=== design 1 ===
Figure 1. Signal wires on met1 (design 1).
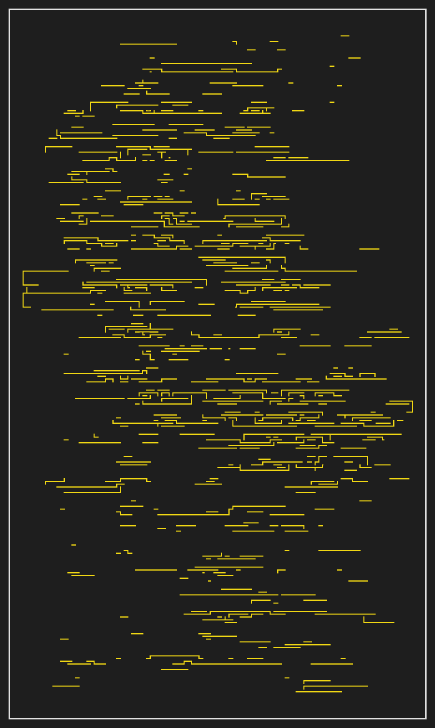

--- src/rtl/keypad_scanner.sv ---
// 4x4 matrix keypad scanner: rotates an active-low column drive, debounces the
// first pressed row in the driven column and emits one value/valid strobe per press.
module keypad_scanner #(
   parameter int unsigned SCAN_DIV = 50000,
   parameter int unsigned DEBOUNCE = 8
) (
   input  logic       clock,
   input  logic       reset,
   input  logic [3:0] rows,
   output logic [3:0] cols,
   output logic [3:0] value,
   output logic       valid,
   output logic       held
);

   localparam int unsigned DW = (SCAN_DIV > 1) ? $clog2(SCAN_DIV) : 1;
   localparam int unsigned CW = $clog2(DEBOUNCE + 1);

   typedef enum logic [1:0] {SCAN, PRESS_DB, HELD, REL_DB} state_t;

   state_t          state, state_nxt;
   logic [3:0]      sync1, srows;
   logic [DW-1:0]   dwell;
   logic [1:0]      cidx, cidx_nxt;
   logic [1:0]      ridx, ridx_nxt;
   logic [CW-1:0]   db, db_nxt, db_inc;
   logic [3:0]      value_nxt, cols_nxt;
   logic            valid_nxt, held_nxt;
   logic            check_c, db_done_c, row_up_c;
   logic [1:0]      low_idx_c;

   assign check_c   = (dwell == DW'(SCAN_DIV - 1));
   assign row_up_c  = srows[ridx];
   assign db_inc    = (db == CW'(DEBOUNCE)) ? db : db + CW'(1);
   assign db_done_c = (db_inc >= CW'(DEBOUNCE));

   // Lowest-index row that is pulled low; descending loop lets the lowest win.
   always_comb begin
      low_idx_c = 2'd0;
      for (int i = 3; i >= 0; i--) begin
         if (!srows[i]) low_idx_c = 2'(i);
      end
   end

   always_comb begin
      state_nxt = state;
      cidx_nxt  = cidx;
      ridx_nxt  = ridx;
      db_nxt    = db;
      value_nxt = value;
      valid_nxt = 1'b0;
      case (state)
         SCAN: begin
            if (check_c) begin
               if (srows == 4'hF) begin
                  cidx_nxt = cidx + 2'd1;
               end else begin
                  ridx_nxt = low_idx_c;
                  db_nxt   = CW'(1);
                  if (DEBOUNCE == 1) begin
                     state_nxt = HELD;
                     value_nxt = {low_idx_c, cidx};
                     valid_nxt = 1'b1;
                  end else begin
                     state_nxt = PRESS_DB;
                  end
               end
            end
         end
         PRESS_DB: begin
            if (check_c) begin
               if (!row_up_c) begin
                  db_nxt = db_inc;
                  if (db_done_c) begin
                     state_nxt = HELD;
                     value_nxt = {ridx, cidx};
                     valid_nxt = 1'b1;
                  end
               end else begin
                  state_nxt = SCAN;
                  db_nxt    = '0;
                  cidx_nxt  = cidx + 2'd1;
               end
            end
         end
         HELD: begin
            // Only the captured row matters here; other rows are ignored.
            if (check_c && row_up_c) begin
               if (DEBOUNCE == 1) begin
                  state_nxt = SCAN;
                  db_nxt    = '0;
                  cidx_nxt  = cidx + 2'd1;
               end else begin
                  state_nxt = REL_DB;
                  db_nxt    = CW'(1);
               end
            end
         end
         REL_DB: begin
            if (check_c) begin
               if (row_up_c) begin
                  db_nxt = db_inc;
                  if (db_done_c) begin
                     state_nxt = SCAN;
                     db_nxt    = '0;
                     cidx_nxt  = cidx + 2'd1;
                  end
               end else begin
                  state_nxt = HELD;
               end
            end
         end
         default: state_nxt = SCAN;
      endcase
      held_nxt = (state_nxt == HELD) || (state_nxt == REL_DB);
      cols_nxt = ~(4'b0001 << cidx_nxt);
   end

   always_ff @(posedge clock or negedge reset) begin
      if (!reset) begin
         sync1 <= 4'hF;
         srows <= 4'hF;
         dwell <= '0;
         state <= SCAN;
         cidx  <= 2'd0;
         ridx  <= 2'd0;
         db    <= '0;
         cols  <= 4'b1110;
         value <= 4'h0;
         valid <= 1'b0;
         held  <= 1'b0;
      end else begin
         sync1 <= rows;
         srows <= sync1;
         dwell <= check_c ? '0 : dwell + DW'(1);
         state <= state_nxt;
         cidx  <= cidx_nxt;
         ridx  <= ridx_nxt;
         db    <= db_nxt;
         cols  <= cols_nxt;
         value <= value_nxt;
         valid <= valid_nxt;
         held  <= held_nxt;
      end
   end

endmodule
--- config.mk ---
export PLATFORM = sky130hd
export DESIGN_NAME = keypad_scanner
export DESIGN_NICKNAME = d
export VERILOG_FILES = /design/src/rtl/keypad_scanner.sv
export SDC_FILE = /design/constraint.sdc
export NUM_CORES = 1
export LEC_CHECK = 0
export CAP_MARGIN = 20
export CORE_ASPECT_RATIO = 1.75
export CORE_MARGIN = 1.5
export CORE_UTILIZATION = 50
export CTS_CLUSTER_DIAMETER = 30
export CTS_CLUSTER_SIZE = 8
export DETAILED_ROUTE_END_ITERATION = 16
export GPL_TIMING_DRIVEN = 1
export PLACE_DENSITY = 0.77
export SKIP_CTS_REPAIR_TIMING = 1
export SLEW_MARGIN = 40
export SYNTH_ARGS = -nofsm -noshare
export SYNTH_HDL_FRONTEND = slang
export SYNTH_SLANG_ARGS = --single-unit
export TNS_END_PERCENT = 50
--- constraint.sdc ---
create_clock -name clock -period 2.2 [get_ports clock]
set_clock_uncertainty 0.05 [all_clocks]
set_input_delay 0.44 -clock clock [delete_from_list [all_inputs] [get_ports clock]]
set_output_delay 0.44 -clock clock [all_outputs]
set_load 0.01 [all_outputs]
=== design 2 ===
--- src/rtl/axis_uart_frame_rx_if.sv ---
// Byte-wide AXI-Stream link used on both sides of the UART frame deframer.
interface axis_uart_frame_rx_if;
    logic [7:0] tdata;
    logic       tvalid;
    logic       tready;
    logic       tlast;

    modport master (output tdata, output tvalid, output tlast, input tready);
    modport slave  (input tdata, input tvalid, output tready);
endinterface

--- src/rtl/axis_uart_frame_rx.sv ---
// UART byte-stream deframer: SYNC, LEN, payload, XOR checksum; forwards only good payloads.
// Optional inter-byte timeout is built when FRAME_TIMEOUT_EN is defined.
module axis_uart_frame_rx #(
    parameter logic [7:0]  SYNC_BYTE      = 8'hA5,
    parameter int unsigned MAX_LEN        = 64,
    parameter int unsigned TIMEOUT_CYCLES = 43_400
) (
    input  logic                        aclk,
    input  logic                        aresetn,
    input  logic [1:0]                  rx_error,
    axis_uart_frame_rx_if.slave         s_axis,
    axis_uart_frame_rx_if.master        m_axis,
    output logic                        frame_ok,
    output logic                        chk_err,
    output logic                        len_err,
    output logic                        timeout_err
);
    localparam int unsigned AW        = (MAX_LEN > 1) ? $clog2(MAX_LEN) : 1;
    localparam logic [7:0]  MAX_LEN_B = 8'(MAX_LEN);

    typedef enum logic [2:0] {
        ST_HUNT = 3'd0,
        ST_LEN  = 3'd1,
        ST_PAY  = 3'd2,
        ST_CHK  = 3'd3,
        ST_SEND = 3'd4
    } state_t;

    state_t     state_r;
    logic [7:0] len_r;
    logic [7:0] wr_ptr_r;
    logic [7:0] rd_ptr_r;
    logic [7:0] csum_r;
    logic       s_tready_r;
    logic       m_tvalid_r;
    logic       m_tlast_r;
    logic [7:0] m_tdata_r;
    logic       frame_ok_r;
    logic       chk_err_r;
    logic       len_err_r;
    logic [7:0] buf_mem [MAX_LEN];

    logic       s_acc_s;
    logic       in_frame_s;
    logic       abort_s;
    logic       timeout_s;
    logic       m_hs_s;
    logic [7:0] rd_next_s;

    assign s_acc_s    = s_axis.tvalid && s_tready_r;
    assign in_frame_s = (state_r == ST_LEN) || (state_r == ST_PAY) || (state_r == ST_CHK);
    assign abort_s    = in_frame_s && (rx_error != 2'b00);
    assign m_hs_s     = m_tvalid_r && m_axis.tready;
    assign rd_next_s  = rd_ptr_r + 8'd1;

    // Payload buffer; contents need no reset because the FSM never reads stale slots.
    always_ff @(posedge aclk) begin
        if ((state_r == ST_PAY) && s_acc_s && !abort_s && !timeout_s) begin
            buf_mem[wr_ptr_r[AW-1:0]] <= s_axis.tdata;
        end
    end

    // Frame FSM with registered stream outputs and status pulses.
    always_ff @(posedge aclk or negedge aresetn) begin
        if (!aresetn) begin
            state_r    <= ST_HUNT;
            len_r      <= 8'd0;
            wr_ptr_r   <= 8'd0;
            rd_ptr_r   <= 8'd0;
            csum_r     <= 8'd0;
            s_tready_r <= 1'b0;
            m_tvalid_r <= 1'b0;
            m_tlast_r  <= 1'b0;
            m_tdata_r  <= 8'd0;
            frame_ok_r <= 1'b0;
            chk_err_r  <= 1'b0;
            len_err_r  <= 1'b0;
        end else begin
            frame_ok_r <= 1'b0;
            chk_err_r  <= 1'b0;
            len_err_r  <= 1'b0;
            if (abort_s) begin
                chk_err_r <= 1'b1;
                state_r   <= ST_HUNT;
            end else if (timeout_s) begin
                state_r <= ST_HUNT;
            end else begin
                case (state_r)
                    ST_HUNT: begin
                        // tready rises here on the first cycle out of reset
                        s_tready_r <= 1'b1;
                        if (s_acc_s && (s_axis.tdata == SYNC_BYTE)) begin
                            state_r <= ST_LEN;
                        end
                    end
                    ST_LEN: begin
                        if (s_acc_s) begin
                            len_r    <= s_axis.tdata;
                            csum_r   <= s_axis.tdata;
                            wr_ptr_r <= 8'd0;
                            if ((s_axis.tdata == 8'd0) || (s_axis.tdata > MAX_LEN_B)) begin
                                len_err_r <= 1'b1;
                                state_r   <= ST_HUNT;
                            end else begin
                                state_r <= ST_PAY;
                            end
                        end
                    end
                    ST_PAY: begin
                        if (s_acc_s) begin
                            csum_r <= csum_r ^ s_axis.tdata;
                            if (wr_ptr_r == (len_r - 8'd1)) begin
                                state_r <= ST_CHK;
                            end else begin
                                wr_ptr_r <= wr_ptr_r + 8'd1;
                            end
                        end
                    end
                    ST_CHK: begin
                        if (s_acc_s) begin
                            if (s_axis.tdata == csum_r) begin
                                frame_ok_r <= 1'b1;
                                state_r    <= ST_SEND;
                                rd_ptr_r   <= 8'd0;
                                s_tready_r <= 1'b0;
                                m_tvalid_r <= 1'b1;
                                m_tdata_r  <= buf_mem[{AW{1'b0}}];
                                m_tlast_r  <= (len_r == 8'd1);
                            end else begin
                                chk_err_r <= 1'b1;
                                state_r   <= ST_HUNT;
                            end
                        end
                    end
                    ST_SEND: begin
                        if (m_hs_s) begin
                            if (m_tlast_r) begin
                                state_r    <= ST_HUNT;
                                m_tvalid_r <= 1'b0;
                                m_tlast_r  <= 1'b0;
                                s_tready_r <= 1'b1;
                            end else begin
                                rd_ptr_r  <= rd_next_s;
                                m_tdata_r <= buf_mem[rd_next_s[AW-1:0]];
                                m_tlast_r <= (rd_next_s == (len_r - 8'd1));
                            end
                        end
                    end
                    default: begin
                        state_r <= ST_HUNT;
                    end
                endcase
            end
        end
    end

`ifdef FRAME_TIMEOUT_EN
    localparam logic [31:0] TO_LAST = 32'(TIMEOUT_CYCLES - 1);

    logic [31:0] to_cnt_r;
    logic        timeout_err_r;

    // Fires on the idle cycle that brings the count up to TIMEOUT_CYCLES.
    assign timeout_s = in_frame_s && !s_acc_s && (to_cnt_r == TO_LAST);

    // Inter-byte idle counter, live only while a frame is being received.
    always_ff @(posedge aclk or negedge aresetn) begin
        if (!aresetn) begin
            to_cnt_r      <= 32'd0;
            timeout_err_r <= 1'b0;
        end else begin
            timeout_err_r <= timeout_s && !abort_s;
            if (!in_frame_s || s_acc_s || timeout_s || abort_s) begin
                to_cnt_r <= 32'd0;
            end else begin
                to_cnt_r <= to_cnt_r + 32'd1;
            end
        end
    end

    assign timeout_err = timeout_err_r;
`else
    logic [31:0] unused_timeout_s;

    assign unused_timeout_s = 32'(TIMEOUT_CYCLES);
    assign timeout_s        = 1'b0;
    assign timeout_err      = 1'b0;
`endif

    assign s_axis.tready = s_tready_r;
    assign m_axis.tvalid = m_tvalid_r;
    assign m_axis.tdata  = m_tdata_r;
    assign m_axis.tlast  = m_tlast_r;
    assign frame_ok      = frame_ok_r;
    assign chk_err       = chk_err_r;
    assign len_err       = len_err_r;
endmodule

--- src/flat_wrapper.sv ---
// flat-port wrapper written by rule: the top's interface ports become plain ports
module axis_uart_frame_rx_flat 
#(
    parameter logic [7:0]  SYNC_BYTE      = 8'hA5,
    parameter int unsigned MAX_LEN        = 64,
    parameter int unsigned TIMEOUT_CYCLES = 43_400
)
  (aclk, aresetn, rx_error, frame_ok, chk_err, len_err, timeout_err, s_axis_tdata, s_axis_tvalid, s_axis_tready, m_axis_tdata, m_axis_tvalid, m_axis_tlast, m_axis_tready);
  axis_uart_frame_rx_if s_axis_i ();
  axis_uart_frame_rx_if m_axis_i ();
  input  logic aclk;
  input  logic aresetn;
  input  logic [1:0] rx_error;
  output logic frame_ok;
  output logic chk_err;
  output logic len_err;
  output logic timeout_err;
  input wire logic [$bits(s_axis_i.tdata)-1:0] s_axis_tdata;
  input wire logic [$bits(s_axis_i.tvalid)-1:0] s_axis_tvalid;
  output wire logic [$bits(s_axis_i.tready)-1:0] s_axis_tready;
  output wire logic [$bits(m_axis_i.tdata)-1:0] m_axis_tdata;
  output wire logic [$bits(m_axis_i.tvalid)-1:0] m_axis_tvalid;
  output wire logic [$bits(m_axis_i.tlast)-1:0] m_axis_tlast;
  input wire logic [$bits(m_axis_i.tready)-1:0] m_axis_tready;
  assign s_axis_i.tdata = s_axis_tdata;
  assign s_axis_i.tvalid = s_axis_tvalid;
  assign s_axis_tready = s_axis_i.tready;
  assign m_axis_tdata = m_axis_i.tdata;
  assign m_axis_tvalid = m_axis_i.tvalid;
  assign m_axis_tlast = m_axis_i.tlast;
  assign m_axis_i.tready = m_axis_tready;
  axis_uart_frame_rx #(.SYNC_BYTE(SYNC_BYTE), .MAX_LEN(MAX_LEN), .TIMEOUT_CYCLES(TIMEOUT_CYCLES)) u_core (.aclk(aclk), .aresetn(aresetn), .rx_error(rx_error), .s_axis(s_axis_i), .m_axis(m_axis_i), .frame_ok(frame_ok), .chk_err(chk_err), .len_err(len_err), .timeout_err(timeout_err));
endmodule
--- config.mk ---
export PLATFORM = sky130hd
export DESIGN_NAME = axis_uart_frame_rx_flat
export DESIGN_NICKNAME = d
export VERILOG_FILES = /design/src/rtl/axis_uart_frame_rx_if.sv /design/src/rtl/axis_uart_frame_rx.sv /design/src/flat_wrapper.sv
export SDC_FILE = /design/constraint.sdc
export NUM_CORES = 1
export LEC_CHECK = 0
export ABC_CLOCK_PERIOD_IN_PS = 2650
export CAP_MARGIN = 30
export CORE_MARGIN = 5
export CORE_UTILIZATION = 35
export DETAILED_ROUTE_END_ITERATION = 7
export GPL_ROUTABILITY_DRIVEN = 0
export MAX_ROUTING_LAYER = met4
export PLACE_DENSITY = 0.61
export SLEW_MARGIN = 20
export SYNTH_ARGS = -nofsm -noshare
export SYNTH_HDL_FRONTEND = slang
export SYNTH_SLANG_ARGS = --single-unit
--- constraint.sdc ---
create_clock -name aclk -period 2.65 [get_ports aclk]
set_input_delay 0.3975 -clock aclk [delete_from_list [all_inputs] [get_ports aclk]]
set_output_delay 0.3975 -clock aclk [all_outputs]
set_load 0.01 [all_outputs]

==> notes/layouts.md <==
Pictures saved along the way, in no particular order.

Clock nets.
image #1
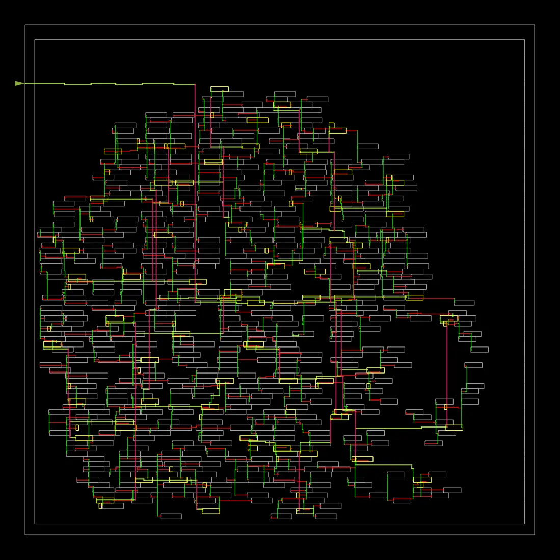
image #2
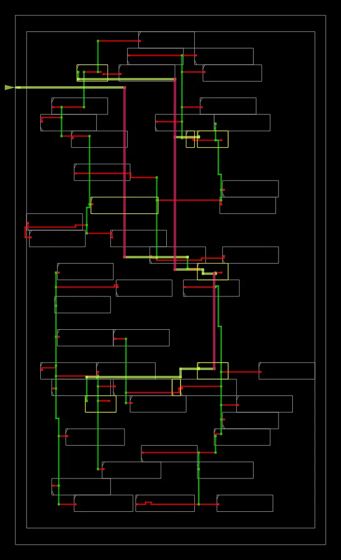
design 1: image #2
design 2: image #1
- most sequential cells: image #1
- most clock buffers: image #1

Figure 2. Signal metal coverage by tile (design 2).
Bar = 100 µm. 27 x 27 tiles, from dark blue (low) to red (high), scaled to the fullest tile. Values are wire area over tile area, all layers added.
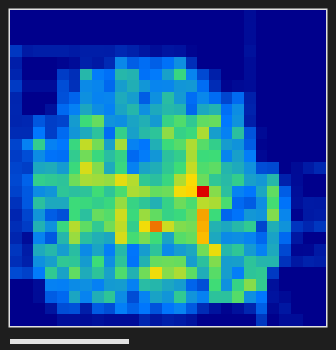
emptiest ninth of the die: top right
tiles over half the peak: 12%
fullest tile: 0.56

==> impl_metrics.toml, design 2 <==
# physical design summary
[placement]
placed_cell_area_um2 = 25100

[synth]
logic_family = "multiplexers"
synth_nets = 1335
syn_area_per_cell_um2 = 17.4
fa_ha_area_frac = 0.00218
synth_cells = 1317
ff_type = "edfxtp_1"
top_cells_by_count = "edfxtp_1 (512), nand2_1 (168), mux4_2 (128), nor2_1 (80), nand3_1 (65)"
yosys_area_um2 = 22900
yosysWarnings = 0

[timing]
setup_viol = 0
finalCriticalPeriod_ns = 2.47
worst_pin_slew_ns = 0.886
hold_violations = 0

[finish]
finalInstanceArea_um2 = 26900
fin_cells = 2364

[die]
num_io_pins = 29
fp_util = 0.355

[power]
powerDensity_nw_per_um2 = 710
p_clk_w = 0.00782
comb_power_w = 0.00127

[routing]
highest_layer = "met4"
viasPerCell = 5.33
drt_iter0_markers = 1104
drt_pass1_iterations = 5
drc = 0

[global_routing]
antenna_found_initial = 6
grt_start_max_net_pins = 69

[critical_path]
cp_slowest_cell = "dfrtp_1"
crit_arrival_ns = 2.98
critPathMaxFanout = 9
crit_type = "flip-flop to flip-flop"

[worst_hold_path]
min_path_type = "primary input to flip-flop"

[clock_network]
cts-htree-levels = 2

[status]
outcome = "complete, no violations"
## design 2: final cells by class
cell class | instances | area [µm²] | area share
clock inverters | 27 | 244 | 0.00907
flip-flops and latches | 561 | 16600 | 0.617
diodes | 2 | 5.00 | 0.000186
well taps | 855 | 1070 | 0.0398
clock buffers | 77 | 1560 | 0.0581
inverters | 9 | 33.8 | 0.00126
repair buffers | 158 | 1350 | 0.0501
multi-input cells | 675 | 6040 | 0.224
## design 2: final timing paths
| path | from | end | slack, ns | cells after the start |
|---|---|---|---|---|
| min reg2reg | u_core.rd_ptr_r[7] | u_core.rd_ptr_r[7] | 0.50 | 2 |
| max | u_core.len_r[0] | u_core.wr_ptr_r[0] | 0.18 | 8 |
| min | s_axis_tdata[2] | u_core.csum_r[2] | 0.15 | 3 |
| max reg2reg | u_core.len_r[0] | u_core.wr_ptr_r[0] | 0.18 | 8 |
| max in group asynchronous | aresetn | u_core.m_axis.tdata[0] | 1.58 | 3 |
| min in group asynchronous | aresetn | u_core.len_r[7] | 0.36 | 2 |
## design 2: timing repair
item	in CTS	in global routing
endpoints found under the hold margin	23	0
hold buffers	1	0
setup buffers	0	0
resized	0	1
endpoints found under the setup margin	0	1
Figure 3. Signal metal coverage by tile (design 1).
Bar = 20 µm. 10 x 17 tiles, from dark blue (low) to red (high), scaled to the fullest tile. Values are wire area over tile area, all layers added.
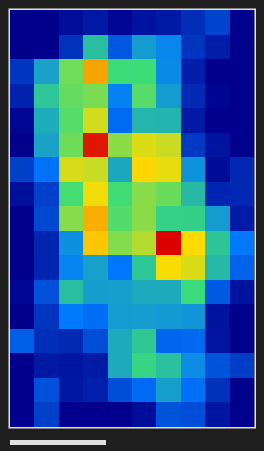
mean over tiles: 0.14
densest ninth of the die: middle
fullest tile: 0.53
emptiest ninth of the die: top right
tiles over half the peak: 19%
vias: 1398
DR WL/cell: 16.0 µm
final wirelength: 3960 µm
Total GRT Usage: 0.211

Figure 4. The metal 3 layer (design 1).
Bar = 20 µm.
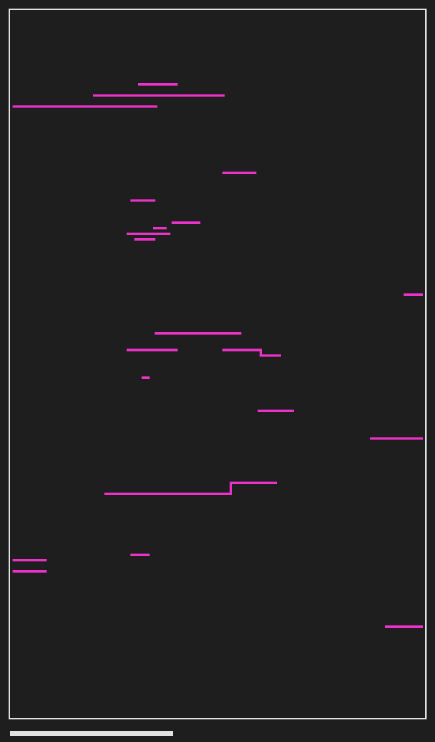
share of all routed wire: 3.3%
longest straight run: 17.5 µm
main direction: horizontal
nets with wire on the layer: 13
wire length on this layer: 130 µm

Notes on Figure 1 above:
wire length on this layer: 1490 µm
nets with wire on the layer: 192
longest straight run: 12.9 µm
share of all routed wire: 38%

==> impl_metrics.toml, design 1 <==
# physical design summary
[synth]
syn_area_per_cell_um2 = 11.3
synth-edff-count = 0
mux_share = 0.0534
fa_ha_area_frac = 0.0186
top_cells_by_area = "dfrtp_1 (40%), dfstp_2 (14%), xnor2_1 (3.9%)"
ys_cells = 178
yosysWarnings = 0
top_area_frac = 0.397
synth_cells = 178
synth.most_common_cell = "dfrtp_1"

[critical_path]
crit_end = "cols[3]"
worst-path-buf-inv = 0
cp_slowest_cell = "or4_4"
regToRegStartpoint = "dwell[5]"
critical-path-top-delay-family = "simple AND/OR/NAND/NOR gates"

[power]
comb_power_share = 0.023
seqPwrFrac = 0.559
p_clk_w = 0.000605
p_int_w = 0.00116
power.group.top = "sequential cells"
p_sw_frac = 0.201

[die]
fp_util = 0.521
num_io_pins = 16

[timing]
period_used_share = 0.911
hold_violations = 0
rsz0062_at_grt = "no"
worst_pin_slew_ns = 0.524
finalSetupTns_ns = 0

[placement]
gp_congestion = 0.879
port-buffer-count = 15
placed_cell_area_um2 = 2210

[run]
cap_violations = 0

[clock_network]
numCtsBuffers = 5
cts_num_sinks = 43
cts-htree-levels = 2

[routing]
drt_iter0_markers = 34

[status]
outcome = "complete, no violations"
design 1: layout make-up:
| type | count | area, µm² | share of cell area |
|---|---|---|---|
| Multi-Input combinational cell | 122 | 861 | 0.371 |
| Clock inverter | 1 | 30.0 | 0.0130 |
| Clock buffer | 7 | 76.3 | 0.0329 |
| Timing Repair Buffer | 18 | 168 | 0.0723 |
| Inverter | 9 | 33.8 | 0.0146 |
| Tap cell | 48 | 60.1 | 0.0259 |
| Sequential cell | 43 | 1090 | 0.470 |
design 1: kinds of logic (layout without fill, tap and decap cells):
family / count (synthesis) / in the layout
simple gates: 71 / 71
xor+xnor: 15 / 15
buf+inv: 13 / 35
mux: 9 / 9
fa+ha+maj: 3 / 3
flops: 43 / 43
compound gates: 24 / 24
design 1: metal layers:
metal / vias to the layer above / GRT usage / routed length [µm]
met5: - / 0 / 0
met1: 692 / 0.225 / 1490
met3: 9 / 0.0584 / 129
li1: 668 / - / -
met4: 0 / 0.113 / 96
met2: 29 / 0.367 / 2240
design 1: state kept, by name, indices dropped and copies added, names as in the netlist, named ones only:
register	cells
valid	1
cols	4
cidx	2
state	1
dwell	16
value	4
sync1	4
srows	4
db	4
ridx	2

=== design 3 ===
<file path="src/rtl/fsmd_result_reader.sv">
// Collects result bytes from an FSMD over a Show_DATA/NEW_OUTPUT handshake into a FIFO
// and keeps per-run count, checksum and completion/timeout status.
module fsmd_result_reader #(
  parameter int DEPTH   = 8,
  parameter int TIMEOUT = 255
) (
  input  logic        CLK,
  input  logic        RST,
  input  logic        start,
  input  logic [7:0]  OUT,
  input  logic        NEW_OUTPUT,
  input  logic        Done_Flag,
  output logic        Show_DATA,
  input  logic        rd_en,
  output logic [7:0]  rd_data,
  output logic        empty,
  output logic        full,
  output logic [4:0]  level,
  output logic [7:0]  total,
  output logic [15:0] sum,
  output logic        busy,
  output logic        done,
  output logic        err
);

  localparam int AW = (DEPTH > 1) ? $clog2(DEPTH) : 1;
  localparam int CW = $clog2(DEPTH + 1);
  localparam int TW = (TIMEOUT > 1) ? $clog2(TIMEOUT + 1) : 1;

  typedef enum logic [2:0] {
    S_IDLE, S_REQ, S_WAIT, S_RELEASE, S_FINISH, S_ERR
  } state_e;

  state_e          state_q, state_d;
  logic [TW-1:0]   timer_q, timer_d;
  logic [7:0]      mem_q [DEPTH];
  logic [7:0]      mem_d [DEPTH];
  logic [AW-1:0]   wr_ptr_q, wr_ptr_d, rd_ptr_q, rd_ptr_d;
  logic [CW-1:0]   count_q, count_d;
  logic [7:0]      total_q, total_d;
  logic [15:0]     sum_q, sum_d;
  logic            done_q, done_d, err_q, err_d;

  logic is_empty, is_full, capture, pop, start_ok, finish_hit, timed_out;

  assign is_empty   = (count_q == '0);
  assign is_full    = (count_q == CW'(DEPTH));
  assign capture    = (state_q == S_WAIT) && NEW_OUTPUT;
  assign finish_hit = (state_q == S_WAIT) && !NEW_OUTPUT && Done_Flag;
  assign timed_out  = (state_q == S_WAIT) && !NEW_OUTPUT && !Done_Flag &&
                      (timer_q == TW'(TIMEOUT - 1));
  assign pop        = rd_en && !is_empty;
  assign start_ok   = start && ((state_q == S_IDLE) || (state_q == S_ERR));

  always_ff @(posedge CLK or negedge RST) begin
    if (!RST) state_q <= S_IDLE;
    else      state_q <= state_d;
  end

  always_comb begin
    state_d = state_q;
    case (state_q)
      S_IDLE:    if (start_ok) state_d = S_REQ;
      S_REQ:     if (!is_full) state_d = S_WAIT;
      S_WAIT: begin
        if (capture)         state_d = S_RELEASE;
        else if (finish_hit) state_d = S_FINISH;
        else if (timed_out)  state_d = S_ERR;
      end
      S_RELEASE: if (!NEW_OUTPUT) state_d = S_REQ;
      S_FINISH:  state_d = S_IDLE;
      S_ERR:     if (start_ok) state_d = S_REQ;
      default:   state_d = S_IDLE;
    endcase
  end

  // Request is only raised (driven low) when a slot is free, so a capture can never overflow.
  always_comb begin
    Show_DATA = !((state_q == S_WAIT) || ((state_q == S_REQ) && !is_full));
    busy      = (state_q == S_REQ) || (state_q == S_WAIT) || (state_q == S_RELEASE);
  end

  always_comb begin
    timer_d  = timer_q;
    total_d  = total_q;
    sum_d    = sum_q;
    done_d   = done_q;
    err_d    = err_q;
    mem_d    = mem_q;
    wr_ptr_d = wr_ptr_q;
    rd_ptr_d = rd_ptr_q;
    count_d  = count_q;

    if (state_q == S_REQ)  timer_d = '0;
    if (state_q == S_WAIT) timer_d = timer_q + TW'(1);

    if (start_ok) begin
      total_d = '0;
      sum_d   = '0;
      done_d  = 1'b0;
      err_d   = 1'b0;
    end
    if (finish_hit) done_d = 1'b1;
    if (timed_out)  err_d  = 1'b1;

    if (capture) begin
      mem_d[wr_ptr_q] = OUT;
      wr_ptr_d        = wr_ptr_q + AW'(1);
      total_d         = total_q + 8'd1;
      sum_d           = sum_q + {8'h00, OUT};
    end
    if (pop) rd_ptr_d = rd_ptr_q + AW'(1);
    if (capture && !pop)      count_d = count_q + CW'(1);
    else if (!capture && pop) count_d = count_q - CW'(1);
  end

  always_ff @(posedge CLK or negedge RST) begin
    if (!RST) begin
      timer_q  <= '0;
      total_q  <= '0;
      sum_q    <= '0;
      done_q   <= 1'b0;
      err_q    <= 1'b0;
      wr_ptr_q <= '0;
      rd_ptr_q <= '0;
      count_q  <= '0;
      for (int i = 0; i < DEPTH; i++) mem_q[i] <= '0;
    end else begin
      timer_q  <= timer_d;
      total_q  <= total_d;
      sum_q    <= sum_d;
      done_q   <= done_d;
      err_q    <= err_d;
      wr_ptr_q <= wr_ptr_d;
      rd_ptr_q <= rd_ptr_d;
      count_q  <= count_d;
      mem_q    <= mem_d;
    end
  end

  assign rd_data = is_empty ? 8'h00 : mem_q[rd_ptr_q];
  assign empty   = is_empty;
  assign full    = is_full;
  assign level   = 5'(count_q);
  assign total   = total_q;
  assign sum     = sum_q;
  assign done    = done_q;
  assign err     = err_q;

endmodule

</file>
<file path="config.mk">
export PLATFORM = sky130hd
export DESIGN_NAME = fsmd_result_reader
export DESIGN_NICKNAME = d
export VERILOG_FILES = /design/src/rtl/fsmd_result_reader.sv
export SDC_FILE = /design/constraint.sdc
export NUM_CORES = 1
export LEC_CHECK = 0
export CORE_ASPECT_RATIO = 2
export CORE_MARGIN = 3
export CORE_UTILIZATION = 40
export DETAILED_ROUTE_END_ITERATION = 8
export PLACE_DENSITY = 0.58
export SETUP_SLACK_MARGIN = 0.1
export SYNTH_ARGS = -nofsm -noshare
export SYNTH_HDL_FRONTEND = slang
export SYNTH_SLANG_ARGS = --single-unit
</file>
<file path="constraint.sdc">
create_clock -name CLK -period 3.15 [get_ports CLK]
set_clock_uncertainty 0.05 [all_clocks]
set_input_delay 0.63 -clock CLK [delete_from_list [all_inputs] [get_ports CLK]]
set_output_delay 0.63 -clock CLK [all_outputs]
set_load 0.05 [all_outputs]
</file>
=== design 4 ===
`src/rtl/sram_arbiter.sv`:
```
// sram_arbiter: shares one SRAM controller between the pipeline MEM stage (port 0)
// and a secondary master (port 1). One access in flight at a time. Enables, address
// and write data are registered and held until the controller reports ready.
// Latency: grant 1 cycle after request; ack 1 cycle after completion (or watchdog abort).
// Backpressure: requests are levels held until ack; pN_stall freezes the requester.
// Ports: clk/rst (async, active-high); pN_rd/wr/addr/wdata in, pN_rdata/ack/stall out;
//        mem_read_en/write_en/address/write_data out, mem_read_data/ready in;
//        timeout_err out (sticky until rst).
// Option: define SRAM_ARB_ROUND_ROBIN_EN for round-robin tie-break; otherwise port 0
//         has fixed priority.
module sram_arbiter #(
    parameter int TIMEOUT = 15,
    parameter int TW      = 4
) (
    input  logic        clk,
    input  logic        rst,
    input  logic        p0_rd,
    input  logic        p0_wr,
    input  logic [31:0] p0_addr,
    input  logic [31:0] p0_wdata,
    output logic [31:0] p0_rdata,
    output logic        p0_ack,
    output logic        p0_stall,
    input  logic        p1_rd,
    input  logic        p1_wr,
    input  logic [31:0] p1_addr,
    input  logic [31:0] p1_wdata,
    output logic [31:0] p1_rdata,
    output logic        p1_ack,
    output logic        p1_stall,
    output logic        mem_read_en,
    output logic        mem_write_en,
    output logic [31:0] mem_address,
    output logic [31:0] mem_write_data,
    input  logic [31:0] mem_read_data,
    input  logic        mem_ready,
    output logic        timeout_err
);

    typedef enum logic {S_IDLE, S_BUSY} state_t;

    state_t        state_q, state_d;
    logic          grant_q, grant_d;     // 0 = port 0, 1 = port 1
    logic          op_wr_q, op_wr_d;
    logic [31:0]   addr_q, addr_d;
    logic [31:0]   wdata_q, wdata_d;
    logic [TW-1:0] wdog_q, wdog_d;
    logic          rd_en_q, rd_en_d;
    logic          wr_en_q, wr_en_d;
    logic [31:0]   p0_rdata_q, p0_rdata_d;
    logic [31:0]   p1_rdata_q, p1_rdata_d;
    logic          p0_ack_q, p0_ack_d;
    logic          p1_ack_q, p1_ack_d;
    logic          terr_q, terr_d;

    logic pend0, pend1, win1, done, abort;

    assign pend0 = p0_rd | p0_wr;
    assign pend1 = p1_rd | p1_wr;

`ifdef SRAM_ARB_ROUND_ROBIN_EN
    // rr_q names the last granted port; the other port wins a tie.
    logic rr_q, rr_d;
    assign win1 = pend1 & (~pend0 | ~rr_q);
`else
    assign win1 = pend1 & ~pend0;
`endif

    // The first BUSY cycle (watchdog still 0) ignores mem_ready: the controller has
    // only just seen the enables and its ready may still reflect the idle state.
    assign done  = (state_q == S_BUSY) && mem_ready && (wdog_q != '0);
    assign abort = (state_q == S_BUSY) && (wdog_q == TW'(TIMEOUT - 1));

    always_comb begin
        state_d    = state_q;
        grant_d    = grant_q;
        op_wr_d    = op_wr_q;
        addr_d     = addr_q;
        wdata_d    = wdata_q;
        wdog_d     = wdog_q;
        rd_en_d    = rd_en_q;
        wr_en_d    = wr_en_q;
        p0_rdata_d = p0_rdata_q;
        p1_rdata_d = p1_rdata_q;
        p0_ack_d   = 1'b0;
        p1_ack_d   = 1'b0;
        terr_d     = terr_q;
`ifdef SRAM_ARB_ROUND_ROBIN_EN
        rr_d       = rr_q;
`endif
        case (state_q)
            S_IDLE: begin
                if (pend0 || pend1) begin
                    state_d = S_BUSY;
                    grant_d = win1;
                    // Write wins when a port raises rd and wr together.
                    op_wr_d = win1 ? p1_wr : p0_wr;
                    addr_d  = win1 ? p1_addr : p0_addr;
                    wdata_d = win1 ? p1_wdata : p0_wdata;
                    wdog_d  = '0;
                    rd_en_d = ~op_wr_d;
                    wr_en_d = op_wr_d;
`ifdef SRAM_ARB_ROUND_ROBIN_EN
                    rr_d    = win1;
`endif
                end
            end
            default: begin
                if (done || abort) begin
                    if (done && !op_wr_q) begin
                        if (grant_q) p1_rdata_d = mem_read_data;
                        else         p0_rdata_d = mem_read_data;
                    end
                    if (!done) terr_d = 1'b1;
                    p0_ack_d = ~grant_q;
                    p1_ack_d = grant_q;
                    // Clearing the mem-side registers gives zero address/data in IDLE
                    // and guarantees at least one idle cycle between accesses.
                    state_d  = S_IDLE;
                    rd_en_d  = 1'b0;
                    wr_en_d  = 1'b0;
                    addr_d   = '0;
                    wdata_d  = '0;
                end else begin
                    wdog_d = wdog_q + TW'(1);
                end
            end
        endcase
    end

    always_ff @(posedge clk or posedge rst) begin
        if (rst) begin
            state_q    <= S_IDLE;
            grant_q    <= 1'b0;
            op_wr_q    <= 1'b0;
            addr_q     <= '0;
            wdata_q    <= '0;
            wdog_q     <= '0;
            rd_en_q    <= 1'b0;
            wr_en_q    <= 1'b0;
            p0_rdata_q <= '0;
            p1_rdata_q <= '0;
            p0_ack_q   <= 1'b0;
            p1_ack_q   <= 1'b0;
            terr_q     <= 1'b0;
        end else begin
            state_q    <= state_d;
            grant_q    <= grant_d;
            op_wr_q    <= op_wr_d;
            addr_q     <= addr_d;
            wdata_q    <= wdata_d;
            wdog_q     <= wdog_d;
            rd_en_q    <= rd_en_d;
            wr_en_q    <= wr_en_d;
            p0_rdata_q <= p0_rdata_d;
            p1_rdata_q <= p1_rdata_d;
            p0_ack_q   <= p0_ack_d;
            p1_ack_q   <= p1_ack_d;
            terr_q     <= terr_d;
        end
    end

`ifdef SRAM_ARB_ROUND_ROBIN_EN
    always_ff @(posedge clk or posedge rst) begin
        if (rst) rr_q <= 1'b0;
        else     rr_q <= rr_d;
    end
`endif

    assign mem_read_en    = rd_en_q;
    assign mem_write_en   = wr_en_q;
    assign mem_address    = addr_q;
    assign mem_write_data = wdata_q;
    assign p0_rdata       = p0_rdata_q;
    assign p1_rdata       = p1_rdata_q;
    assign p0_ack         = p0_ack_q;
    assign p1_ack         = p1_ack_q;
    assign timeout_err    = terr_q;
    assign p0_stall       = pend0 & ~p0_ack_q;
    assign p1_stall       = pend1 & ~p1_ack_q;

endmodule
```
`config.mk`:
```
export PLATFORM = sky130hd
export DESIGN_NAME = sram_arbiter
export DESIGN_NICKNAME = d
export VERILOG_FILES = /design/src/rtl/sram_arbiter.sv
export SDC_FILE = /design/constraint.sdc
export NUM_CORES = 1
export LEC_CHECK = 0
export CAP_MARGIN = 20
export CORE_MARGIN = 5
export CORE_UTILIZATION = 44
export DETAILED_ROUTE_END_ITERATION = 6
export GPL_ROUTABILITY_DRIVEN = 0
export PLACE_DENSITY = 0.87
export SETUP_SLACK_MARGIN = 0.1
export SLEW_MARGIN = 40
export SYNTH_ARGS = -nofsm -noshare
export SYNTH_HDL_FRONTEND = slang
export SYNTH_SLANG_ARGS = --single-unit
```
`constraint.sdc`:
```
create_clock -name clk -period 13.4 [get_ports clk]
set_input_delay 2.68 -clock clk [delete_from_list [all_inputs] [get_ports clk]]
set_output_delay 2.68 -clock clk [all_outputs]
set_load 0.005 [all_outputs]
```
Figure 5. Signal wires on met1 (design 3).
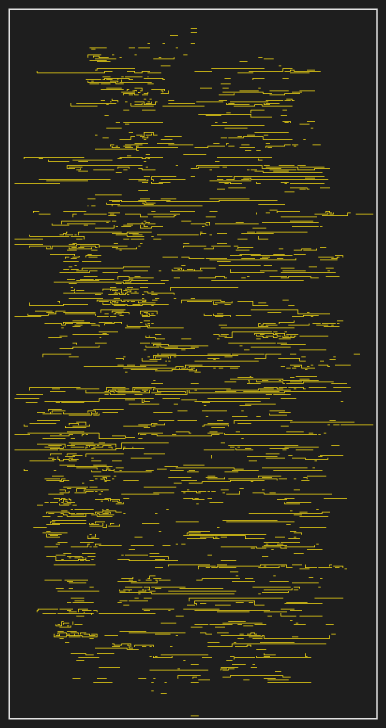
main direction: horizontal
longest straight run: 23.4 µm
nets with wire on the layer: 525
final wirelength: 13200 µm
met1 GRT Util: 0.201
vias: 3899

Figure 6. Cell classes on the final placement (design 3).
Fill, decap, tap and diode cells in grey.
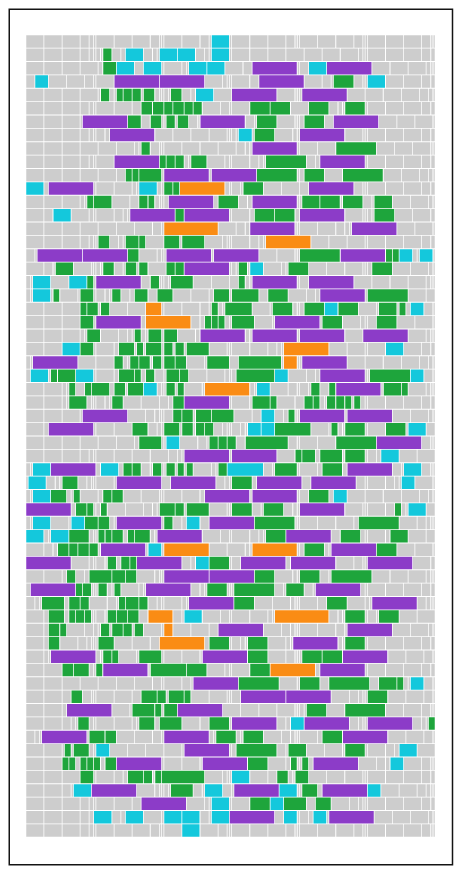
| colour | class | cells |
|---|---|---|
| purple | flip-flops | 111 |
| orange | clock drivers and dummy loads | 15 |
| green | all other logic | 332 |
| cyan | other buffers and delay cells | 76 |

==> impl_metrics.toml, design 3 <==
# physical design summary
[die]
fp_util = 0.414
num_io_pins = 57
die_w_um = 89.8

[timing]
finalCriticalPeriod_ns = 2.95
drv_slew = 0
finalSetupTns_ns = 0

[critical_path]
critical-path-top-delay-family = "buffers and inverters"

[synth]
top_area_cell = "dfrtp_1"

[clock_network]
clk_latency_ns = 0.34
cts_num_sinks = 111

[placement]
port-buffer-count = 55

[power]
comb_power_w = 0.00290

[finish]
largest_reg_flops = 64

[status]
outcome = "complete, no violations"

[run]
cap_violations = 0
[design 3: synthesized netlist by cell type, types with 7 or more instances]
cell,number
nand3_1,20
dfrtp_1,111
xnor2_1,8
mux2i_1,13
o21ai_0,28
xor2_1,7
a21oi_1,12
nor2_1,22
clkbuf_1,10
inv_1,8
mux2_2,62
nand2_1,35
mux4_2,16
ha_1,16
nand4_1,10
[design 3: final cells by class]
cell class              count  area (µm²)
fillers                  1215        6790
repair buffers             76         698
flip-flops and latches    111        2780
clock buffers              10         239
inverters                   9        38.8
well taps                 186         233
clock inverters             5        81.3
multi-input cells         323        2730
[design 3: layer usage]
metal | wire [µm] | share of wire | global-route usage | vias up
met5 | 0 | 0 | 0 | -
met3 | 342 | 0.026 | 0.0304 | 12
met2 | 7440 | 0.56 | 0.328 | 69
li1 | - | - | - | 1847
met1 | 5260 | 0.40 | 0.201 | 1971
met4 | 191 | 0.014 | 0.0557 | 0
[design 3: cell families after synthesis]
kind of cell	Yosys count	share of synthesized area
and+or+nand+nor	124	0.124
DFF	111	0.494
muxes	91	0.211
AOI/OAI and AO/OA	74	0.0806
buffers and inverters	29	0.0236
adders and majority gates	18	0.0427
xor gates and xnor gates	15	0.0234
other	1	0.000667
Figure 7. Clock nets (design 4).
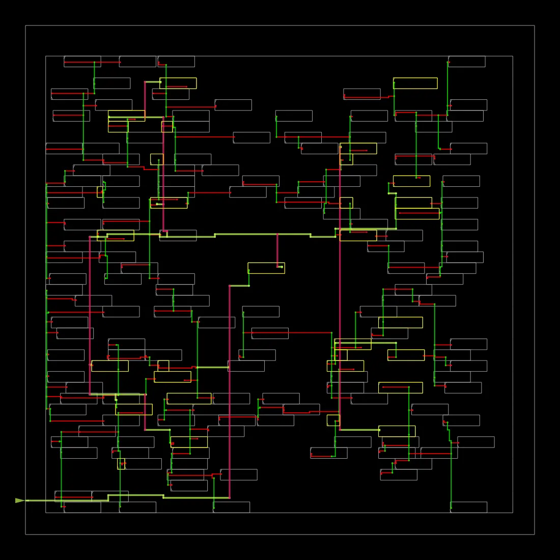
# clk buffers: 19
Worst Skew: 0.00648 ns
Worst-Skew Late Latency: 0.42 ns
Clk power: 0.000518 W

Figure 8. Cell classes on the final placement (design 4).
Fill, decap, tap and diode cells in grey.
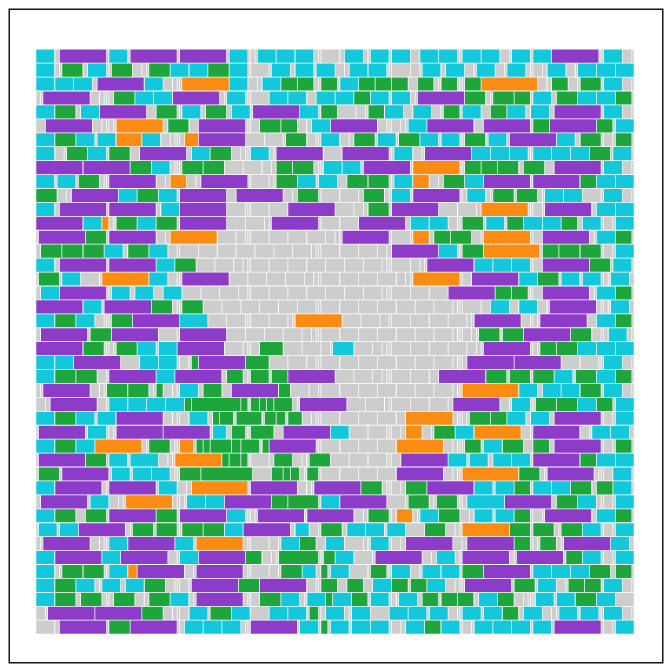
| colour | class | cells |
|---|---|---|
| purple | flip-flops | 140 |
| cyan | other buffers and delay cells | 308 |
| green | all other logic | 242 |
| orange | clock drivers and dummy loads | 32 |

==> impl_metrics.toml, design 4 <==
# physical design summary
[worst_hold_path]
min_path_type = "flip-flop to flip-flop"
hp-start = "timeout_err"

[global_routing]
grt_pass1_vias = 5303
antenna_found_initial = 0

[power]
comb_power_share = 0.435
p_sw_w = 0.000660
comb_power_w = 0.000987
clkPwrFrac = 0.228
p_leak_nw = 4.32
p_int_w = 0.00161

[timing]
finalSetupTns_ns = 0
rsz0062_at_grt = "no"

[synth]
syn_area_per_cell_um2 = 14.8
synth_nets = 579
ys.flops = 140
top_cells_by_area = "dfrtp_1 (58%), mux2_2 (17%), a22o_1 (9.4%)"
ys_types = 36
synth_cells = 409
yosysSeqAreaShare = 0.578
fa_ha_area_frac = 0.00620
syn-cell-area_um2 = 6060

[critical_path]
regToRegStartpoint = "state_q"
cp-end-kind = "primary output"
cpPeakStageDelay_ns = 0.53
reg2reg_to = "mem_write_data[27]"

[clock_network]
cts_num_sinks = 140
clk_pin_slew_ns = 0.06

[status]
outcome = "complete, no violations"

[routing]
drt-total-wl_um = 18900
drt_pass1_iterations = 7
wl_per_cell_um = 21.1
vias = 4729

[placement]
placed_cell_area_um2 = 9230
-- design 4: cell usage after synthesis --
cell,n
o22ai_1,1
mux2_1,40
a22o_1,65
buf_6,2
nor3b_1,1
a32oi_4,1
nor2_1,8
a32o_1,1
o2111ai_1,1
o2111a_1,1
and2_4,1
mux2_2,89
and3_1,1
nand3_1,1
o22a_1,1
buf_2,8
inv_1,8
o21ai_1,1
ha_1,3
o2bb2ai_1,1
nor2b_1,3
a21o_1,1
and2b_4,1
or2_1,1
nor4_4,1
buf_4,2
dfrtp_1,140
a41o_1,1
nand2b_4,1
clkbuf_1,11
buf_8,4
nand2_1,1
nand3b_1,1
a221o_1,2
a21oi_2,1
a21oi_1,3
-- design 4: layout make-up --
class | instances | area [µm²]
clock inverters | 13 | 214
multi-input cells | 234 | 2370
well taps | 176 | 220
inverters | 8 | 35.0
fillers | 843 | 3460
repair buffers | 308 | 3100
clock buffers | 19 | 443
flip-flops and latches | 140 | 3500
-- design 4: routing by layer --
layer,track usage,share of wire
met5,0,0
met4,0.0839,0.022
met3,0.102,0.11
met2,0.406,0.51
met1,0.254,0.36

==> gallery <==
Signal metal coverage by tile.
shot_01.png
Bar = 50 µm. 25 x 25 tiles, from dark blue (low) to red (high), scaled to the fullest tile. Values are wire area over tile area, all layers added.
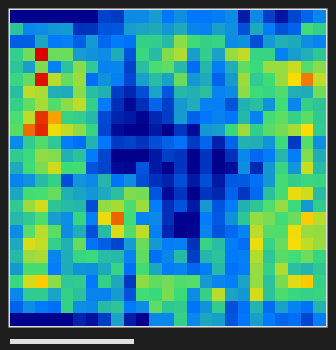
shot_02.png
Bar = 20 µm. 18 x 35 tiles, from dark blue (low) to red (high), scaled to the fullest tile. Values are wire area over tile area, all layers added.
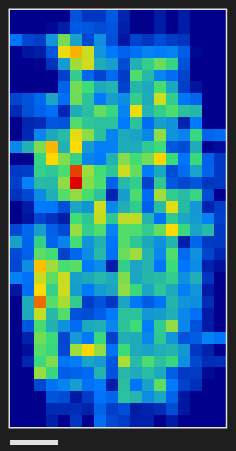
design 4: shot_01.png
design 3: shot_02.png


=== design 5 ===
Figure 9. Cell classes on the final placement (design 5).
Fill, decap, tap and diode cells in grey.
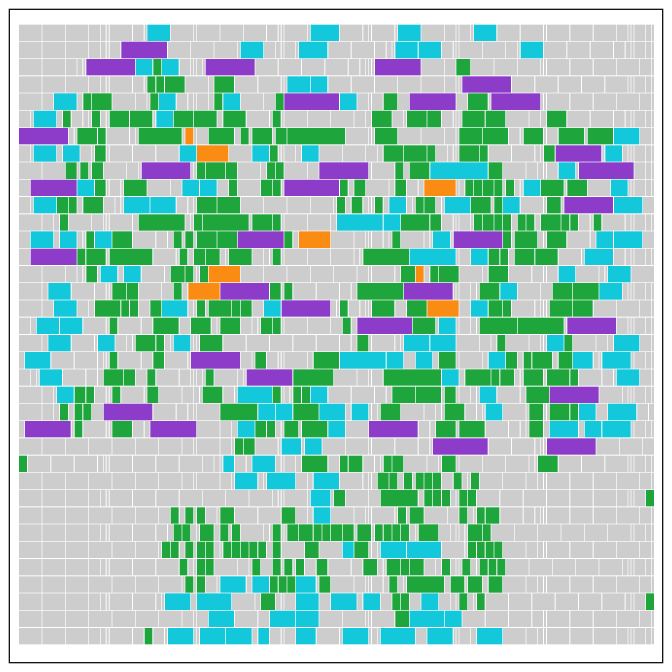

--- config.mk ---
export PLATFORM = sky130hd
export DESIGN_NAME = hazard_unit
export DESIGN_NICKNAME = d
export VERILOG_FILES = /design/src/rtl/hazard_unit.sv
export SDC_FILE = /design/constraint.sdc
export NUM_CORES = 1
export LEC_CHECK = 0
export ABC_AREA = 1
export ABC_CLOCK_PERIOD_IN_PS = 1600
export CORE_UTILIZATION = 25
export DETAILED_ROUTE_END_ITERATION = 6
export PLACE_DENSITY_LB_ADDON = 0.12
export SLEW_MARGIN = 10
export SYNTH_ARGS = -nofsm -noshare
export SYNTH_HDL_FRONTEND = slang
export SYNTH_SLANG_ARGS = --single-unit
--- constraint.sdc ---
create_clock -name Clk -period 1.6 [get_ports Clk]
set_input_delay 0.32 -clock Clk [delete_from_list [all_inputs] [get_ports Clk]]
set_output_delay 0.32 -clock Clk [all_outputs]
set_load 0.005 [all_outputs]
--- src/rtl/hazard_unit.sv ---
// -----------------------------------------------------------------------------
// hazard_unit
//   Pipeline hazard controller for a five-stage in-order core. It decides
//   every cycle whether the front end must hold (stall), whether IF_ID or
//   ID_EXE must receive a bubble (empty), and, optionally, which pipeline
//   stage feeds each ALU operand. A three-state register (RUN, STALL, FLUSH)
//   is the only control state. Two saturating performance counters track
//   stall and flush cycles.
//
//   Build option:
//     HAZARD_FWD_EN  defined   -> operand forwarding enabled; only a load
//                                 followed by a dependent instruction stalls
//                                 (one cycle, via the STALL state).
//                    undefined -> no forwarding; any RAW dependency on an
//                                 instruction in EXE or MEM stalls in RUN
//                                 until the producer reaches WB.
//
//   Ports
//     Clk, reset                    clock, synchronous active-high reset
//     id_num_1/id_num_2/id_use_rt   rs/rt of the ID instruction, rt used
//     ex_memRead/ex_regWrite/ex_dest/ex_num_1/ex_num_2   from ID_EXE
//     mem_regWrite/mem_dest         from EXE_MEM
//     wb_regWrite/wb_dest           from MEM_WB
//     branch_taken_ex               taken branch/jr/jump resolved in EXE
//     jump_id                       j/jal decoded in ID
//     mem_busy                      data memory wait request
//     PC_STALL..EXE_MEM_STALL       hold PC / stage registers
//     IF_ID_EMPTY, EMPTY            bubble into IF_ID / ID_EXE
//     fwd_a, fwd_b                  00 regfile, 10 EXE_MEM, 01 MEM_WB
//     stall_cnt, flush_cnt          saturating performance counters
// -----------------------------------------------------------------------------
module hazard_unit (
  input  logic        Clk,
  input  logic        reset,
  input  logic [4:0]  id_num_1,
  input  logic [4:0]  id_num_2,
  input  logic        id_use_rt,
  input  logic        ex_memRead,
  input  logic        ex_regWrite,
  input  logic [4:0]  ex_dest,
  input  logic [4:0]  ex_num_1,
  input  logic [4:0]  ex_num_2,
  input  logic        mem_regWrite,
  input  logic [4:0]  mem_dest,
  input  logic        wb_regWrite,
  input  logic [4:0]  wb_dest,
  input  logic        branch_taken_ex,
  input  logic        jump_id,
  input  logic        mem_busy,
  output logic        PC_STALL,
  output logic        IF_ID_STALL,
  output logic        ID_EXE_STALL,
  output logic        EXE_MEM_STALL,
  output logic        IF_ID_EMPTY,
  output logic        EMPTY,
  output logic [1:0]  fwd_a,
  output logic [1:0]  fwd_b,
  output logic [15:0] stall_cnt,
  output logic [15:0] flush_cnt
);

  localparam logic [1:0] S_RUN   = 2'd0;
  localparam logic [1:0] S_STALL = 2'd1;
  localparam logic [1:0] S_FLUSH = 2'd2;

  logic [1:0]  state_q, state_d;
  logic [15:0] stall_cnt_q, stall_cnt_d;
  logic [15:0] flush_cnt_q, flush_cnt_d;

  logic        ex_hit;
  logic        dep_stall;
  logic [1:0]  fwd_a_raw, fwd_b_raw;

  function automatic logic [15:0] sat_inc(input logic [15:0] v, input logic en);
    logic [15:0] r;
    r = v;
    if (en && (v != 16'hFFFF)) r = v + 16'd1;
    return r;
  endfunction

  // A destination register hits the ID instruction only when it is not r0.
  function automatic logic id_reads(input logic [4:0] dest, input logic [4:0] rs,
                                    input logic [4:0] rt, input logic use_rt);
    return (dest != 5'd0) && ((dest == rs) || (use_rt && (dest == rt)));
  endfunction

  function automatic logic [1:0] fwd_sel(input logic [4:0] src,
                                         input logic m_we, input logic [4:0] m_dst,
                                         input logic w_we, input logic [4:0] w_dst);
    logic [1:0] r;
    r = 2'b00;
    if (src != 5'd0) begin
      // EXE_MEM holds the younger value, so it wins over MEM_WB.
      if (m_we && (m_dst == src))      r = 2'b10;
      else if (w_we && (w_dst == src)) r = 2'b01;
    end
    return r;
  endfunction

  assign ex_hit = id_reads(ex_dest, id_num_1, id_num_2, id_use_rt);

`ifdef HAZARD_FWD_EN
  // With forwarding only a load result is too late for the next instruction;
  // one bubble is enough, tracked by the STALL state.
  localparam logic DEP_ENTERS_STALL = 1'b1;
  logic unused_inputs;
  assign unused_inputs = ex_regWrite;
  assign dep_stall = ex_memRead && ex_hit;
  assign fwd_a_raw = fwd_sel(ex_num_1, mem_regWrite, mem_dest, wb_regWrite, wb_dest);
  assign fwd_b_raw = fwd_sel(ex_num_2, mem_regWrite, mem_dest, wb_regWrite, wb_dest);
`else
  // Without forwarding the consumer waits in RUN, re-checking each cycle,
  // until the producer has left both EXE and MEM. A load writes its
  // destination too, so it is covered whether or not ex_regWrite is set.
  localparam logic DEP_ENTERS_STALL = 1'b0;
  logic unused_inputs;
  assign unused_inputs = ^{ex_num_1, ex_num_2, wb_regWrite, wb_dest};
  assign dep_stall = ((ex_regWrite || ex_memRead) && ex_hit) ||
                     (mem_regWrite && id_reads(mem_dest, id_num_1, id_num_2, id_use_rt));
  assign fwd_a_raw = 2'b00;
  assign fwd_b_raw = 2'b00;
`endif

  // Decision: combinational from inputs and state, applied at the next edge
  always_comb begin
    PC_STALL      = 1'b0;
    IF_ID_STALL   = 1'b0;
    ID_EXE_STALL  = 1'b0;
    EXE_MEM_STALL = 1'b0;
    IF_ID_EMPTY   = 1'b0;
    EMPTY         = 1'b0;
    fwd_a         = 2'b00;
    fwd_b         = 2'b00;
    state_d       = state_q;
    if (reset) begin
      state_d = S_RUN;
    end else begin
      fwd_a = fwd_a_raw;
      fwd_b = fwd_b_raw;
      if (mem_busy) begin
        // Freeze the whole pipe; state holds so a pending branch is
        // re-evaluated once memory is ready.
        PC_STALL      = 1'b1;
        IF_ID_STALL   = 1'b1;
        ID_EXE_STALL  = 1'b1;
        EXE_MEM_STALL = 1'b1;
      end else if (branch_taken_ex) begin
        IF_ID_EMPTY = 1'b1;
        EMPTY       = 1'b1;
        state_d     = S_FLUSH;
      end else begin
        state_d = S_RUN;
        case (state_q)
          S_RUN: begin
            if (dep_stall) begin
              PC_STALL    = 1'b1;
              IF_ID_STALL = 1'b1;
              EMPTY       = 1'b1;
              state_d     = DEP_ENTERS_STALL ? S_STALL : S_RUN;
            end else if (jump_id) begin
              IF_ID_EMPTY = 1'b1;
            end
          end
          // The load has moved on; the held instruction must not re-trigger.
          S_STALL: IF_ID_EMPTY = jump_id;
          // IF_ID already carries a bubble; nothing in ID is real.
          default: ;
        endcase
      end
    end
  end

  assign stall_cnt_d = sat_inc(stall_cnt_q, PC_STALL);
  assign flush_cnt_d = sat_inc(flush_cnt_q, IF_ID_EMPTY);

  // State and counter registers
  always_ff @(posedge Clk) begin
    if (reset) begin
      state_q     <= S_RUN;
      stall_cnt_q <= 16'd0;
      flush_cnt_q <= 16'd0;
    end else begin
      state_q     <= state_d;
      stall_cnt_q <= stall_cnt_d;
      flush_cnt_q <= flush_cnt_d;
    end
  end

  assign stall_cnt = stall_cnt_q;
  assign flush_cnt = flush_cnt_q;

endmodule

=== design 6 ===
File: config.mk
export PLATFORM = sky130hd
export DESIGN_NAME = pixel_feed_ctrl
export DESIGN_NICKNAME = d
export VERILOG_FILES = /design/src/rtl/pixel_feed_ctrl.sv
export SDC_FILE = /design/constraint.sdc
export NUM_CORES = 1
export LEC_CHECK = 0
export CORE_MARGIN = 8
export CORE_UTILIZATION = 39
export DETAILED_ROUTE_END_ITERATION = 8
export PLACE_DENSITY = 0.66
export SLEW_MARGIN = 10
export SYNTH_ARGS = -nofsm -noshare
export SYNTH_HDL_FRONTEND = slang
export SYNTH_SLANG_ARGS = --single-unit
File: constraint.sdc
create_clock -name clk -period 2.05 [get_ports clk]
set_clock_uncertainty 0.05 [all_clocks]
set_input_delay 0.41 -clock clk [delete_from_list [all_inputs] [get_ports clk]]
set_output_delay 0.41 -clock clk [all_outputs]
set_load 0.01 [all_outputs]
File: src/rtl/pixel_feed_ctrl.sv
// pixel_feed_ctrl: frame sequencer that feeds upstream pixels to the context modeller.
// Build macro PIXEL_FEED_LINE_GAP_EN adds the line_gap input and the GAP state.
module pixel_feed_ctrl #(
    parameter int LINE_W    = 512,
    parameter int ROW_W     = 10,
    parameter int DRAIN_CYC = 3
) (
    input  logic             clk,
    input  logic             reset,
    input  logic             start,
    input  logic [ROW_W-1:0] img_rows,
`ifdef PIXEL_FEED_LINE_GAP_EN
    input  logic [3:0]       line_gap,
`endif
    input  logic             pix_valid,
    input  logic [7:0]       pix_data,
    output logic             pix_ready,
    input  logic             stall,
    output logic             ctx_en,
    output logic [7:0]       ctx_data,
    output logic             ctx_rst_n,
    output logic             busy,
    output logic             frame_done,
    output logic [8:0]       col_cnt,
    output logic [ROW_W-1:0] row_cnt
);

    localparam int DW = (DRAIN_CYC > 1) ? $clog2(DRAIN_CYC) : 1;
    localparam logic [8:0]    COL_LAST   = 9'(LINE_W - 1);
    localparam logic [DW-1:0] DRAIN_LAST = DW'(DRAIN_CYC - 1);

    typedef enum logic [2:0] {
        IDLE,
        FLUSH,
        RUN,
        DRAIN,
        DONE
`ifdef PIXEL_FEED_LINE_GAP_EN
        , GAP
`endif
    } state_t;

    state_t           state_q;
    state_t           state_d;
    logic [ROW_W-1:0] rows_q;
    logic             flush_q;
    logic [DW-1:0]    drain_q;
    logic             xfer;
    logic             last_col;
    logic             last_row;
    logic             drain_adv;
    logic             accept;
`ifdef PIXEL_FEED_LINE_GAP_EN
    logic [3:0]       gap_q;
    logic [3:0]       gap_cnt_q;
`endif

    // Drain counts only once the last pixel has left ctx_data.
    always_comb begin
        state_d    = state_q;
        pix_ready  = (state_q == RUN) && !stall;
        xfer       = pix_valid && pix_ready;
        accept     = (state_q == IDLE) && start;
        last_col   = (col_cnt == COL_LAST);
        last_row   = (row_cnt == rows_q - ROW_W'(1));
        drain_adv  = !stall && !ctx_en;
        busy       = (state_q != IDLE);
        frame_done = (state_q == DONE);
        unique case (state_q)
            IDLE: begin
                if (start)
                    state_d = FLUSH;
            end
            FLUSH: begin
                if (flush_q)
                    state_d = (rows_q == '0) ? DONE : RUN;
            end
            RUN: begin
                if (xfer && last_col) begin
                    if (last_row)
                        state_d = DRAIN;
`ifdef PIXEL_FEED_LINE_GAP_EN
                    else if (gap_q != 4'd0)
                        state_d = GAP;
`endif
                end
            end
`ifdef PIXEL_FEED_LINE_GAP_EN
            GAP: begin
                if (gap_cnt_q == gap_q - 4'd1)
                    state_d = RUN;
            end
`endif
            DRAIN: begin
                if (drain_adv && drain_q == DRAIN_LAST)
                    state_d = DONE;
            end
            DONE: begin
                state_d = IDLE;
            end
            default: begin
                state_d = IDLE;
            end
        endcase
    end

    always_ff @(posedge clk or negedge reset) begin
        if (!reset) begin
            state_q   <= IDLE;
            ctx_rst_n <= 1'b0;
            ctx_en    <= 1'b0;
            ctx_data  <= '0;
        end else begin
            state_q   <= state_d;
            ctx_rst_n <= (state_d != FLUSH);
            ctx_en    <= xfer;
            if (xfer)
                ctx_data <= pix_data;
        end
    end

    always_ff @(posedge clk or negedge reset) begin
        if (!reset) begin
            rows_q  <= '0;
            col_cnt <= '0;
            row_cnt <= '0;
            flush_q <= 1'b0;
            drain_q <= '0;
        end else begin
            if (accept) begin
                rows_q  <= img_rows;
                col_cnt <= '0;
                row_cnt <= '0;
            end else if (xfer) begin
                if (last_col) begin
                    col_cnt <= '0;
                    row_cnt <= row_cnt + ROW_W'(1);
                end else begin
                    col_cnt <= col_cnt + 9'd1;
                end
            end
            flush_q <= (state_q == FLUSH) && !flush_q;
            if (state_q != DRAIN)
                drain_q <= '0;
            else if (drain_adv)
                drain_q <= drain_q + DW'(1);
        end
    end

`ifdef PIXEL_FEED_LINE_GAP_EN
    always_ff @(posedge clk or negedge reset) begin
        if (!reset) begin
            gap_q     <= '0;
            gap_cnt_q <= '0;
        end else begin
            if (accept)
                gap_q <= line_gap;
            if (state_q == GAP)
                gap_cnt_q <= gap_cnt_q + 4'd1;
            else
                gap_cnt_q <= '0;
        end
    end
`endif

endmodule

Figure 10. Signal metal coverage by tile (design 6).
Bar = 20 µm. 19 x 19 tiles, from dark blue (low) to red (high), scaled to the fullest tile. Values are wire area over tile area, all layers added.
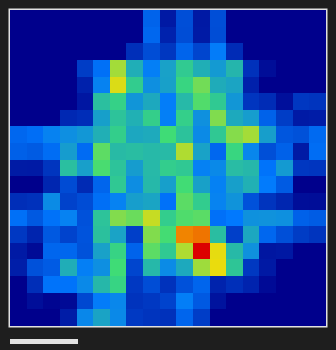
fullest tile: 0.53
tiles over half the peak: 8.0%
densest ninth of the die: middle

==> impl_metrics.toml, design 6 <==
# physical design summary
[status]
outcome = "complete, no violations"

[timing]
finalCriticalPeriod_ns = 1.94
maxSlewHeadroom = 0.674
finalSetupTns_ns = 0

[power]
powerDensity_nw_per_um2 = 1030
ir_worst_vdd_mv = 0.519
p_leak_nw = 1.54

[critical_path]
reg2reg_slack_ns = 0.11
crit_type = "flip-flop to flip-flop"
reg2reg_to = "state_q[2]"

[synth]
syn_area_per_cell_um2 = 9.13
logic_family = "simple AND/OR/NAND/NOR gates"
ys_cells = 256
synth_cells = 256

[clock_network]
cts-root-buf = "clkbuf_8"
cts-htree-levels = 2
clk_pin_slew_ns = 0.09

[routing]
wl_met3_um = 269
vias = 2131

[die]
die-area_um2 = 8730
rows = 28
die_height_um = 93.4

[finish]
lay_top_count = "nand2_1"
top_regs = "row_cnt (10), rows_q (10), col_cnt (9)"
area_growth_pct = 44.4

[global_routing]
grtUsageTotal = 0.147
antenna_found_initial = 0
use_met2 = 0.242
## design 6: power breakdown
| group | switching [W] | internal (W) |
|---|---|---|
| clock network | 0.000301 | 0.000235 |
| registers | 0.000163 | 0.00113 |
| logic | 0.000798 | 0.000868 |
## design 6: cells by family after synthesis
| logic type | Yosys count |
|---|---|
| XOR/XNOR | 21 |
| AND-OR/OR-AND | 32 |
| AND/OR/NAND/NOR | 138 |
| multiplexers | 2 |
| flip-flops | 45 |
| adder cells (fa/ha/maj) | 5 |
| buffers and inverters | 13 |
## design 6: final cells by class
| type | instances | area [µm²] | share of cell area |
|---|---|---|---|
| clock inverter | 3 | 17.5 | 0.00519 |
| clock buffer | 5 | 68.8 | 0.0204 |
| tap | 75 | 93.8 | 0.0278 |
| inverter | 4 | 15.0 | 0.00445 |
| timing repair buffer | 91 | 827 | 0.245 |
| multi-input combinational | 198 | 1230 | 0.363 |
| sequential | 45 | 1130 | 0.334 |
## design 6: metrics by stage
step,std cells,power (W)
final,421,0.00349
after global placement,408,0.00284
after detailed placement,408,0.00287
after floorplan,256,0.00215
after CTS,418,0.00345
after global routing,421,0.00376
Figure 11. Clock nets (design 5).
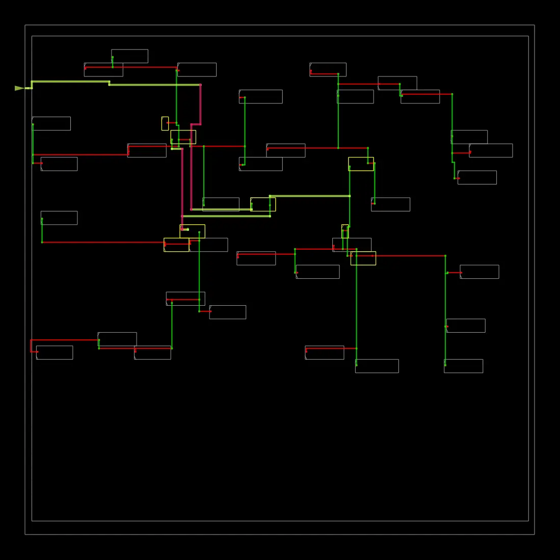
# clk buffers: 8
Clk power: 0.000688 W
flop count: 33

## Picture notes: Figure 9
| colour | class | cells |
|---|---|---|
| purple | flip-flops | 33 |
| orange | clock drivers and dummy loads | 8 |
| green | all other logic | 339 |
| cyan | other buffers and delay cells | 133 |

==> impl_metrics.toml, design 5 <==
# physical design summary
[synth]
ys_cells = 383
top_cells_by_count = "nand2_1 (113), nor2_1 (40), nand3_1 (37), dfxtp_1 (33), inv_1 (33)"
simple_gate_share = 0.420
mux_share = 0
logic_family = "simple AND/OR/NAND/NOR gates"

[die]
core_um2 = 9820
die-area_um2 = 10600
tap_cells = 133
fp_util = 0.259

[placement]
port-buffer-count = 66

[global_routing]
antenna_found_initial = 0
grtUsageTotal = 0.156
use_met3 = 0.0231

[critical_path]
regToRegStartpoint = "flush_cnt[1]"
crit_type = "primary input to primary output"

[status]
violations = "setup timing"
outcome = "finished with violations"

[finish]
logic_gates = 298

[power]
p_sw_frac = 0.295
p_seq_w = 0.000834
comb_power_w = 0.000473

[clock_network]
clockBufferDepth = 2

[routing]
drt-met1-wl_um = 3740

[timing]
setup_viol = 8
timing.final.ws_setup_ns = -0.109
==> design 5: stage by stage <==
stage	setup slack [ns]	power (W)
3_5_place_dp	-0.915	0.00122
6_report	-0.109	0.00200
4_1_cts	-0.139	0.00196
3_3_place_gp	-0.936	0.00122
2_1_floorplan	-0.0209	0.00106
5_1_grt	-0.214	0.00210
==> design 5: cells in the final DEF (no fill, tap or decap), types with 3 or more instances in the layout <==
cell type        count
nand2_1             90
buf_4               57
nor2_1              30
clkdlybuf4s50_1     24
nand3_1             23
a21oi_2             23
buf_6               23
inv_1               21
nand3_2             21
nand2_2             19
xor2_1              18
dfxtp_2             18
inv_2               17
nand2_4             11
dfxtp_1             10
dlymetal6s2s_1      10
nor2_2               8
xnor2_1              8
nor3_1               6
a21oi_1              6
clkbuf_8             6
nand2_8              5
dfxtp_4              5
buf_8                5
dlygate4sd2_1        5
o21ai_0              4
conb_1               4
inv_4                3
o21ai_1              3
nor2_4               3
nand4_1              3
buf_12               3
==> design 5: sequential cells by signal, indices dropped and copies added (netlist names) <==
register	count
stall_cnt	16
flush_cnt	16
state_q	1

=== design 7 ===
Figure 12. Cell classes on the final placement (design 7).
Fill, decap, tap and diode cells in grey.
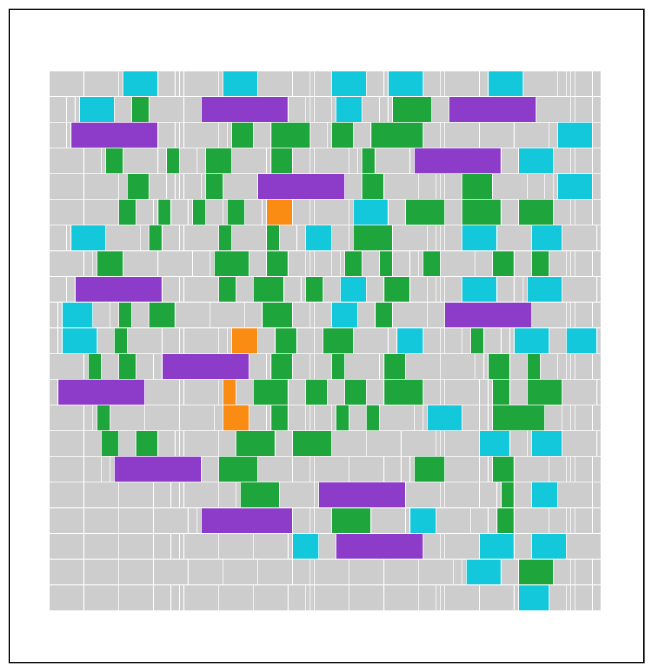

<file path="src/rtl/bus_addr_decoder_pkg.sv">
// Shared bus definitions: decoder FSM states and bus-wide sizing constants.
package bus_pkg;

  typedef enum logic [1:0] {
    IDLE,
    DEVID,
    CONNECT,
    ERROR
  } dec_state_t;

  localparam int DEV_ID_W   = 2;
  localparam int ADDR_BITS  = 15;
  localparam int NSLAVE_MAX = 4;

endpackage

</file>
<file path="src/rtl/bus_addr_decoder_if.sv">
// Decoder-facing bundle: master/arbiter requests, slave selects and slave returns.
interface bus_addr_decoder_if #(
  parameter int NSLAVE = 3
);
  logic              B_BUS_BSY;
  logic              B_ADDR_VALID;
  logic              B_BUS_OUT;
  logic              B_SPL_RESUME;
  logic [NSLAVE-1:0] AD_SEL;
  logic [NSLAVE-1:0] S_ACK;
  logic [NSLAVE-1:0] S_READY;
  logic [NSLAVE-1:0] S_SBSY;
  logic [NSLAVE-1:0] S_BUS_IN;
  logic              B_ACK;
  logic              B_READY;
  logic              B_SBSY;
  logic              B_BUS_IN;
  logic              DEC_ERR;
  logic              SPL_PEND;

  modport master (
    output B_BUS_BSY, B_ADDR_VALID, B_BUS_OUT, B_SPL_RESUME,
    output S_ACK, S_READY, S_SBSY, S_BUS_IN,
    input  AD_SEL, B_ACK, B_READY, B_SBSY, B_BUS_IN, DEC_ERR, SPL_PEND
  );

  modport slave (
    input  B_BUS_BSY, B_ADDR_VALID, B_BUS_OUT, B_SPL_RESUME,
    input  S_ACK, S_READY, S_SBSY, S_BUS_IN,
    output AD_SEL, B_ACK, B_READY, B_SBSY, B_BUS_IN, DEC_ERR, SPL_PEND
  );
endinterface

</file>
<file path="src/rtl/bus_addr_decoder_resp_mux.sv">
// Combinational return path: picks one slave's ACK/READY/SBSY/data, all zero when disabled.
module bus_resp_mux #(
  parameter int NSLAVE = 3,
  parameter int IDW    = 2
) (
  input  logic              en_i,
  input  logic [IDW-1:0]    sel_i,
  input  logic [NSLAVE-1:0] ack_i,
  input  logic [NSLAVE-1:0] ready_i,
  input  logic [NSLAVE-1:0] sbsy_i,
  input  logic [NSLAVE-1:0] data_i,
  output logic              ack_o,
  output logic              ready_o,
  output logic              sbsy_o,
  output logic              data_o
);

  always_comb begin
    ack_o   = 1'b0;
    ready_o = 1'b0;
    sbsy_o  = 1'b0;
    data_o  = 1'b0;
    for (int unsigned i = 0; i < NSLAVE; i++) begin
      if (en_i && (sel_i == IDW'(i))) begin
        ack_o   = ack_i[i];
        ready_o = ready_i[i];
        sbsy_o  = sbsy_i[i];
        data_o  = data_i[i];
      end
    end
  end

endmodule

</file>
<file path="src/rtl/bus_addr_decoder.sv">
// Serial device-ID decoder driving one-hot AD_SEL, with one outstanding split transaction.
module bus_addr_decoder
  import bus_pkg::*;
#(
  parameter int NSLAVE = 3,
  parameter int IDW    = DEV_ID_W
) (
  input logic              CLK,
  input logic              RSTN,
  bus_addr_decoder_if.slave bus
);

  localparam logic [IDW:0] NS_LIM = (IDW+1)'(NSLAVE);

  if (NSLAVE < 1 || NSLAVE > NSLAVE_MAX || IDW != DEV_ID_W) begin : g_bad_cfg
    $error("bus_addr_decoder: unsupported NSLAVE/IDW combination");
  end

  dec_state_t        state_q;
  logic              id0_q;
  logic [IDW-1:0]    act_id_q;
  logic [IDW-1:0]    spl_id_q;
  logic              act_valid_q;
  logic              spl_pend_q;
  logic              dec_err_q;
  logic [NSLAVE-1:0] ad_sel_q;

  logic [IDW-1:0]    id_d;
  logic              id_bad_d;
  logic              keep_sel_d;
  logic              sbsy_act;

  assign id_d     = {bus.B_BUS_OUT, id0_q};
  assign id_bad_d = ({1'b0, id_d} >= NS_LIM) || (spl_pend_q && (id_d == spl_id_q));
  // A split raised on the very cycle the bus drops must still keep its slave selected.
  assign keep_sel_d = sbsy_act || (spl_pend_q && (spl_id_q == act_id_q));

  bus_resp_mux #(
    .NSLAVE (NSLAVE),
    .IDW    (IDW)
  ) u_resp_mux (
    .en_i    (act_valid_q),
    .sel_i   (act_id_q),
    .ack_i   (bus.S_ACK),
    .ready_i (bus.S_READY),
    .sbsy_i  (bus.S_SBSY),
    .data_i  (bus.S_BUS_IN),
    .ack_o   (bus.B_ACK),
    .ready_o (bus.B_READY),
    .sbsy_o  (sbsy_act),
    .data_o  (bus.B_BUS_IN)
  );

  assign bus.B_SBSY   = sbsy_act;
  assign bus.AD_SEL   = ad_sel_q;
  assign bus.DEC_ERR  = dec_err_q;
  assign bus.SPL_PEND = spl_pend_q;

  always_ff @(posedge CLK or negedge RSTN) begin
    if (!RSTN) begin
      state_q     <= IDLE;
      id0_q       <= 1'b0;
      act_id_q    <= '0;
      spl_id_q    <= '0;
      act_valid_q <= 1'b0;
      spl_pend_q  <= 1'b0;
      dec_err_q   <= 1'b0;
      ad_sel_q    <= '0;
    end else begin
      case (state_q)
        IDLE: begin
          if (bus.B_SPL_RESUME && spl_pend_q) begin
            act_id_q    <= spl_id_q;
            act_valid_q <= 1'b1;
            spl_pend_q  <= 1'b0;
            state_q     <= CONNECT;
          end else if (bus.B_BUS_BSY && bus.B_ADDR_VALID) begin
            id0_q   <= bus.B_BUS_OUT;
            state_q <= DEVID;
          end
        end
        DEVID: begin
          if (!bus.B_BUS_BSY) begin
            state_q <= IDLE;
          end else if (id_bad_d) begin
            dec_err_q <= 1'b1;
            state_q   <= ERROR;
          end else begin
            for (int unsigned i = 0; i < NSLAVE; i++) begin
              if (id_d == IDW'(i)) ad_sel_q[i] <= 1'b1;
            end
            act_id_q    <= id_d;
            act_valid_q <= 1'b1;
            state_q     <= CONNECT;
          end
        end
        CONNECT: begin
          if (sbsy_act) begin
            spl_pend_q <= 1'b1;
            spl_id_q   <= act_id_q;
          end
          if (!bus.B_BUS_BSY) begin
            if (!keep_sel_d) begin
              for (int unsigned i = 0; i < NSLAVE; i++) begin
                if (act_id_q == IDW'(i)) ad_sel_q[i] <= 1'b0;
              end
            end
            act_valid_q <= 1'b0;
            state_q     <= IDLE;
          end
        end
        ERROR: begin
          if (!bus.B_BUS_BSY) begin
            dec_err_q <= 1'b0;
            state_q   <= IDLE;
          end
        end
        default: state_q <= IDLE;
      endcase
    end
  end

endmodule

</file>
<file path="src/flat_wrapper.sv">
// flat-port wrapper written by rule: the top's interface ports become plain ports
module bus_addr_decoder_flat import bus_pkg::*;
#(
  parameter int NSLAVE = 3,
  parameter int IDW    = DEV_ID_W
)
  (CLK, RSTN, bus_B_BUS_BSY, bus_B_ADDR_VALID, bus_B_BUS_OUT, bus_B_SPL_RESUME, bus_S_ACK, bus_S_READY, bus_S_SBSY, bus_S_BUS_IN, bus_AD_SEL, bus_B_ACK, bus_B_READY, bus_B_SBSY, bus_B_BUS_IN, bus_DEC_ERR, bus_SPL_PEND);
  bus_addr_decoder_if #(.NSLAVE(NSLAVE)) bus_i ();
  input logic CLK;
  input logic RSTN;
  input wire logic [$bits(bus_i.B_BUS_BSY)-1:0] bus_B_BUS_BSY;
  input wire logic [$bits(bus_i.B_ADDR_VALID)-1:0] bus_B_ADDR_VALID;
  input wire logic [$bits(bus_i.B_BUS_OUT)-1:0] bus_B_BUS_OUT;
  input wire logic [$bits(bus_i.B_SPL_RESUME)-1:0] bus_B_SPL_RESUME;
  input wire logic [$bits(bus_i.S_ACK)-1:0] bus_S_ACK;
  input wire logic [$bits(bus_i.S_READY)-1:0] bus_S_READY;
  input wire logic [$bits(bus_i.S_SBSY)-1:0] bus_S_SBSY;
  input wire logic [$bits(bus_i.S_BUS_IN)-1:0] bus_S_BUS_IN;
  output wire logic [$bits(bus_i.AD_SEL)-1:0] bus_AD_SEL;
  output wire logic [$bits(bus_i.B_ACK)-1:0] bus_B_ACK;
  output wire logic [$bits(bus_i.B_READY)-1:0] bus_B_READY;
  output wire logic [$bits(bus_i.B_SBSY)-1:0] bus_B_SBSY;
  output wire logic [$bits(bus_i.B_BUS_IN)-1:0] bus_B_BUS_IN;
  output wire logic [$bits(bus_i.DEC_ERR)-1:0] bus_DEC_ERR;
  output wire logic [$bits(bus_i.SPL_PEND)-1:0] bus_SPL_PEND;
  assign bus_i.B_BUS_BSY = bus_B_BUS_BSY;
  assign bus_i.B_ADDR_VALID = bus_B_ADDR_VALID;
  assign bus_i.B_BUS_OUT = bus_B_BUS_OUT;
  assign bus_i.B_SPL_RESUME = bus_B_SPL_RESUME;
  assign bus_i.S_ACK = bus_S_ACK;
  assign bus_i.S_READY = bus_S_READY;
  assign bus_i.S_SBSY = bus_S_SBSY;
  assign bus_i.S_BUS_IN = bus_S_BUS_IN;
  assign bus_AD_SEL = bus_i.AD_SEL;
  assign bus_B_ACK = bus_i.B_ACK;
  assign bus_B_READY = bus_i.B_READY;
  assign bus_B_SBSY = bus_i.B_SBSY;
  assign bus_B_BUS_IN = bus_i.B_BUS_IN;
  assign bus_DEC_ERR = bus_i.DEC_ERR;
  assign bus_SPL_PEND = bus_i.SPL_PEND;
  bus_addr_decoder #(.NSLAVE(NSLAVE), .IDW(IDW)) u_core (.CLK(CLK), .RSTN(RSTN), .bus(bus_i));
endmodule
</file>
<file path="config.mk">
export PLATFORM = sky130hd
export DESIGN_NAME = bus_addr_decoder_flat
export DESIGN_NICKNAME = d
export VERILOG_FILES = /design/src/rtl/bus_addr_decoder_pkg.sv /design/src/rtl/bus_addr_decoder_if.sv /design/src/rtl/bus_addr_decoder_resp_mux.sv /design/src/rtl/bus_addr_decoder.sv /design/src/flat_wrapper.sv
export SDC_FILE = /design/constraint.sdc
export NUM_CORES = 1
export LEC_CHECK = 0
export CELL_PAD_IN_SITES_DETAIL_PLACEMENT = 2
export CELL_PAD_IN_SITES_GLOBAL_PLACEMENT = 2
export CORE_AREA = 4 4 63 65
export DETAILED_ROUTE_END_ITERATION = 8
export DIE_AREA = 0 0 67 69
export PLACE_DENSITY = 0.71
export SETUP_SLACK_MARGIN = 0.4
export SLEW_MARGIN = 5
export SYNTH_ARGS = -nofsm -noshare
export SYNTH_HDL_FRONTEND = slang
export SYNTH_SLANG_ARGS = --single-unit
</file>
<file path="constraint.sdc">
create_clock -name CLK -period 2.8 [get_ports CLK]
set_input_delay 0.56 -clock CLK [delete_from_list [all_inputs] [get_ports CLK]]
set_output_delay 0.56 -clock CLK [all_outputs]
set_load 0.02 [all_outputs]
</file>
=== design 8 ===
--- config.mk ---
export PLATFORM = sky130hd
export DESIGN_NAME = sr_frame_sequencer_flat
export DESIGN_NICKNAME = d
export VERILOG_FILES = /design/src/rtl/sr_frame_sequencer_if.sv /design/src/rtl/sr_frame_sequencer.sv /design/src/flat_wrapper.sv
export SDC_FILE = /design/constraint.sdc
export NUM_CORES = 1
export LEC_CHECK = 0
export ABC_AREA = 1
export CORE_MARGIN = 2
export CORE_UTILIZATION = 25
export DETAILED_ROUTE_END_ITERATION = 12
export PLACE_DENSITY = 0.58
export SYNTH_ARGS = -nofsm -noshare
export SYNTH_HDL_FRONTEND = slang
export SYNTH_SLANG_ARGS = --single-unit
--- constraint.sdc ---
create_clock -name clk -period 2.1 [get_ports clk]
set_input_delay 0.315 -clock clk [delete_from_list [all_inputs] [get_ports clk]]
set_output_delay 0.315 -clock clk [all_outputs]
set_load 0.02 [all_outputs]
--- src/rtl/sr_frame_sequencer_if.sv ---
// Bus bundle between the frame sequencer, the sample front end, the core and the result consumer.
// The master side drives the sequencer inputs (testbench or integration shell); the slave side is the sequencer.
interface sr_frame_sequencer_if #(
  parameter int DW = 14
);
  logic          enable;
  logic          clr_err;
  logic          in_valid;
  logic [DW-1:0] ini;
  logic [DW-1:0] inq;
  logic [DW-1:0] core_ini;
  logic [DW-1:0] core_inq;
  logic          core_start;
  logic          core_valid;
  logic          core_final;
  logic          core_done;
  logic [9:0]    core_arg;
  logic [9:0]    core_mag;
  logic [3:0]    core_class;
  logic [23:0]   core_regres;
  logic          res_valid;
  logic          res_ready;
  logic [9:0]    res_arg;
  logic [9:0]    res_mag;
  logic [3:0]    res_class;
  logic [23:0]   res_regres;
  logic [15:0]   frame_cnt;
  logic          busy;
  logic          overrun;
  logic          timeout_err;
  logic          late_sample;

  modport master (
    output enable, clr_err, in_valid, ini, inq,
    output core_done, core_arg, core_mag, core_class, core_regres, res_ready,
    input  core_ini, core_inq, core_start, core_valid, core_final,
    input  res_valid, res_arg, res_mag, res_class, res_regres,
    input  frame_cnt, busy, overrun, timeout_err, late_sample
  );

  modport slave (
    input  enable, clr_err, in_valid, ini, inq,
    input  core_done, core_arg, core_mag, core_class, core_regres, res_ready,
    output core_ini, core_inq, core_start, core_valid, core_final,
    output res_valid, res_arg, res_mag, res_class, res_regres,
    output frame_cnt, busy, overrun, timeout_err, late_sample
  );
endinterface

--- src/rtl/sr_frame_sequencer.sv ---
// Frames the I/Q stream into N-sample blocks for the core, waits for its result and holds it
// in a one-entry valid/ready register; sticky flags report overrun, timeout and late samples.
module sr_frame_sequencer #(
  parameter int N       = 1000,
  parameter int GAP     = 2,
  parameter int TIMEOUT = 4096,
  parameter int DW      = 14
) (
  input  logic                   clk,
  input  logic                   reset_n,
  sr_frame_sequencer_if.slave    bus
);
  localparam int SW = $clog2(N + 1);
  localparam int GW = $clog2(GAP + 1);
  localparam int TW = $clog2(TIMEOUT + 1);

  typedef enum logic [1:0] {IDLE, ACQ, FLUSH, WAIT_DONE} state_t;

  state_t        state_q, state_d;
  logic [SW-1:0] sample_cnt_q, sample_cnt_d;
  logic [GW-1:0] gap_cnt_q, gap_cnt_d;
  logic [TW-1:0] wait_cnt_q, wait_cnt_d;
  logic [DW-1:0] core_ini_q, core_ini_d, core_inq_q, core_inq_d;
  logic          core_valid_q, core_valid_d, core_final_q, core_final_d;
  logic          res_valid_q, res_valid_d;
  logic [9:0]    res_arg_q, res_arg_d, res_mag_q, res_mag_d;
  logic [3:0]    res_class_q, res_class_d;
  logic [23:0]   res_regres_q, res_regres_d;
  logic [15:0]   frame_cnt_q, frame_cnt_d;
  logic          overrun_q, overrun_d, timeout_q, timeout_d, late_q, late_d;

  always_ff @(posedge clk or negedge reset_n) begin
    if (!reset_n) begin
      state_q      <= IDLE;
      sample_cnt_q <= '0;
      gap_cnt_q    <= '0;
      wait_cnt_q   <= '0;
      core_ini_q   <= '0;
      core_inq_q   <= '0;
      core_valid_q <= 1'b0;
      core_final_q <= 1'b0;
      res_valid_q  <= 1'b0;
      res_arg_q    <= '0;
      res_mag_q    <= '0;
      res_class_q  <= '0;
      res_regres_q <= '0;
      frame_cnt_q  <= '0;
      overrun_q    <= 1'b0;
      timeout_q    <= 1'b0;
      late_q       <= 1'b0;
    end else begin
      state_q      <= state_d;
      sample_cnt_q <= sample_cnt_d;
      gap_cnt_q    <= gap_cnt_d;
      wait_cnt_q   <= wait_cnt_d;
      core_ini_q   <= core_ini_d;
      core_inq_q   <= core_inq_d;
      core_valid_q <= core_valid_d;
      core_final_q <= core_final_d;
      res_valid_q  <= res_valid_d;
      res_arg_q    <= res_arg_d;
      res_mag_q    <= res_mag_d;
      res_class_q  <= res_class_d;
      res_regres_q <= res_regres_d;
      frame_cnt_q  <= frame_cnt_d;
      overrun_q    <= overrun_d;
      timeout_q    <= timeout_d;
      late_q       <= late_d;
    end
  end

  always_comb begin
    state_d      = state_q;
    sample_cnt_d = sample_cnt_q;
    gap_cnt_d    = gap_cnt_q;
    wait_cnt_d   = wait_cnt_q;
    core_ini_d   = core_ini_q;
    core_inq_d   = core_inq_q;
    core_valid_d = 1'b0;
    core_final_d = 1'b0;
    res_valid_d  = res_valid_q;
    res_arg_d    = res_arg_q;
    res_mag_d    = res_mag_q;
    res_class_d  = res_class_q;
    res_regres_d = res_regres_q;
    frame_cnt_d  = frame_cnt_q;
    // Clear first so that an error event in the same cycle still sets its flag.
    overrun_d    = bus.clr_err ? 1'b0 : overrun_q;
    timeout_d    = bus.clr_err ? 1'b0 : timeout_q;
    late_d       = bus.clr_err ? 1'b0 : late_q;

    if (res_valid_q && bus.res_ready) res_valid_d = 1'b0;
    if (bus.in_valid && state_q != ACQ) late_d = 1'b1;

    unique case (state_q)
      IDLE: begin
        sample_cnt_d = '0;
        if (bus.enable) state_d = ACQ;
      end
      ACQ: begin
        if (bus.in_valid) begin
          core_valid_d = 1'b1;
          core_ini_d   = bus.ini;
          core_inq_d   = bus.inq;
          if (sample_cnt_q == SW'(N - 1)) begin
            core_final_d = 1'b1;
            sample_cnt_d = '0;
            gap_cnt_d    = '0;
            state_d      = FLUSH;
          end else begin
            sample_cnt_d = sample_cnt_q + 1'b1;
          end
        end
      end
      FLUSH: begin
        if (gap_cnt_q == GW'(GAP - 1)) begin
          wait_cnt_d = '0;
          state_d    = WAIT_DONE;
        end else begin
          gap_cnt_d = gap_cnt_q + 1'b1;
        end
      end
      WAIT_DONE: begin
        if (bus.core_done) begin
          frame_cnt_d = frame_cnt_q + 16'd1;
          // A result accepted downstream this cycle frees the slot for the new one.
          if (!res_valid_q || bus.res_ready) begin
            res_valid_d  = 1'b1;
            res_arg_d    = bus.core_arg;
            res_mag_d    = bus.core_mag;
            res_class_d  = bus.core_class;
            res_regres_d = bus.core_regres;
          end else begin
            overrun_d = 1'b1;
          end
          state_d = bus.enable ? ACQ : IDLE;
        end else if (wait_cnt_q == TW'(TIMEOUT - 1)) begin
          timeout_d = 1'b1;
          state_d   = bus.enable ? ACQ : IDLE;
        end else begin
          wait_cnt_d = wait_cnt_q + 1'b1;
        end
      end
      default: state_d = IDLE;
    endcase
  end

  assign bus.core_ini    = core_ini_q;
  assign bus.core_inq    = core_inq_q;
  assign bus.core_valid  = core_valid_q;
  assign bus.core_final  = core_final_q;
  assign bus.core_start  = (state_q == ACQ);
  assign bus.busy        = (state_q != IDLE);
  assign bus.res_valid   = res_valid_q;
  assign bus.res_arg     = res_arg_q;
  assign bus.res_mag     = res_mag_q;
  assign bus.res_class   = res_class_q;
  assign bus.res_regres  = res_regres_q;
  assign bus.frame_cnt   = frame_cnt_q;
  assign bus.overrun     = overrun_q;
  assign bus.timeout_err = timeout_q;
  assign bus.late_sample = late_q;
endmodule
--- src/flat_wrapper.sv ---
// flat-port wrapper written by rule: the top's interface ports become plain ports
module sr_frame_sequencer_flat 
#(
  parameter int N       = 1000,
  parameter int GAP     = 2,
  parameter int TIMEOUT = 4096,
  parameter int DW      = 14
)
  (clk, reset_n, bus_enable, bus_clr_err, bus_in_valid, bus_ini, bus_inq, bus_core_done, bus_core_arg, bus_core_mag, bus_core_class, bus_core_regres, bus_res_ready, bus_core_ini, bus_core_inq, bus_core_start, bus_core_valid, bus_core_final, bus_res_valid, bus_res_arg, bus_res_mag, bus_res_class, bus_res_regres, bus_frame_cnt, bus_busy, bus_overrun, bus_timeout_err, bus_late_sample);
  sr_frame_sequencer_if #(.DW(DW)) bus_i ();
  input  logic clk;
  input  logic reset_n;
  input wire logic [$bits(bus_i.enable)-1:0] bus_enable;
  input wire logic [$bits(bus_i.clr_err)-1:0] bus_clr_err;
  input wire logic [$bits(bus_i.in_valid)-1:0] bus_in_valid;
  input wire logic [$bits(bus_i.ini)-1:0] bus_ini;
  input wire logic [$bits(bus_i.inq)-1:0] bus_inq;
  input wire logic [$bits(bus_i.core_done)-1:0] bus_core_done;
  input wire logic [$bits(bus_i.core_arg)-1:0] bus_core_arg;
  input wire logic [$bits(bus_i.core_mag)-1:0] bus_core_mag;
  input wire logic [$bits(bus_i.core_class)-1:0] bus_core_class;
  input wire logic [$bits(bus_i.core_regres)-1:0] bus_core_regres;
  input wire logic [$bits(bus_i.res_ready)-1:0] bus_res_ready;
  output wire logic [$bits(bus_i.core_ini)-1:0] bus_core_ini;
  output wire logic [$bits(bus_i.core_inq)-1:0] bus_core_inq;
  output wire logic [$bits(bus_i.core_start)-1:0] bus_core_start;
  output wire logic [$bits(bus_i.core_valid)-1:0] bus_core_valid;
  output wire logic [$bits(bus_i.core_final)-1:0] bus_core_final;
  output wire logic [$bits(bus_i.res_valid)-1:0] bus_res_valid;
  output wire logic [$bits(bus_i.res_arg)-1:0] bus_res_arg;
  output wire logic [$bits(bus_i.res_mag)-1:0] bus_res_mag;
  output wire logic [$bits(bus_i.res_class)-1:0] bus_res_class;
  output wire logic [$bits(bus_i.res_regres)-1:0] bus_res_regres;
  output wire logic [$bits(bus_i.frame_cnt)-1:0] bus_frame_cnt;
  output wire logic [$bits(bus_i.busy)-1:0] bus_busy;
  output wire logic [$bits(bus_i.overrun)-1:0] bus_overrun;
  output wire logic [$bits(bus_i.timeout_err)-1:0] bus_timeout_err;
  output wire logic [$bits(bus_i.late_sample)-1:0] bus_late_sample;
  assign bus_i.enable = bus_enable;
  assign bus_i.clr_err = bus_clr_err;
  assign bus_i.in_valid = bus_in_valid;
  assign bus_i.ini = bus_ini;
  assign bus_i.inq = bus_inq;
  assign bus_i.core_done = bus_core_done;
  assign bus_i.core_arg = bus_core_arg;
  assign bus_i.core_mag = bus_core_mag;
  assign bus_i.core_class = bus_core_class;
  assign bus_i.core_regres = bus_core_regres;
  assign bus_i.res_ready = bus_res_ready;
  assign bus_core_ini = bus_i.core_ini;
  assign bus_core_inq = bus_i.core_inq;
  assign bus_core_start = bus_i.core_start;
  assign bus_core_valid = bus_i.core_valid;
  assign bus_core_final = bus_i.core_final;
  assign bus_res_valid = bus_i.res_valid;
  assign bus_res_arg = bus_i.res_arg;
  assign bus_res_mag = bus_i.res_mag;
  assign bus_res_class = bus_i.res_class;
  assign bus_res_regres = bus_i.res_regres;
  assign bus_frame_cnt = bus_i.frame_cnt;
  assign bus_busy = bus_i.busy;
  assign bus_overrun = bus_i.overrun;
  assign bus_timeout_err = bus_i.timeout_err;
  assign bus_late_sample = bus_i.late_sample;
  sr_frame_sequencer #(.N(N), .GAP(GAP), .TIMEOUT(TIMEOUT), .DW(DW)) u_core (.clk(clk), .reset_n(reset_n), .bus(bus_i));
endmodule
=== design 9 ===
[config.mk]
export PLATFORM = sky130hd
export DESIGN_NAME = alu_share_arbiter
export DESIGN_NICKNAME = d
export VERILOG_FILES = /design/src/rtl/alu_share_arbiter.sv
export SDC_FILE = /design/constraint.sdc
export NUM_CORES = 1
export LEC_CHECK = 0
export CAP_MARGIN = 20
export CORE_MARGIN = 5
export CORE_UTILIZATION = 49
export CTS_CLUSTER_DIAMETER = 60
export DETAILED_ROUTE_END_ITERATION = 16
export PLACE_DENSITY = 0.72
export SETUP_SLACK_MARGIN = 0.3
export SYNTH_ARGS = -nofsm -noshare
export SYNTH_HDL_FRONTEND = slang
export SYNTH_SLANG_ARGS = --single-unit
export TNS_END_PERCENT = 30
[constraint.sdc]
create_clock -name clk -period 4.35 [get_ports clk]
set_input_delay 0.6525 -clock clk [delete_from_list [all_inputs] [get_ports clk]]
set_output_delay 0.6525 -clock clk [all_outputs]
set_load 0.1 [all_outputs]
[src/rtl/alu_share_arbiter.sv]
// alu_share_arbiter
// Shares one 32-bit ALU (AND/XOR/SUB/ADD/CMP/ORR with zero/lt/gt flags)
// between NREQ requesters using round-robin arbitration. Requests and
// responses both use valid/ready handshakes. Only one operation is in
// flight at a time, and the response is registered.
//
// Ports:
//   clk, rst_n               clock (rising edge), async active-low reset
//   req_valid / req_ready    per-requester request handshake (ready is one-hot or zero)
//   req_op1 / req_op2        operands, requester i at [32*i +: 32]
//   req_alu_op               opcode, requester i at [4*i +: 4]
//   rsp_valid / rsp_ready    response handshake
//   rsp_id                   index of the requester that owns the response
//   rsp_result               ALU result
//   rsp_zero/rsp_lt/rsp_gt   result == 0, op1 < op2 and op1 > op2 (both unsigned)
//   busy                     high whenever the FSM is not idle
module alu_share_arbiter #(
    parameter int NREQ = 2,
    parameter int IDW  = (NREQ > 1) ? $clog2(NREQ) : 1
) (
    input  logic                 clk,
    input  logic                 rst_n,
    input  logic [NREQ-1:0]      req_valid,
    output logic [NREQ-1:0]      req_ready,
    input  logic [NREQ*32-1:0]   req_op1,
    input  logic [NREQ*32-1:0]   req_op2,
    input  logic [NREQ*4-1:0]    req_alu_op,
    output logic                 rsp_valid,
    input  logic                 rsp_ready,
    output logic [IDW-1:0]       rsp_id,
    output logic [31:0]          rsp_result,
    output logic                 rsp_zero,
    output logic                 rsp_lt,
    output logic                 rsp_gt,
    output logic                 busy
);

    localparam logic [3:0] OP_AND = 4'b0000;
    localparam logic [3:0] OP_XOR = 4'b0001;
    localparam logic [3:0] OP_SUB = 4'b0010;
    localparam logic [3:0] OP_ADD = 4'b0100;
    localparam logic [3:0] OP_CMP = 4'b1010;
    localparam logic [3:0] OP_ORR = 4'b1100;

    typedef enum logic [1:0] {
        IDLE,
        EXEC,
        RESP
    } state_t;

    state_t          state, state_next;
    logic [IDW-1:0]  last;
    logic [IDW-1:0]  winner;
    logic            found;
    int unsigned     cand;

    logic [31:0]     lat_op1, lat_op2;
    logic [3:0]      lat_op;
    logic [IDW-1:0]  lat_id;
    logic [31:0]     alu_res;
    logic            take;

    // Round-robin scan: the search starts just after the last winner and wraps.
    always_comb begin
        winner = '0;
        found  = 1'b0;
        cand   = 0;
        for (int unsigned k = 1; k <= NREQ; k++) begin
            cand = (32'(last) + k) % NREQ;
            if (!found && req_valid[cand]) begin
                winner = IDW'(cand);
                found  = 1'b1;
            end
        end
    end

    // Gating with rst_n keeps req_ready low while reset is held, even though
    // the FSM sits in IDLE.
    always_comb begin
        req_ready = '0;
        if (state == IDLE && found && rst_n) begin
            req_ready[winner] = 1'b1;
        end
    end

    assign take = (state == IDLE) && found;
    assign busy = (state != IDLE);

    always_comb begin
        state_next = state;
        case (state)
            IDLE:    if (found) state_next = EXEC;
            EXEC:    state_next = RESP;
            RESP:    if (rsp_ready) state_next = IDLE;
            default: state_next = IDLE;
        endcase
    end

    always_comb begin
        alu_res = '0;
        case (lat_op)
            OP_AND:          alu_res = lat_op1 & lat_op2;
            OP_XOR:          alu_res = lat_op1 ^ lat_op2;
            OP_SUB, OP_CMP:  alu_res = lat_op1 - lat_op2;
            OP_ADD:          alu_res = lat_op1 + lat_op2;
            OP_ORR:          alu_res = lat_op1 | lat_op2;
            default:         alu_res = '0;
        endcase
    end

    always_ff @(posedge clk or negedge rst_n) begin
        if (!rst_n) begin
            state <= IDLE;
        end else begin
            state <= state_next;
        end
    end

    always_ff @(posedge clk or negedge rst_n) begin
        if (!rst_n) begin
            last       <= IDW'(NREQ - 1);
            lat_op1    <= '0;
            lat_op2    <= '0;
            lat_op     <= '0;
            lat_id     <= '0;
            rsp_valid  <= 1'b0;
            rsp_id     <= '0;
            rsp_result <= '0;
            rsp_zero   <= 1'b0;
            rsp_lt     <= 1'b0;
            rsp_gt     <= 1'b0;
        end else begin
            case (state)
                IDLE: begin
                    if (take) begin
                        lat_op1 <= req_op1[32*winner +: 32];
                        lat_op2 <= req_op2[32*winner +: 32];
                        lat_op  <= req_alu_op[4*winner +: 4];
                        lat_id  <= winner;
                        last    <= winner;
                    end
                end
                EXEC: begin
                    rsp_valid  <= 1'b1;
                    rsp_id     <= lat_id;
                    rsp_result <= alu_res;
                    rsp_zero   <= (alu_res == '0);
                    rsp_lt     <= (lat_op1 < lat_op2);
                    rsp_gt     <= (lat_op1 > lat_op2);
                end
                RESP: begin
                    if (rsp_ready) begin
                        rsp_valid <= 1'b0;
                    end
                end
                default: ;
            endcase
        end
    end

endmodule

=== design 10 ===
## config.mk

```make
export PLATFORM = sky130hd
export DESIGN_NAME = vec_bram_loader
export DESIGN_NICKNAME = d
export VERILOG_FILES = /design/src/rtl/dist_calc_pkg.sv /design/src/rtl/vec_elem_counter.sv /design/src/rtl/vec_bram_loader.sv
export SDC_FILE = /design/constraint.sdc
export NUM_CORES = 1
export LEC_CHECK = 0
export CAP_MARGIN = 10
export CORE_MARGIN = 2
export CORE_UTILIZATION = 45
export DETAILED_ROUTE_END_ITERATION = 6
export GPL_TIMING_DRIVEN = 0
export PLACE_DENSITY_LB_ADDON = 0.25
export SLEW_MARGIN = 20
export SYNTH_ARGS = -nofsm -noshare
export SYNTH_HDL_FRONTEND = slang
export SYNTH_HIERARCHICAL = 1
export SYNTH_SLANG_ARGS = --single-unit
export TNS_END_PERCENT = 100
```

## constraint.sdc

```tcl
create_clock -name clk -period 2.8 [get_ports clk]
set_clock_uncertainty 0.05 [all_clocks]
set_input_delay 0.56 -clock clk [delete_from_list [all_inputs] [get_ports clk]]
set_output_delay 0.56 -clock clk [all_outputs]
set_load 0.02 [all_outputs]
```

## src/rtl/dist_calc_pkg.sv

```systemverilog
// Shared distance-calc definitions: loader state encoding, BRAM flag bit positions
// and the element-index width helper.
package dist_calc_pkg;

    typedef enum logic [1:0] {
        ST_IDLE  = 2'd0,
        ST_FILL  = 2'd1,
        ST_FLUSH = 2'd2,
        ST_DONE  = 2'd3
    } ld_state_e;

    localparam int unsigned FLAG_W   = 4;
    localparam int unsigned FLAG_CS  = 3;
    localparam int unsigned FLAG_WE  = 2;
    localparam int unsigned FLAG_OE  = 1;
    localparam int unsigned FLAG_SEL = 0;

    // Index width that stays at least one bit, so single-element vectors still have an address.
    function automatic int unsigned idx_width(input int unsigned n);
        return (n > 1) ? $clog2(n) : 1;
    endfunction

endpackage

```

## src/rtl/vec_elem_counter.sv

```systemverilog
// Element counter for the loader: counts 0..VECWIDTH-1, wraps and toggles the vector select.
module vec_elem_counter
    import dist_calc_pkg::*;
#(
    parameter int unsigned VECWIDTH = 10,
    parameter int unsigned AW       = idx_width(VECWIDTH)
) (
    input  logic          clk,
    input  logic          rst_n,
    input  logic          clear,
    input  logic          inc,
    output logic [AW-1:0] cnt,
    output logic          vecsel,
    output logic          last_c
);

    logic [AW-1:0] cnt_q, cnt_d;
    logic          sel_q, sel_d;
    logic          wrap_c;

    assign wrap_c = (cnt_q == AW'(VECWIDTH - 1));
    assign cnt    = cnt_q;
    assign vecsel = sel_q;
    assign last_c = wrap_c & sel_q;

    always_comb begin
        cnt_d = cnt_q;
        sel_d = sel_q;
        if (clear) begin
            cnt_d = '0;
            sel_d = 1'b0;
        end else if (inc) begin
            if (wrap_c) begin
                cnt_d = '0;
                sel_d = ~sel_q;
            end else begin
                cnt_d = cnt_q + AW'(1);
            end
        end
    end

    always_ff @(posedge clk or negedge rst_n) begin
        if (!rst_n) begin
            cnt_q <= '0;
            sel_q <= 1'b0;
        end else begin
            cnt_q <= cnt_d;
            sel_q <= sel_d;
        end
    end

endmodule

```

## src/rtl/vec_bram_loader.sv

```systemverilog
// Streams two VECWIDTH-element vectors into BRAM, one registered write per accepted
// element, then pulses DONE/STARTCALC to kick off the distance calculation.
module vec_bram_loader
    import dist_calc_pkg::*;
#(
    parameter int unsigned VARWIDTH = 32,
    parameter int unsigned VECWIDTH = 10
) (
    input  logic                               clk,
    input  logic                               RST_N,
    input  logic                               LOAD,
    input  logic                               ABORT,
    input  logic                               IN_VALID,
    input  logic [VARWIDTH-1:0]                IN_DATA,
    output logic                               IN_READY,
    output logic [idx_width(VECWIDTH)-1:0]     ADDR_Bram,
    output logic [VARWIDTH-1:0]                DATA_Bram,
    output logic [3:0]                         FLAG_Bram,
    output logic                               BUSY,
    output logic                               DONE,
    output logic                               STARTCALC
);

    localparam int unsigned AW = idx_width(VECWIDTH);

    ld_state_e               state_q, state_d;
    logic [AW-1:0]           addr_q, addr_d;
    logic [VARWIDTH-1:0]     data_q, data_d;
    logic [FLAG_W-1:0]       flag_q, flag_d;

    logic [AW-1:0]           cnt;
    logic                    vecsel;
    logic                    last_c;
    logic                    cnt_clear_c;
    logic                    cnt_inc_c;

    vec_elem_counter #(
        .VECWIDTH (VECWIDTH),
        .AW       (AW)
    ) u_cnt (
        .clk    (clk),
        .rst_n  (RST_N),
        .clear  (cnt_clear_c),
        .inc    (cnt_inc_c),
        .cnt    (cnt),
        .vecsel (vecsel),
        .last_c (last_c)
    );

    // Status outputs decode the state register directly.
    assign IN_READY  = (state_q == ST_FILL);
    assign BUSY      = (state_q != ST_IDLE);
    assign DONE      = (state_q == ST_DONE);
    assign STARTCALC = (state_q == ST_DONE);
    assign ADDR_Bram = addr_q;
    assign DATA_Bram = data_q;
    assign FLAG_Bram = flag_q;

    // Next state and BRAM write request; an ABORT on the handshake edge drops the write.
    always_comb begin
        state_d          = state_q;
        addr_d           = addr_q;
        data_d           = data_q;
        flag_d           = flag_q;
        flag_d[FLAG_CS]  = 1'b0;
        flag_d[FLAG_WE]  = 1'b0;
        flag_d[FLAG_OE]  = 1'b0;
        cnt_clear_c      = 1'b0;
        cnt_inc_c        = 1'b0;
        case (state_q)
            ST_IDLE: begin
                if (LOAD && !ABORT) begin
                    state_d     = ST_FILL;
                    cnt_clear_c = 1'b1;
                end
            end
            ST_FILL: begin
                if (ABORT) begin
                    state_d = ST_IDLE;
                end else if (IN_VALID) begin
                    cnt_inc_c        = 1'b1;
                    addr_d           = cnt;
                    data_d           = IN_DATA;
                    flag_d[FLAG_CS]  = 1'b1;
                    flag_d[FLAG_WE]  = 1'b1;
                    flag_d[FLAG_SEL] = vecsel;
                    if (last_c) begin
                        state_d = ST_FLUSH;
                    end
                end
            end
            ST_FLUSH: state_d = ABORT ? ST_IDLE : ST_DONE;
            ST_DONE:  state_d = ST_IDLE;
            default:  state_d = ST_IDLE;
        endcase
    end

    always_ff @(posedge clk or negedge RST_N) begin
        if (!RST_N) begin
            state_q <= ST_IDLE;
            addr_q  <= '0;
            data_q  <= '0;
            flag_q  <= '0;
        end else begin
            state_q <= state_d;
            addr_q  <= addr_d;
            data_q  <= data_d;
            flag_q  <= flag_d;
        end
    end

endmodule

```


==> screenshots <==
Clock nets.
picture 1
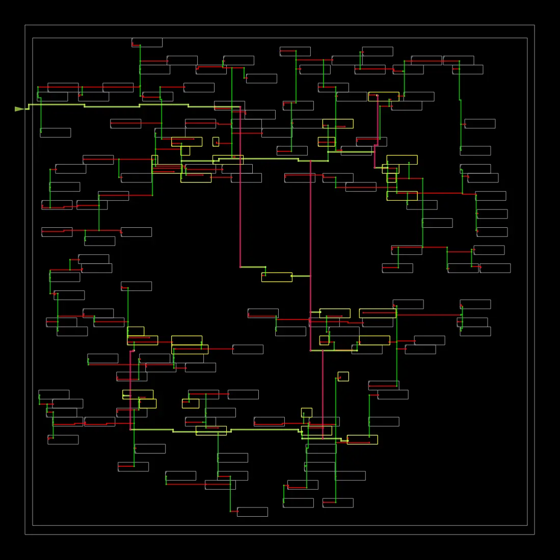
picture 2
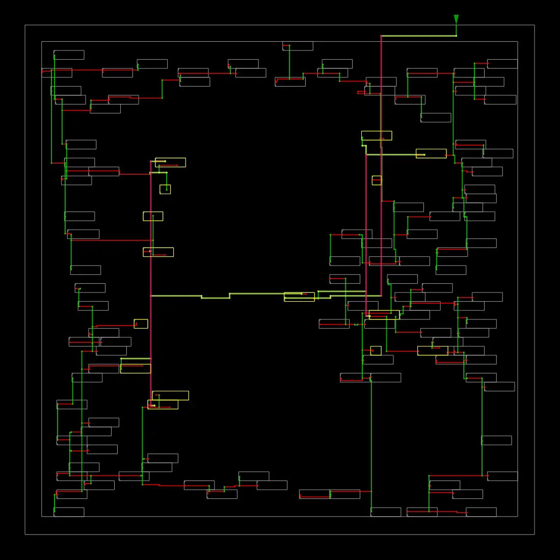
picture 3
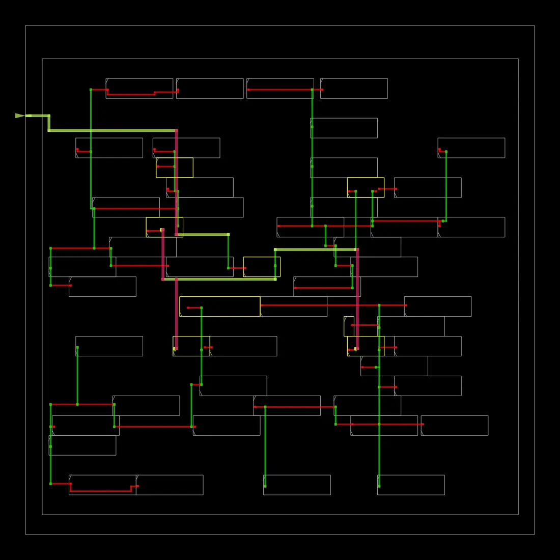
design 10 -> picture 3
design 8 -> picture 1
design 9 -> picture 2
- most clock buffers: picture 1
- fewest sequential cells: picture 3

Figure 13. Cell classes on the final placement (design 8).
Fill, decap, tap and diode cells in grey.
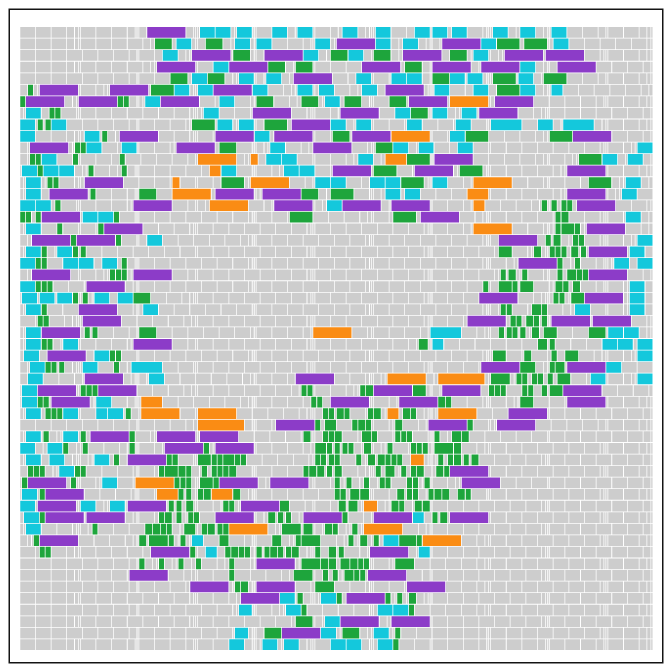
| colour | class | cells |
|---|---|---|
| green | all other logic | 432 |
| orange | clock drivers and dummy loads | 31 |
| purple | flip-flops | 125 |
| cyan | other buffers and delay cells | 193 |

Figure 14. Signal metal coverage by tile (design 8).
Bar = 50 µm. 31 x 31 tiles, from dark blue (low) to red (high), scaled to the fullest tile. Values are wire area over tile area, all layers added.
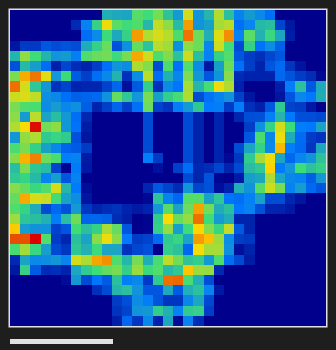
tiles over half the peak: 18%
densest ninth of the die: top middle
fullest tile: 0.39
nearly empty tiles: 30%
mean over tiles: 0.095
emptiest ninth of the die: bottom right
vias: 4400
final wirelength: 13900 µm
DR WL/cell: 13.1 µm

==> impl_metrics.toml, design 8 <==
# physical design summary
[global_routing]
use_met2 = 0.196
top_usage_layer = "met2"
grt_pass1_wl_um = 22800

[finish]
logic_area_um2 = 2160
diodes = 0
mostFrequentLayoutCells = "nand2_1 (188), clkdlybuf4s50_1 (179), dfrtp_1 (125), inv_1 (52), nor2_1 (35)"
final_core_util = 0.383
fill_cells = 2210
largest_reg_flops = 24

[run]
warning_count = 30

[critical_path]
critical-path-top-delay-family = "buffers and inverters"
cp.required_ns = 1.78
crit_type = "flip-flop to primary output"

[clock_network]
cts-htree-levels = 4
clk_latency_ns = 0.42

[synth]
yosysSeqAreaShare = 0.560
ff_type = "dfrtp_1"
yosys_area_um2 = 5590

[timing]
drv_slew = 0

[die]
die_height_um = 154

[status]
outcome = "complete, no violations"
## design 8: area by class of cell
cell class,count,share of cell area
Clock buffer,22,0.0589
Clock inverter,9,0.0131
Inverter,53,0.0243
Multi-Input combinational cell,379,0.257
Sequential cell,125,0.373
Tap cell,280,0.0417
Timing Repair Buffer,193,0.233
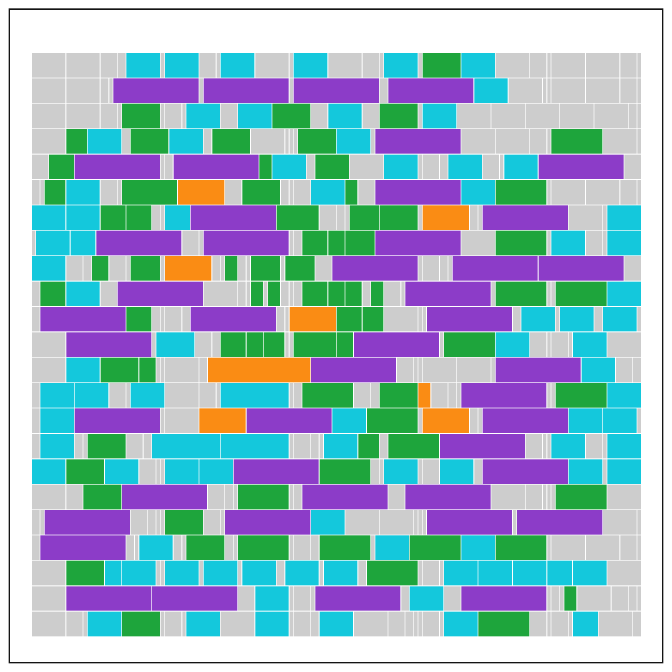
Figure 15: design 10, cell classes on the final placement.
Fill, decap, tap and diode cells in grey.
| colour | class | cells |
|---|---|---|
| orange | clock drivers and dummy loads | 8 |
| cyan | other buffers and delay cells | 87 |
| green | all other logic | 74 |
| purple | flip-flops | 45 |

==> impl_metrics.toml, design 10 <==
# physical design summary
[global_routing]
grt_pass1_vias = 1443
grt_start_max_net_pins = 32

[routing]
drt-total-wl_um = 4050
vias = 1298

[synth]
syn_area_per_cell_um2 = 15.5
top_cells_by_count = "dfrtp_1 (45), mux2_4 (19), mux2_2 (18), a21oi_1 (4), buf_4 (4)"
simple_gate_share = 0.0718
mux_share = 0.250

[critical_path]
reg2reg_to = "u_cnt/vecsel"
crit_type = "flip-flop to primary output"
critPathMaxFanout = 8

[finish]
n_all_buffers = 87

[die]
core_um2 = 4090
num_io_pins = 81
die-area_um2 = 4880
die_w_um = 69.8
tap_cells = 50

[placement]
dp.cells = 256

[timing]
max_freq_mhz = 443

[clock_network]
clockBufferDepth = 2
cts_tree = "done"

[status]
outcome = "complete, no violations"
[design 10: cells by family (layout without fill, tap and decap cells)]
kind of cell	Yosys count	after routing
mux	37	37
flops	45	45
buf+inv	9	97
simple gates	20	20
xor+xnor	1	1
compound gates	11	11
fa+ha+maj	2	2
other cells	1	1
[design 10: metal layers]
metal | vias to the layer above | track usage | wire length [µm]
met3 | 8 | 0.0451 | 221
met1 | 633 | 0.210 | 1630
li1 | 613 | - | -
met4 | 0 | 0.0577 | 44
met2 | 44 | 0.310 | 2150
met5 | - | 0 | 0
[design 10: worst max path at each step]
stage,start,to,slack [ns],depth (start not counted)
6_report,state_q[0],STARTCALC,0.54,3
5_1_grt,state_q[0],STARTCALC,0.47,3
4_1_cts,state_q[0],STARTCALC,0.55,3
3_5_place_dp,ABORT,u_cnt/cnt[2],0.45,7
3_3_place_gp,RST_N,DATA_Bram[2],0.03,1
2_1_floorplan,ABORT,u_cnt/cnt[2],1.08,6
[design 10: worst register-to-register path: cells and delay by family (launching register included)]
family,cells,cell delay [ns]
AND/OR/NAND/NOR,3,1.16
flip-flops,1,0.46
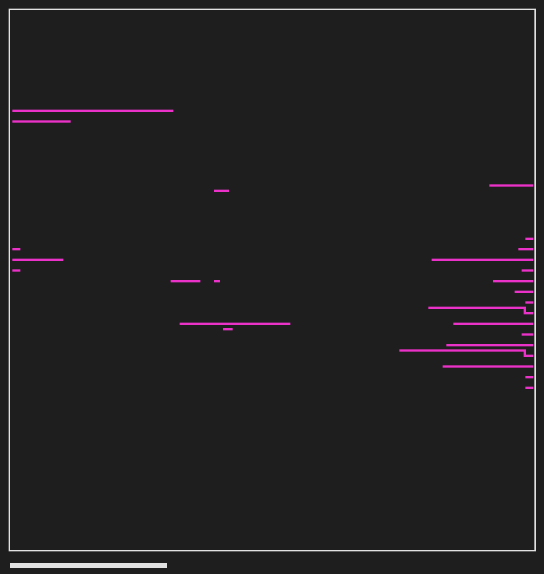
Figure 16: design 7, the metal 3 layer.
Bar = 20 µm.
wire length on this layer: 150 µm
main direction: horizontal
nets with wire on the layer: 24
met3 Usage GRT: 0.0260
vias: 851

Figure 17. Signal wires on met1 (design 7).
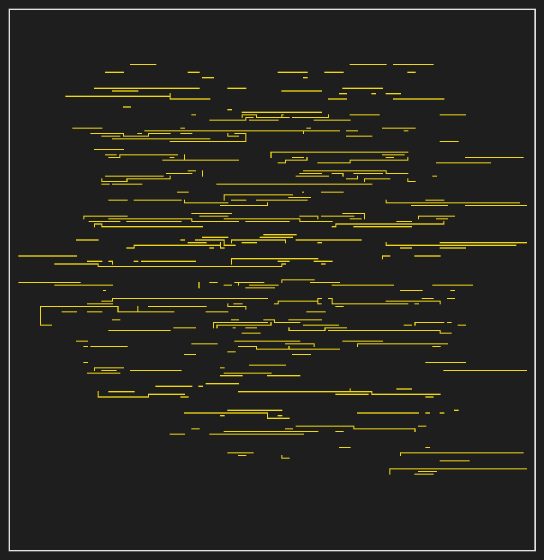
nets with wire on the layer: 130
wire length on this layer: 1240 µm
final wirelength: 2890 µm
met1 GRT Util: 0.174

Notes on Figure 12 above:
| colour | class | cells |
|---|---|---|
| purple | flip-flops | 13 |
| cyan | other buffers and delay cells | 34 |
| green | all other logic | 76 |
| orange | clock drivers and dummy loads | 4 |

==> impl_metrics.toml, design 7 <==
# physical design summary
[status]
outcome = "complete, no violations"

[finish]
diodes = 0
fin_cells = 173

[timing]
finalSetupTns_ns = 0
fin_skew_ns = 0.00258
holdWs_ns = 0.512

[global_routing]
grt_pass1_vias = 968
grtUsageTotal = 0.138

[clock_network]
clk_latency_ns = 0.28
cts-resized-gates = 8
clk_pin_slew_ns = 0.09

[routing]
wl_met2_um = 1460
highest_layer = "met4"
drt_pass1_iterations = 4

[synth]
top_area_frac = 0.376
syn_area_per_cell_um2 = 9.30
synth.most_common_cell = "dfrtp_1"

[run]
cap_violations = 0

[critical_path]
crit_arrival_ns = 1.76
crit_type = "primary input to primary output"
cp.required_ns = 2.24

[die]
die_height_um = 69
design 7: flip-flops by register name, indices dropped and copies added (netlist names):
register and flops:
u_core.spl_id_q 2, u_core.id0_q 1, u_core.bus.AD_SEL 3, u_core.act_id_q 2
u_core.act_valid_q 1, u_core.bus.DEC_ERR 1, u_core.bus.SPL_PEND 1, u_core.state_q 2
design 7: cell type report:
class                   count  area [µm²]
repair buffers             34         313
inverters                   2        7.51
fillers                   395        2090
well taps                  46        57.6
flip-flops and latches     13         327
multi-input cells          74         512
clock buffers               4        26.3
Figure 18. Signal metal coverage by tile (design 9).
Bar = 50 µm. 31 x 31 tiles, from dark blue (low) to red (high), scaled to the fullest tile. Values are wire area over tile area, all layers added.
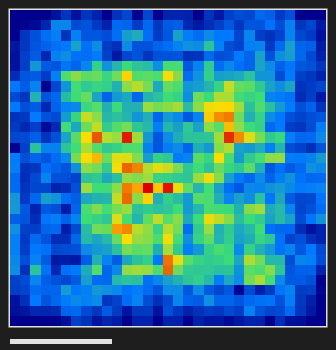
tiles over half the peak: 19%
nearly empty tiles: 3.3%
densest ninth of the die: middle
fullest tile: 0.78
mean over tiles: 0.24

Figure 19. Signal wires on met1 (design 9).
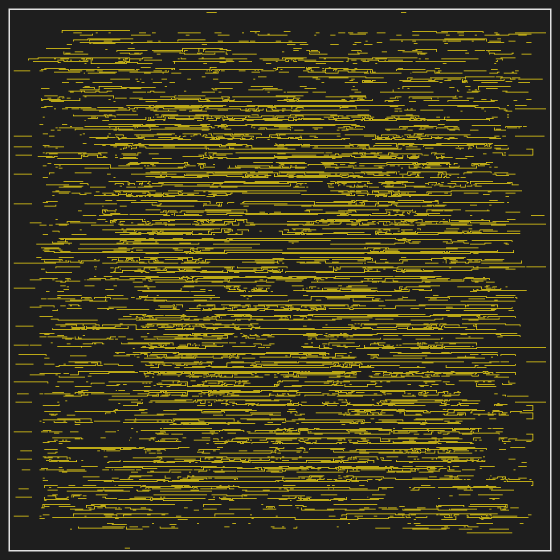
main direction: horizontal
nets with wire on the layer: 1512
longest straight run: 69.5 µm
vias: 10500
met1 GRT Util: 0.424

==> impl_metrics.toml, design 9 <==
# physical design summary
[synth]
synthXorXnorAreaFrac = 0.00684
syn_area_per_cell_um2 = 7.73
fa_ha_area_frac = 0.121
ys_sh_aoi = 0.253

[critical_path]
crit_type = "flip-flop to flip-flop"
cpPeakStageDelay_ns = 0.44
worst-path-buf-inv = 2

[clock_network]
cts_setup_buffers = 0
clk_pin_slew_ns = 0.08
cts-htree-levels = 3

[timing]
max_freq_mhz = 253
timing.final.ws_setup_ns = 0.400

[global_routing]
globalRouteOverflowTotal = 0
grt_pass1_vias = 10100

[placement]
dp.cells = 1746
placed_cell_area_um2 = 12500

[run]
cap_violations = 0

[finish]
drive_gt1_frac = 0.0798
mostFrequentLayoutCells = "clkdlybuf4s50_1 (177), nor2_1 (165), a21oi_1 (161), dfrtp_1 (107), nand2_1 (106)"

[die]
die_height_um = 155

[status]
outcome = "complete, no violations"

[worst_hold_path]
min_path_type = "primary input to async pin"
## design 9: layer usage
layer	vias up	global-route usage	share of wire
li1	5046	-	-
met1	4960	0.424	0.46
met2	492	0.435	0.43
met3	51	0.0613	0.086
met4	0	0.0736	0.020
met5	-	0	0
## design 9: area by class of cell
cell class	count	area, µm²	share of cell area
Multi-Input combinational cell	1040	6980	0.541
Sequential cell	109	2730	0.211
Timing Repair Buffer	230	2180	0.169
Inverter	97	364	0.0282
Tap cell	275	344	0.0267
Clock buffer	9	225	0.0174
Clock inverter	6	82.6	0.00640
## design 9: final timing paths
kind	start	end	cells after the start
min in group clk	rsp_result[18]	rsp_result[18]	2
hold / removal	rst_n	rsp_result[7]	1
hold reg to reg	rsp_result[18]	rsp_result[18]	2
max in group asynchronous	rst_n	lat_op1[18]	2
setup / recovery	lat_op1[10]	rsp_zero	14
setup reg to reg	lat_op1[10]	rsp_zero	14
## design 9: flip-flops by register name, summed over array words and instances, names as in the netlist
register    flops
state           2
lat_op          4
rsp_result     32
rsp_lt          1
rsp_valid       1
lat_id          1
last            1
lat_op1        32
rsp_id          1
rsp_gt          1
lat_op2        32
rsp_zero        1


==> gallery <==
Signal metal coverage by tile.
(a)
Bar = 20 µm. 13 x 14 tiles, from dark blue (low) to red (high), scaled to the fullest tile. Values are wire area over tile area, all layers added.
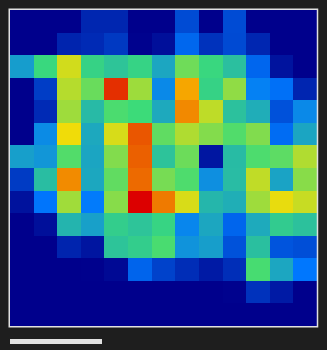
(b)
Bar = 20 µm. 21 x 21 tiles, from dark blue (low) to red (high), scaled to the fullest tile. Values are wire area over tile area, all layers added.
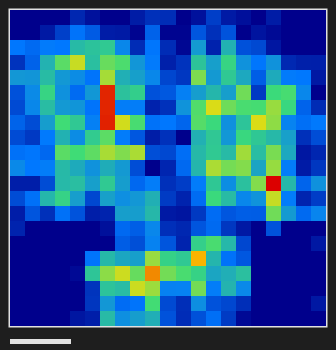
(c)
Bar = 20 µm. 14 x 14 tiles, from dark blue (low) to red (high), scaled to the fullest tile. Values are wire area over tile area, all layers added.
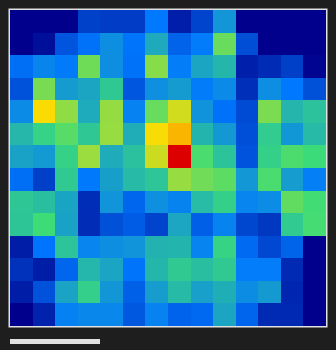
Design 10 is (c).
Design 5 is (b).
Design 7 is (a).

Key to (a):
mean over tiles: 0.097
fullest tile: 0.33
emptiest ninth of the die: bottom left


==> notes/layouts.md <==
Pictures saved along the way, in no particular order.

Cell classes on the final placement.
Fill, decap, tap and diode cells in grey.
panel A
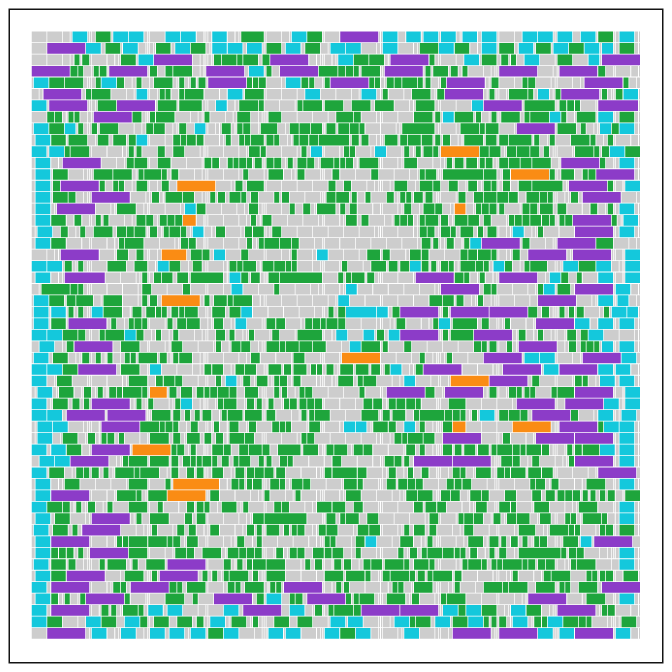
panel B
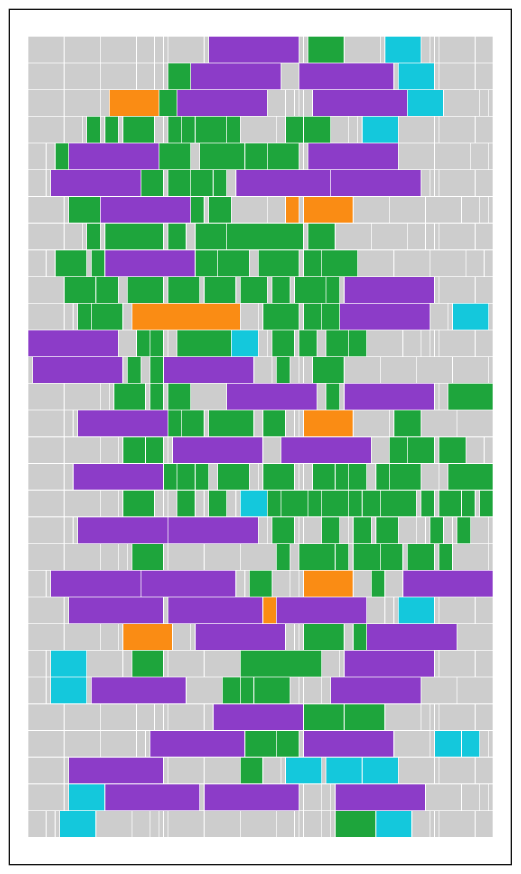
panel C
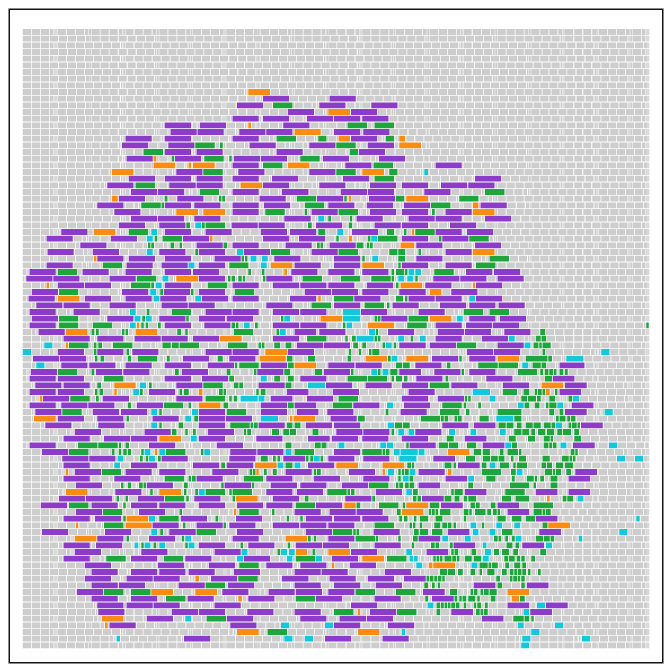
panel D
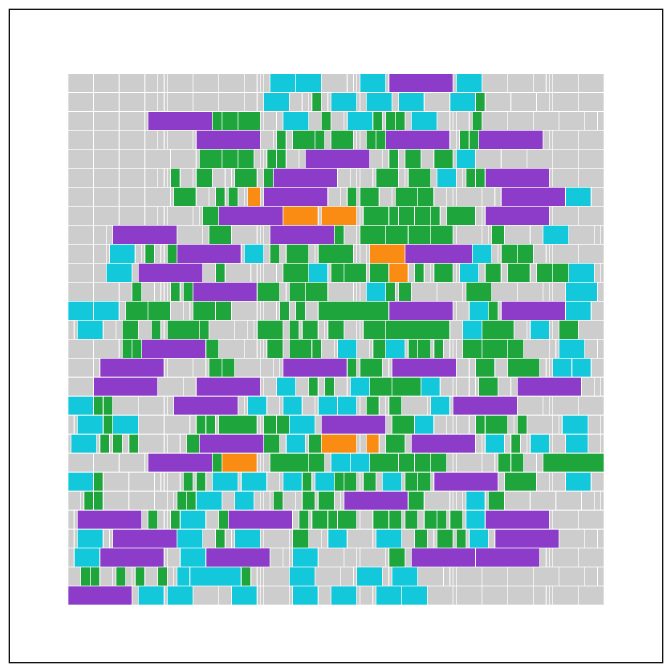
panel A -> design 9
panel D -> design 6
panel C -> design 2
panel B -> design 1
- lowest utilization: panel C
- fewest cells: panel B

Power figures rest on the tool's default switching activity, not on a simulated workload.
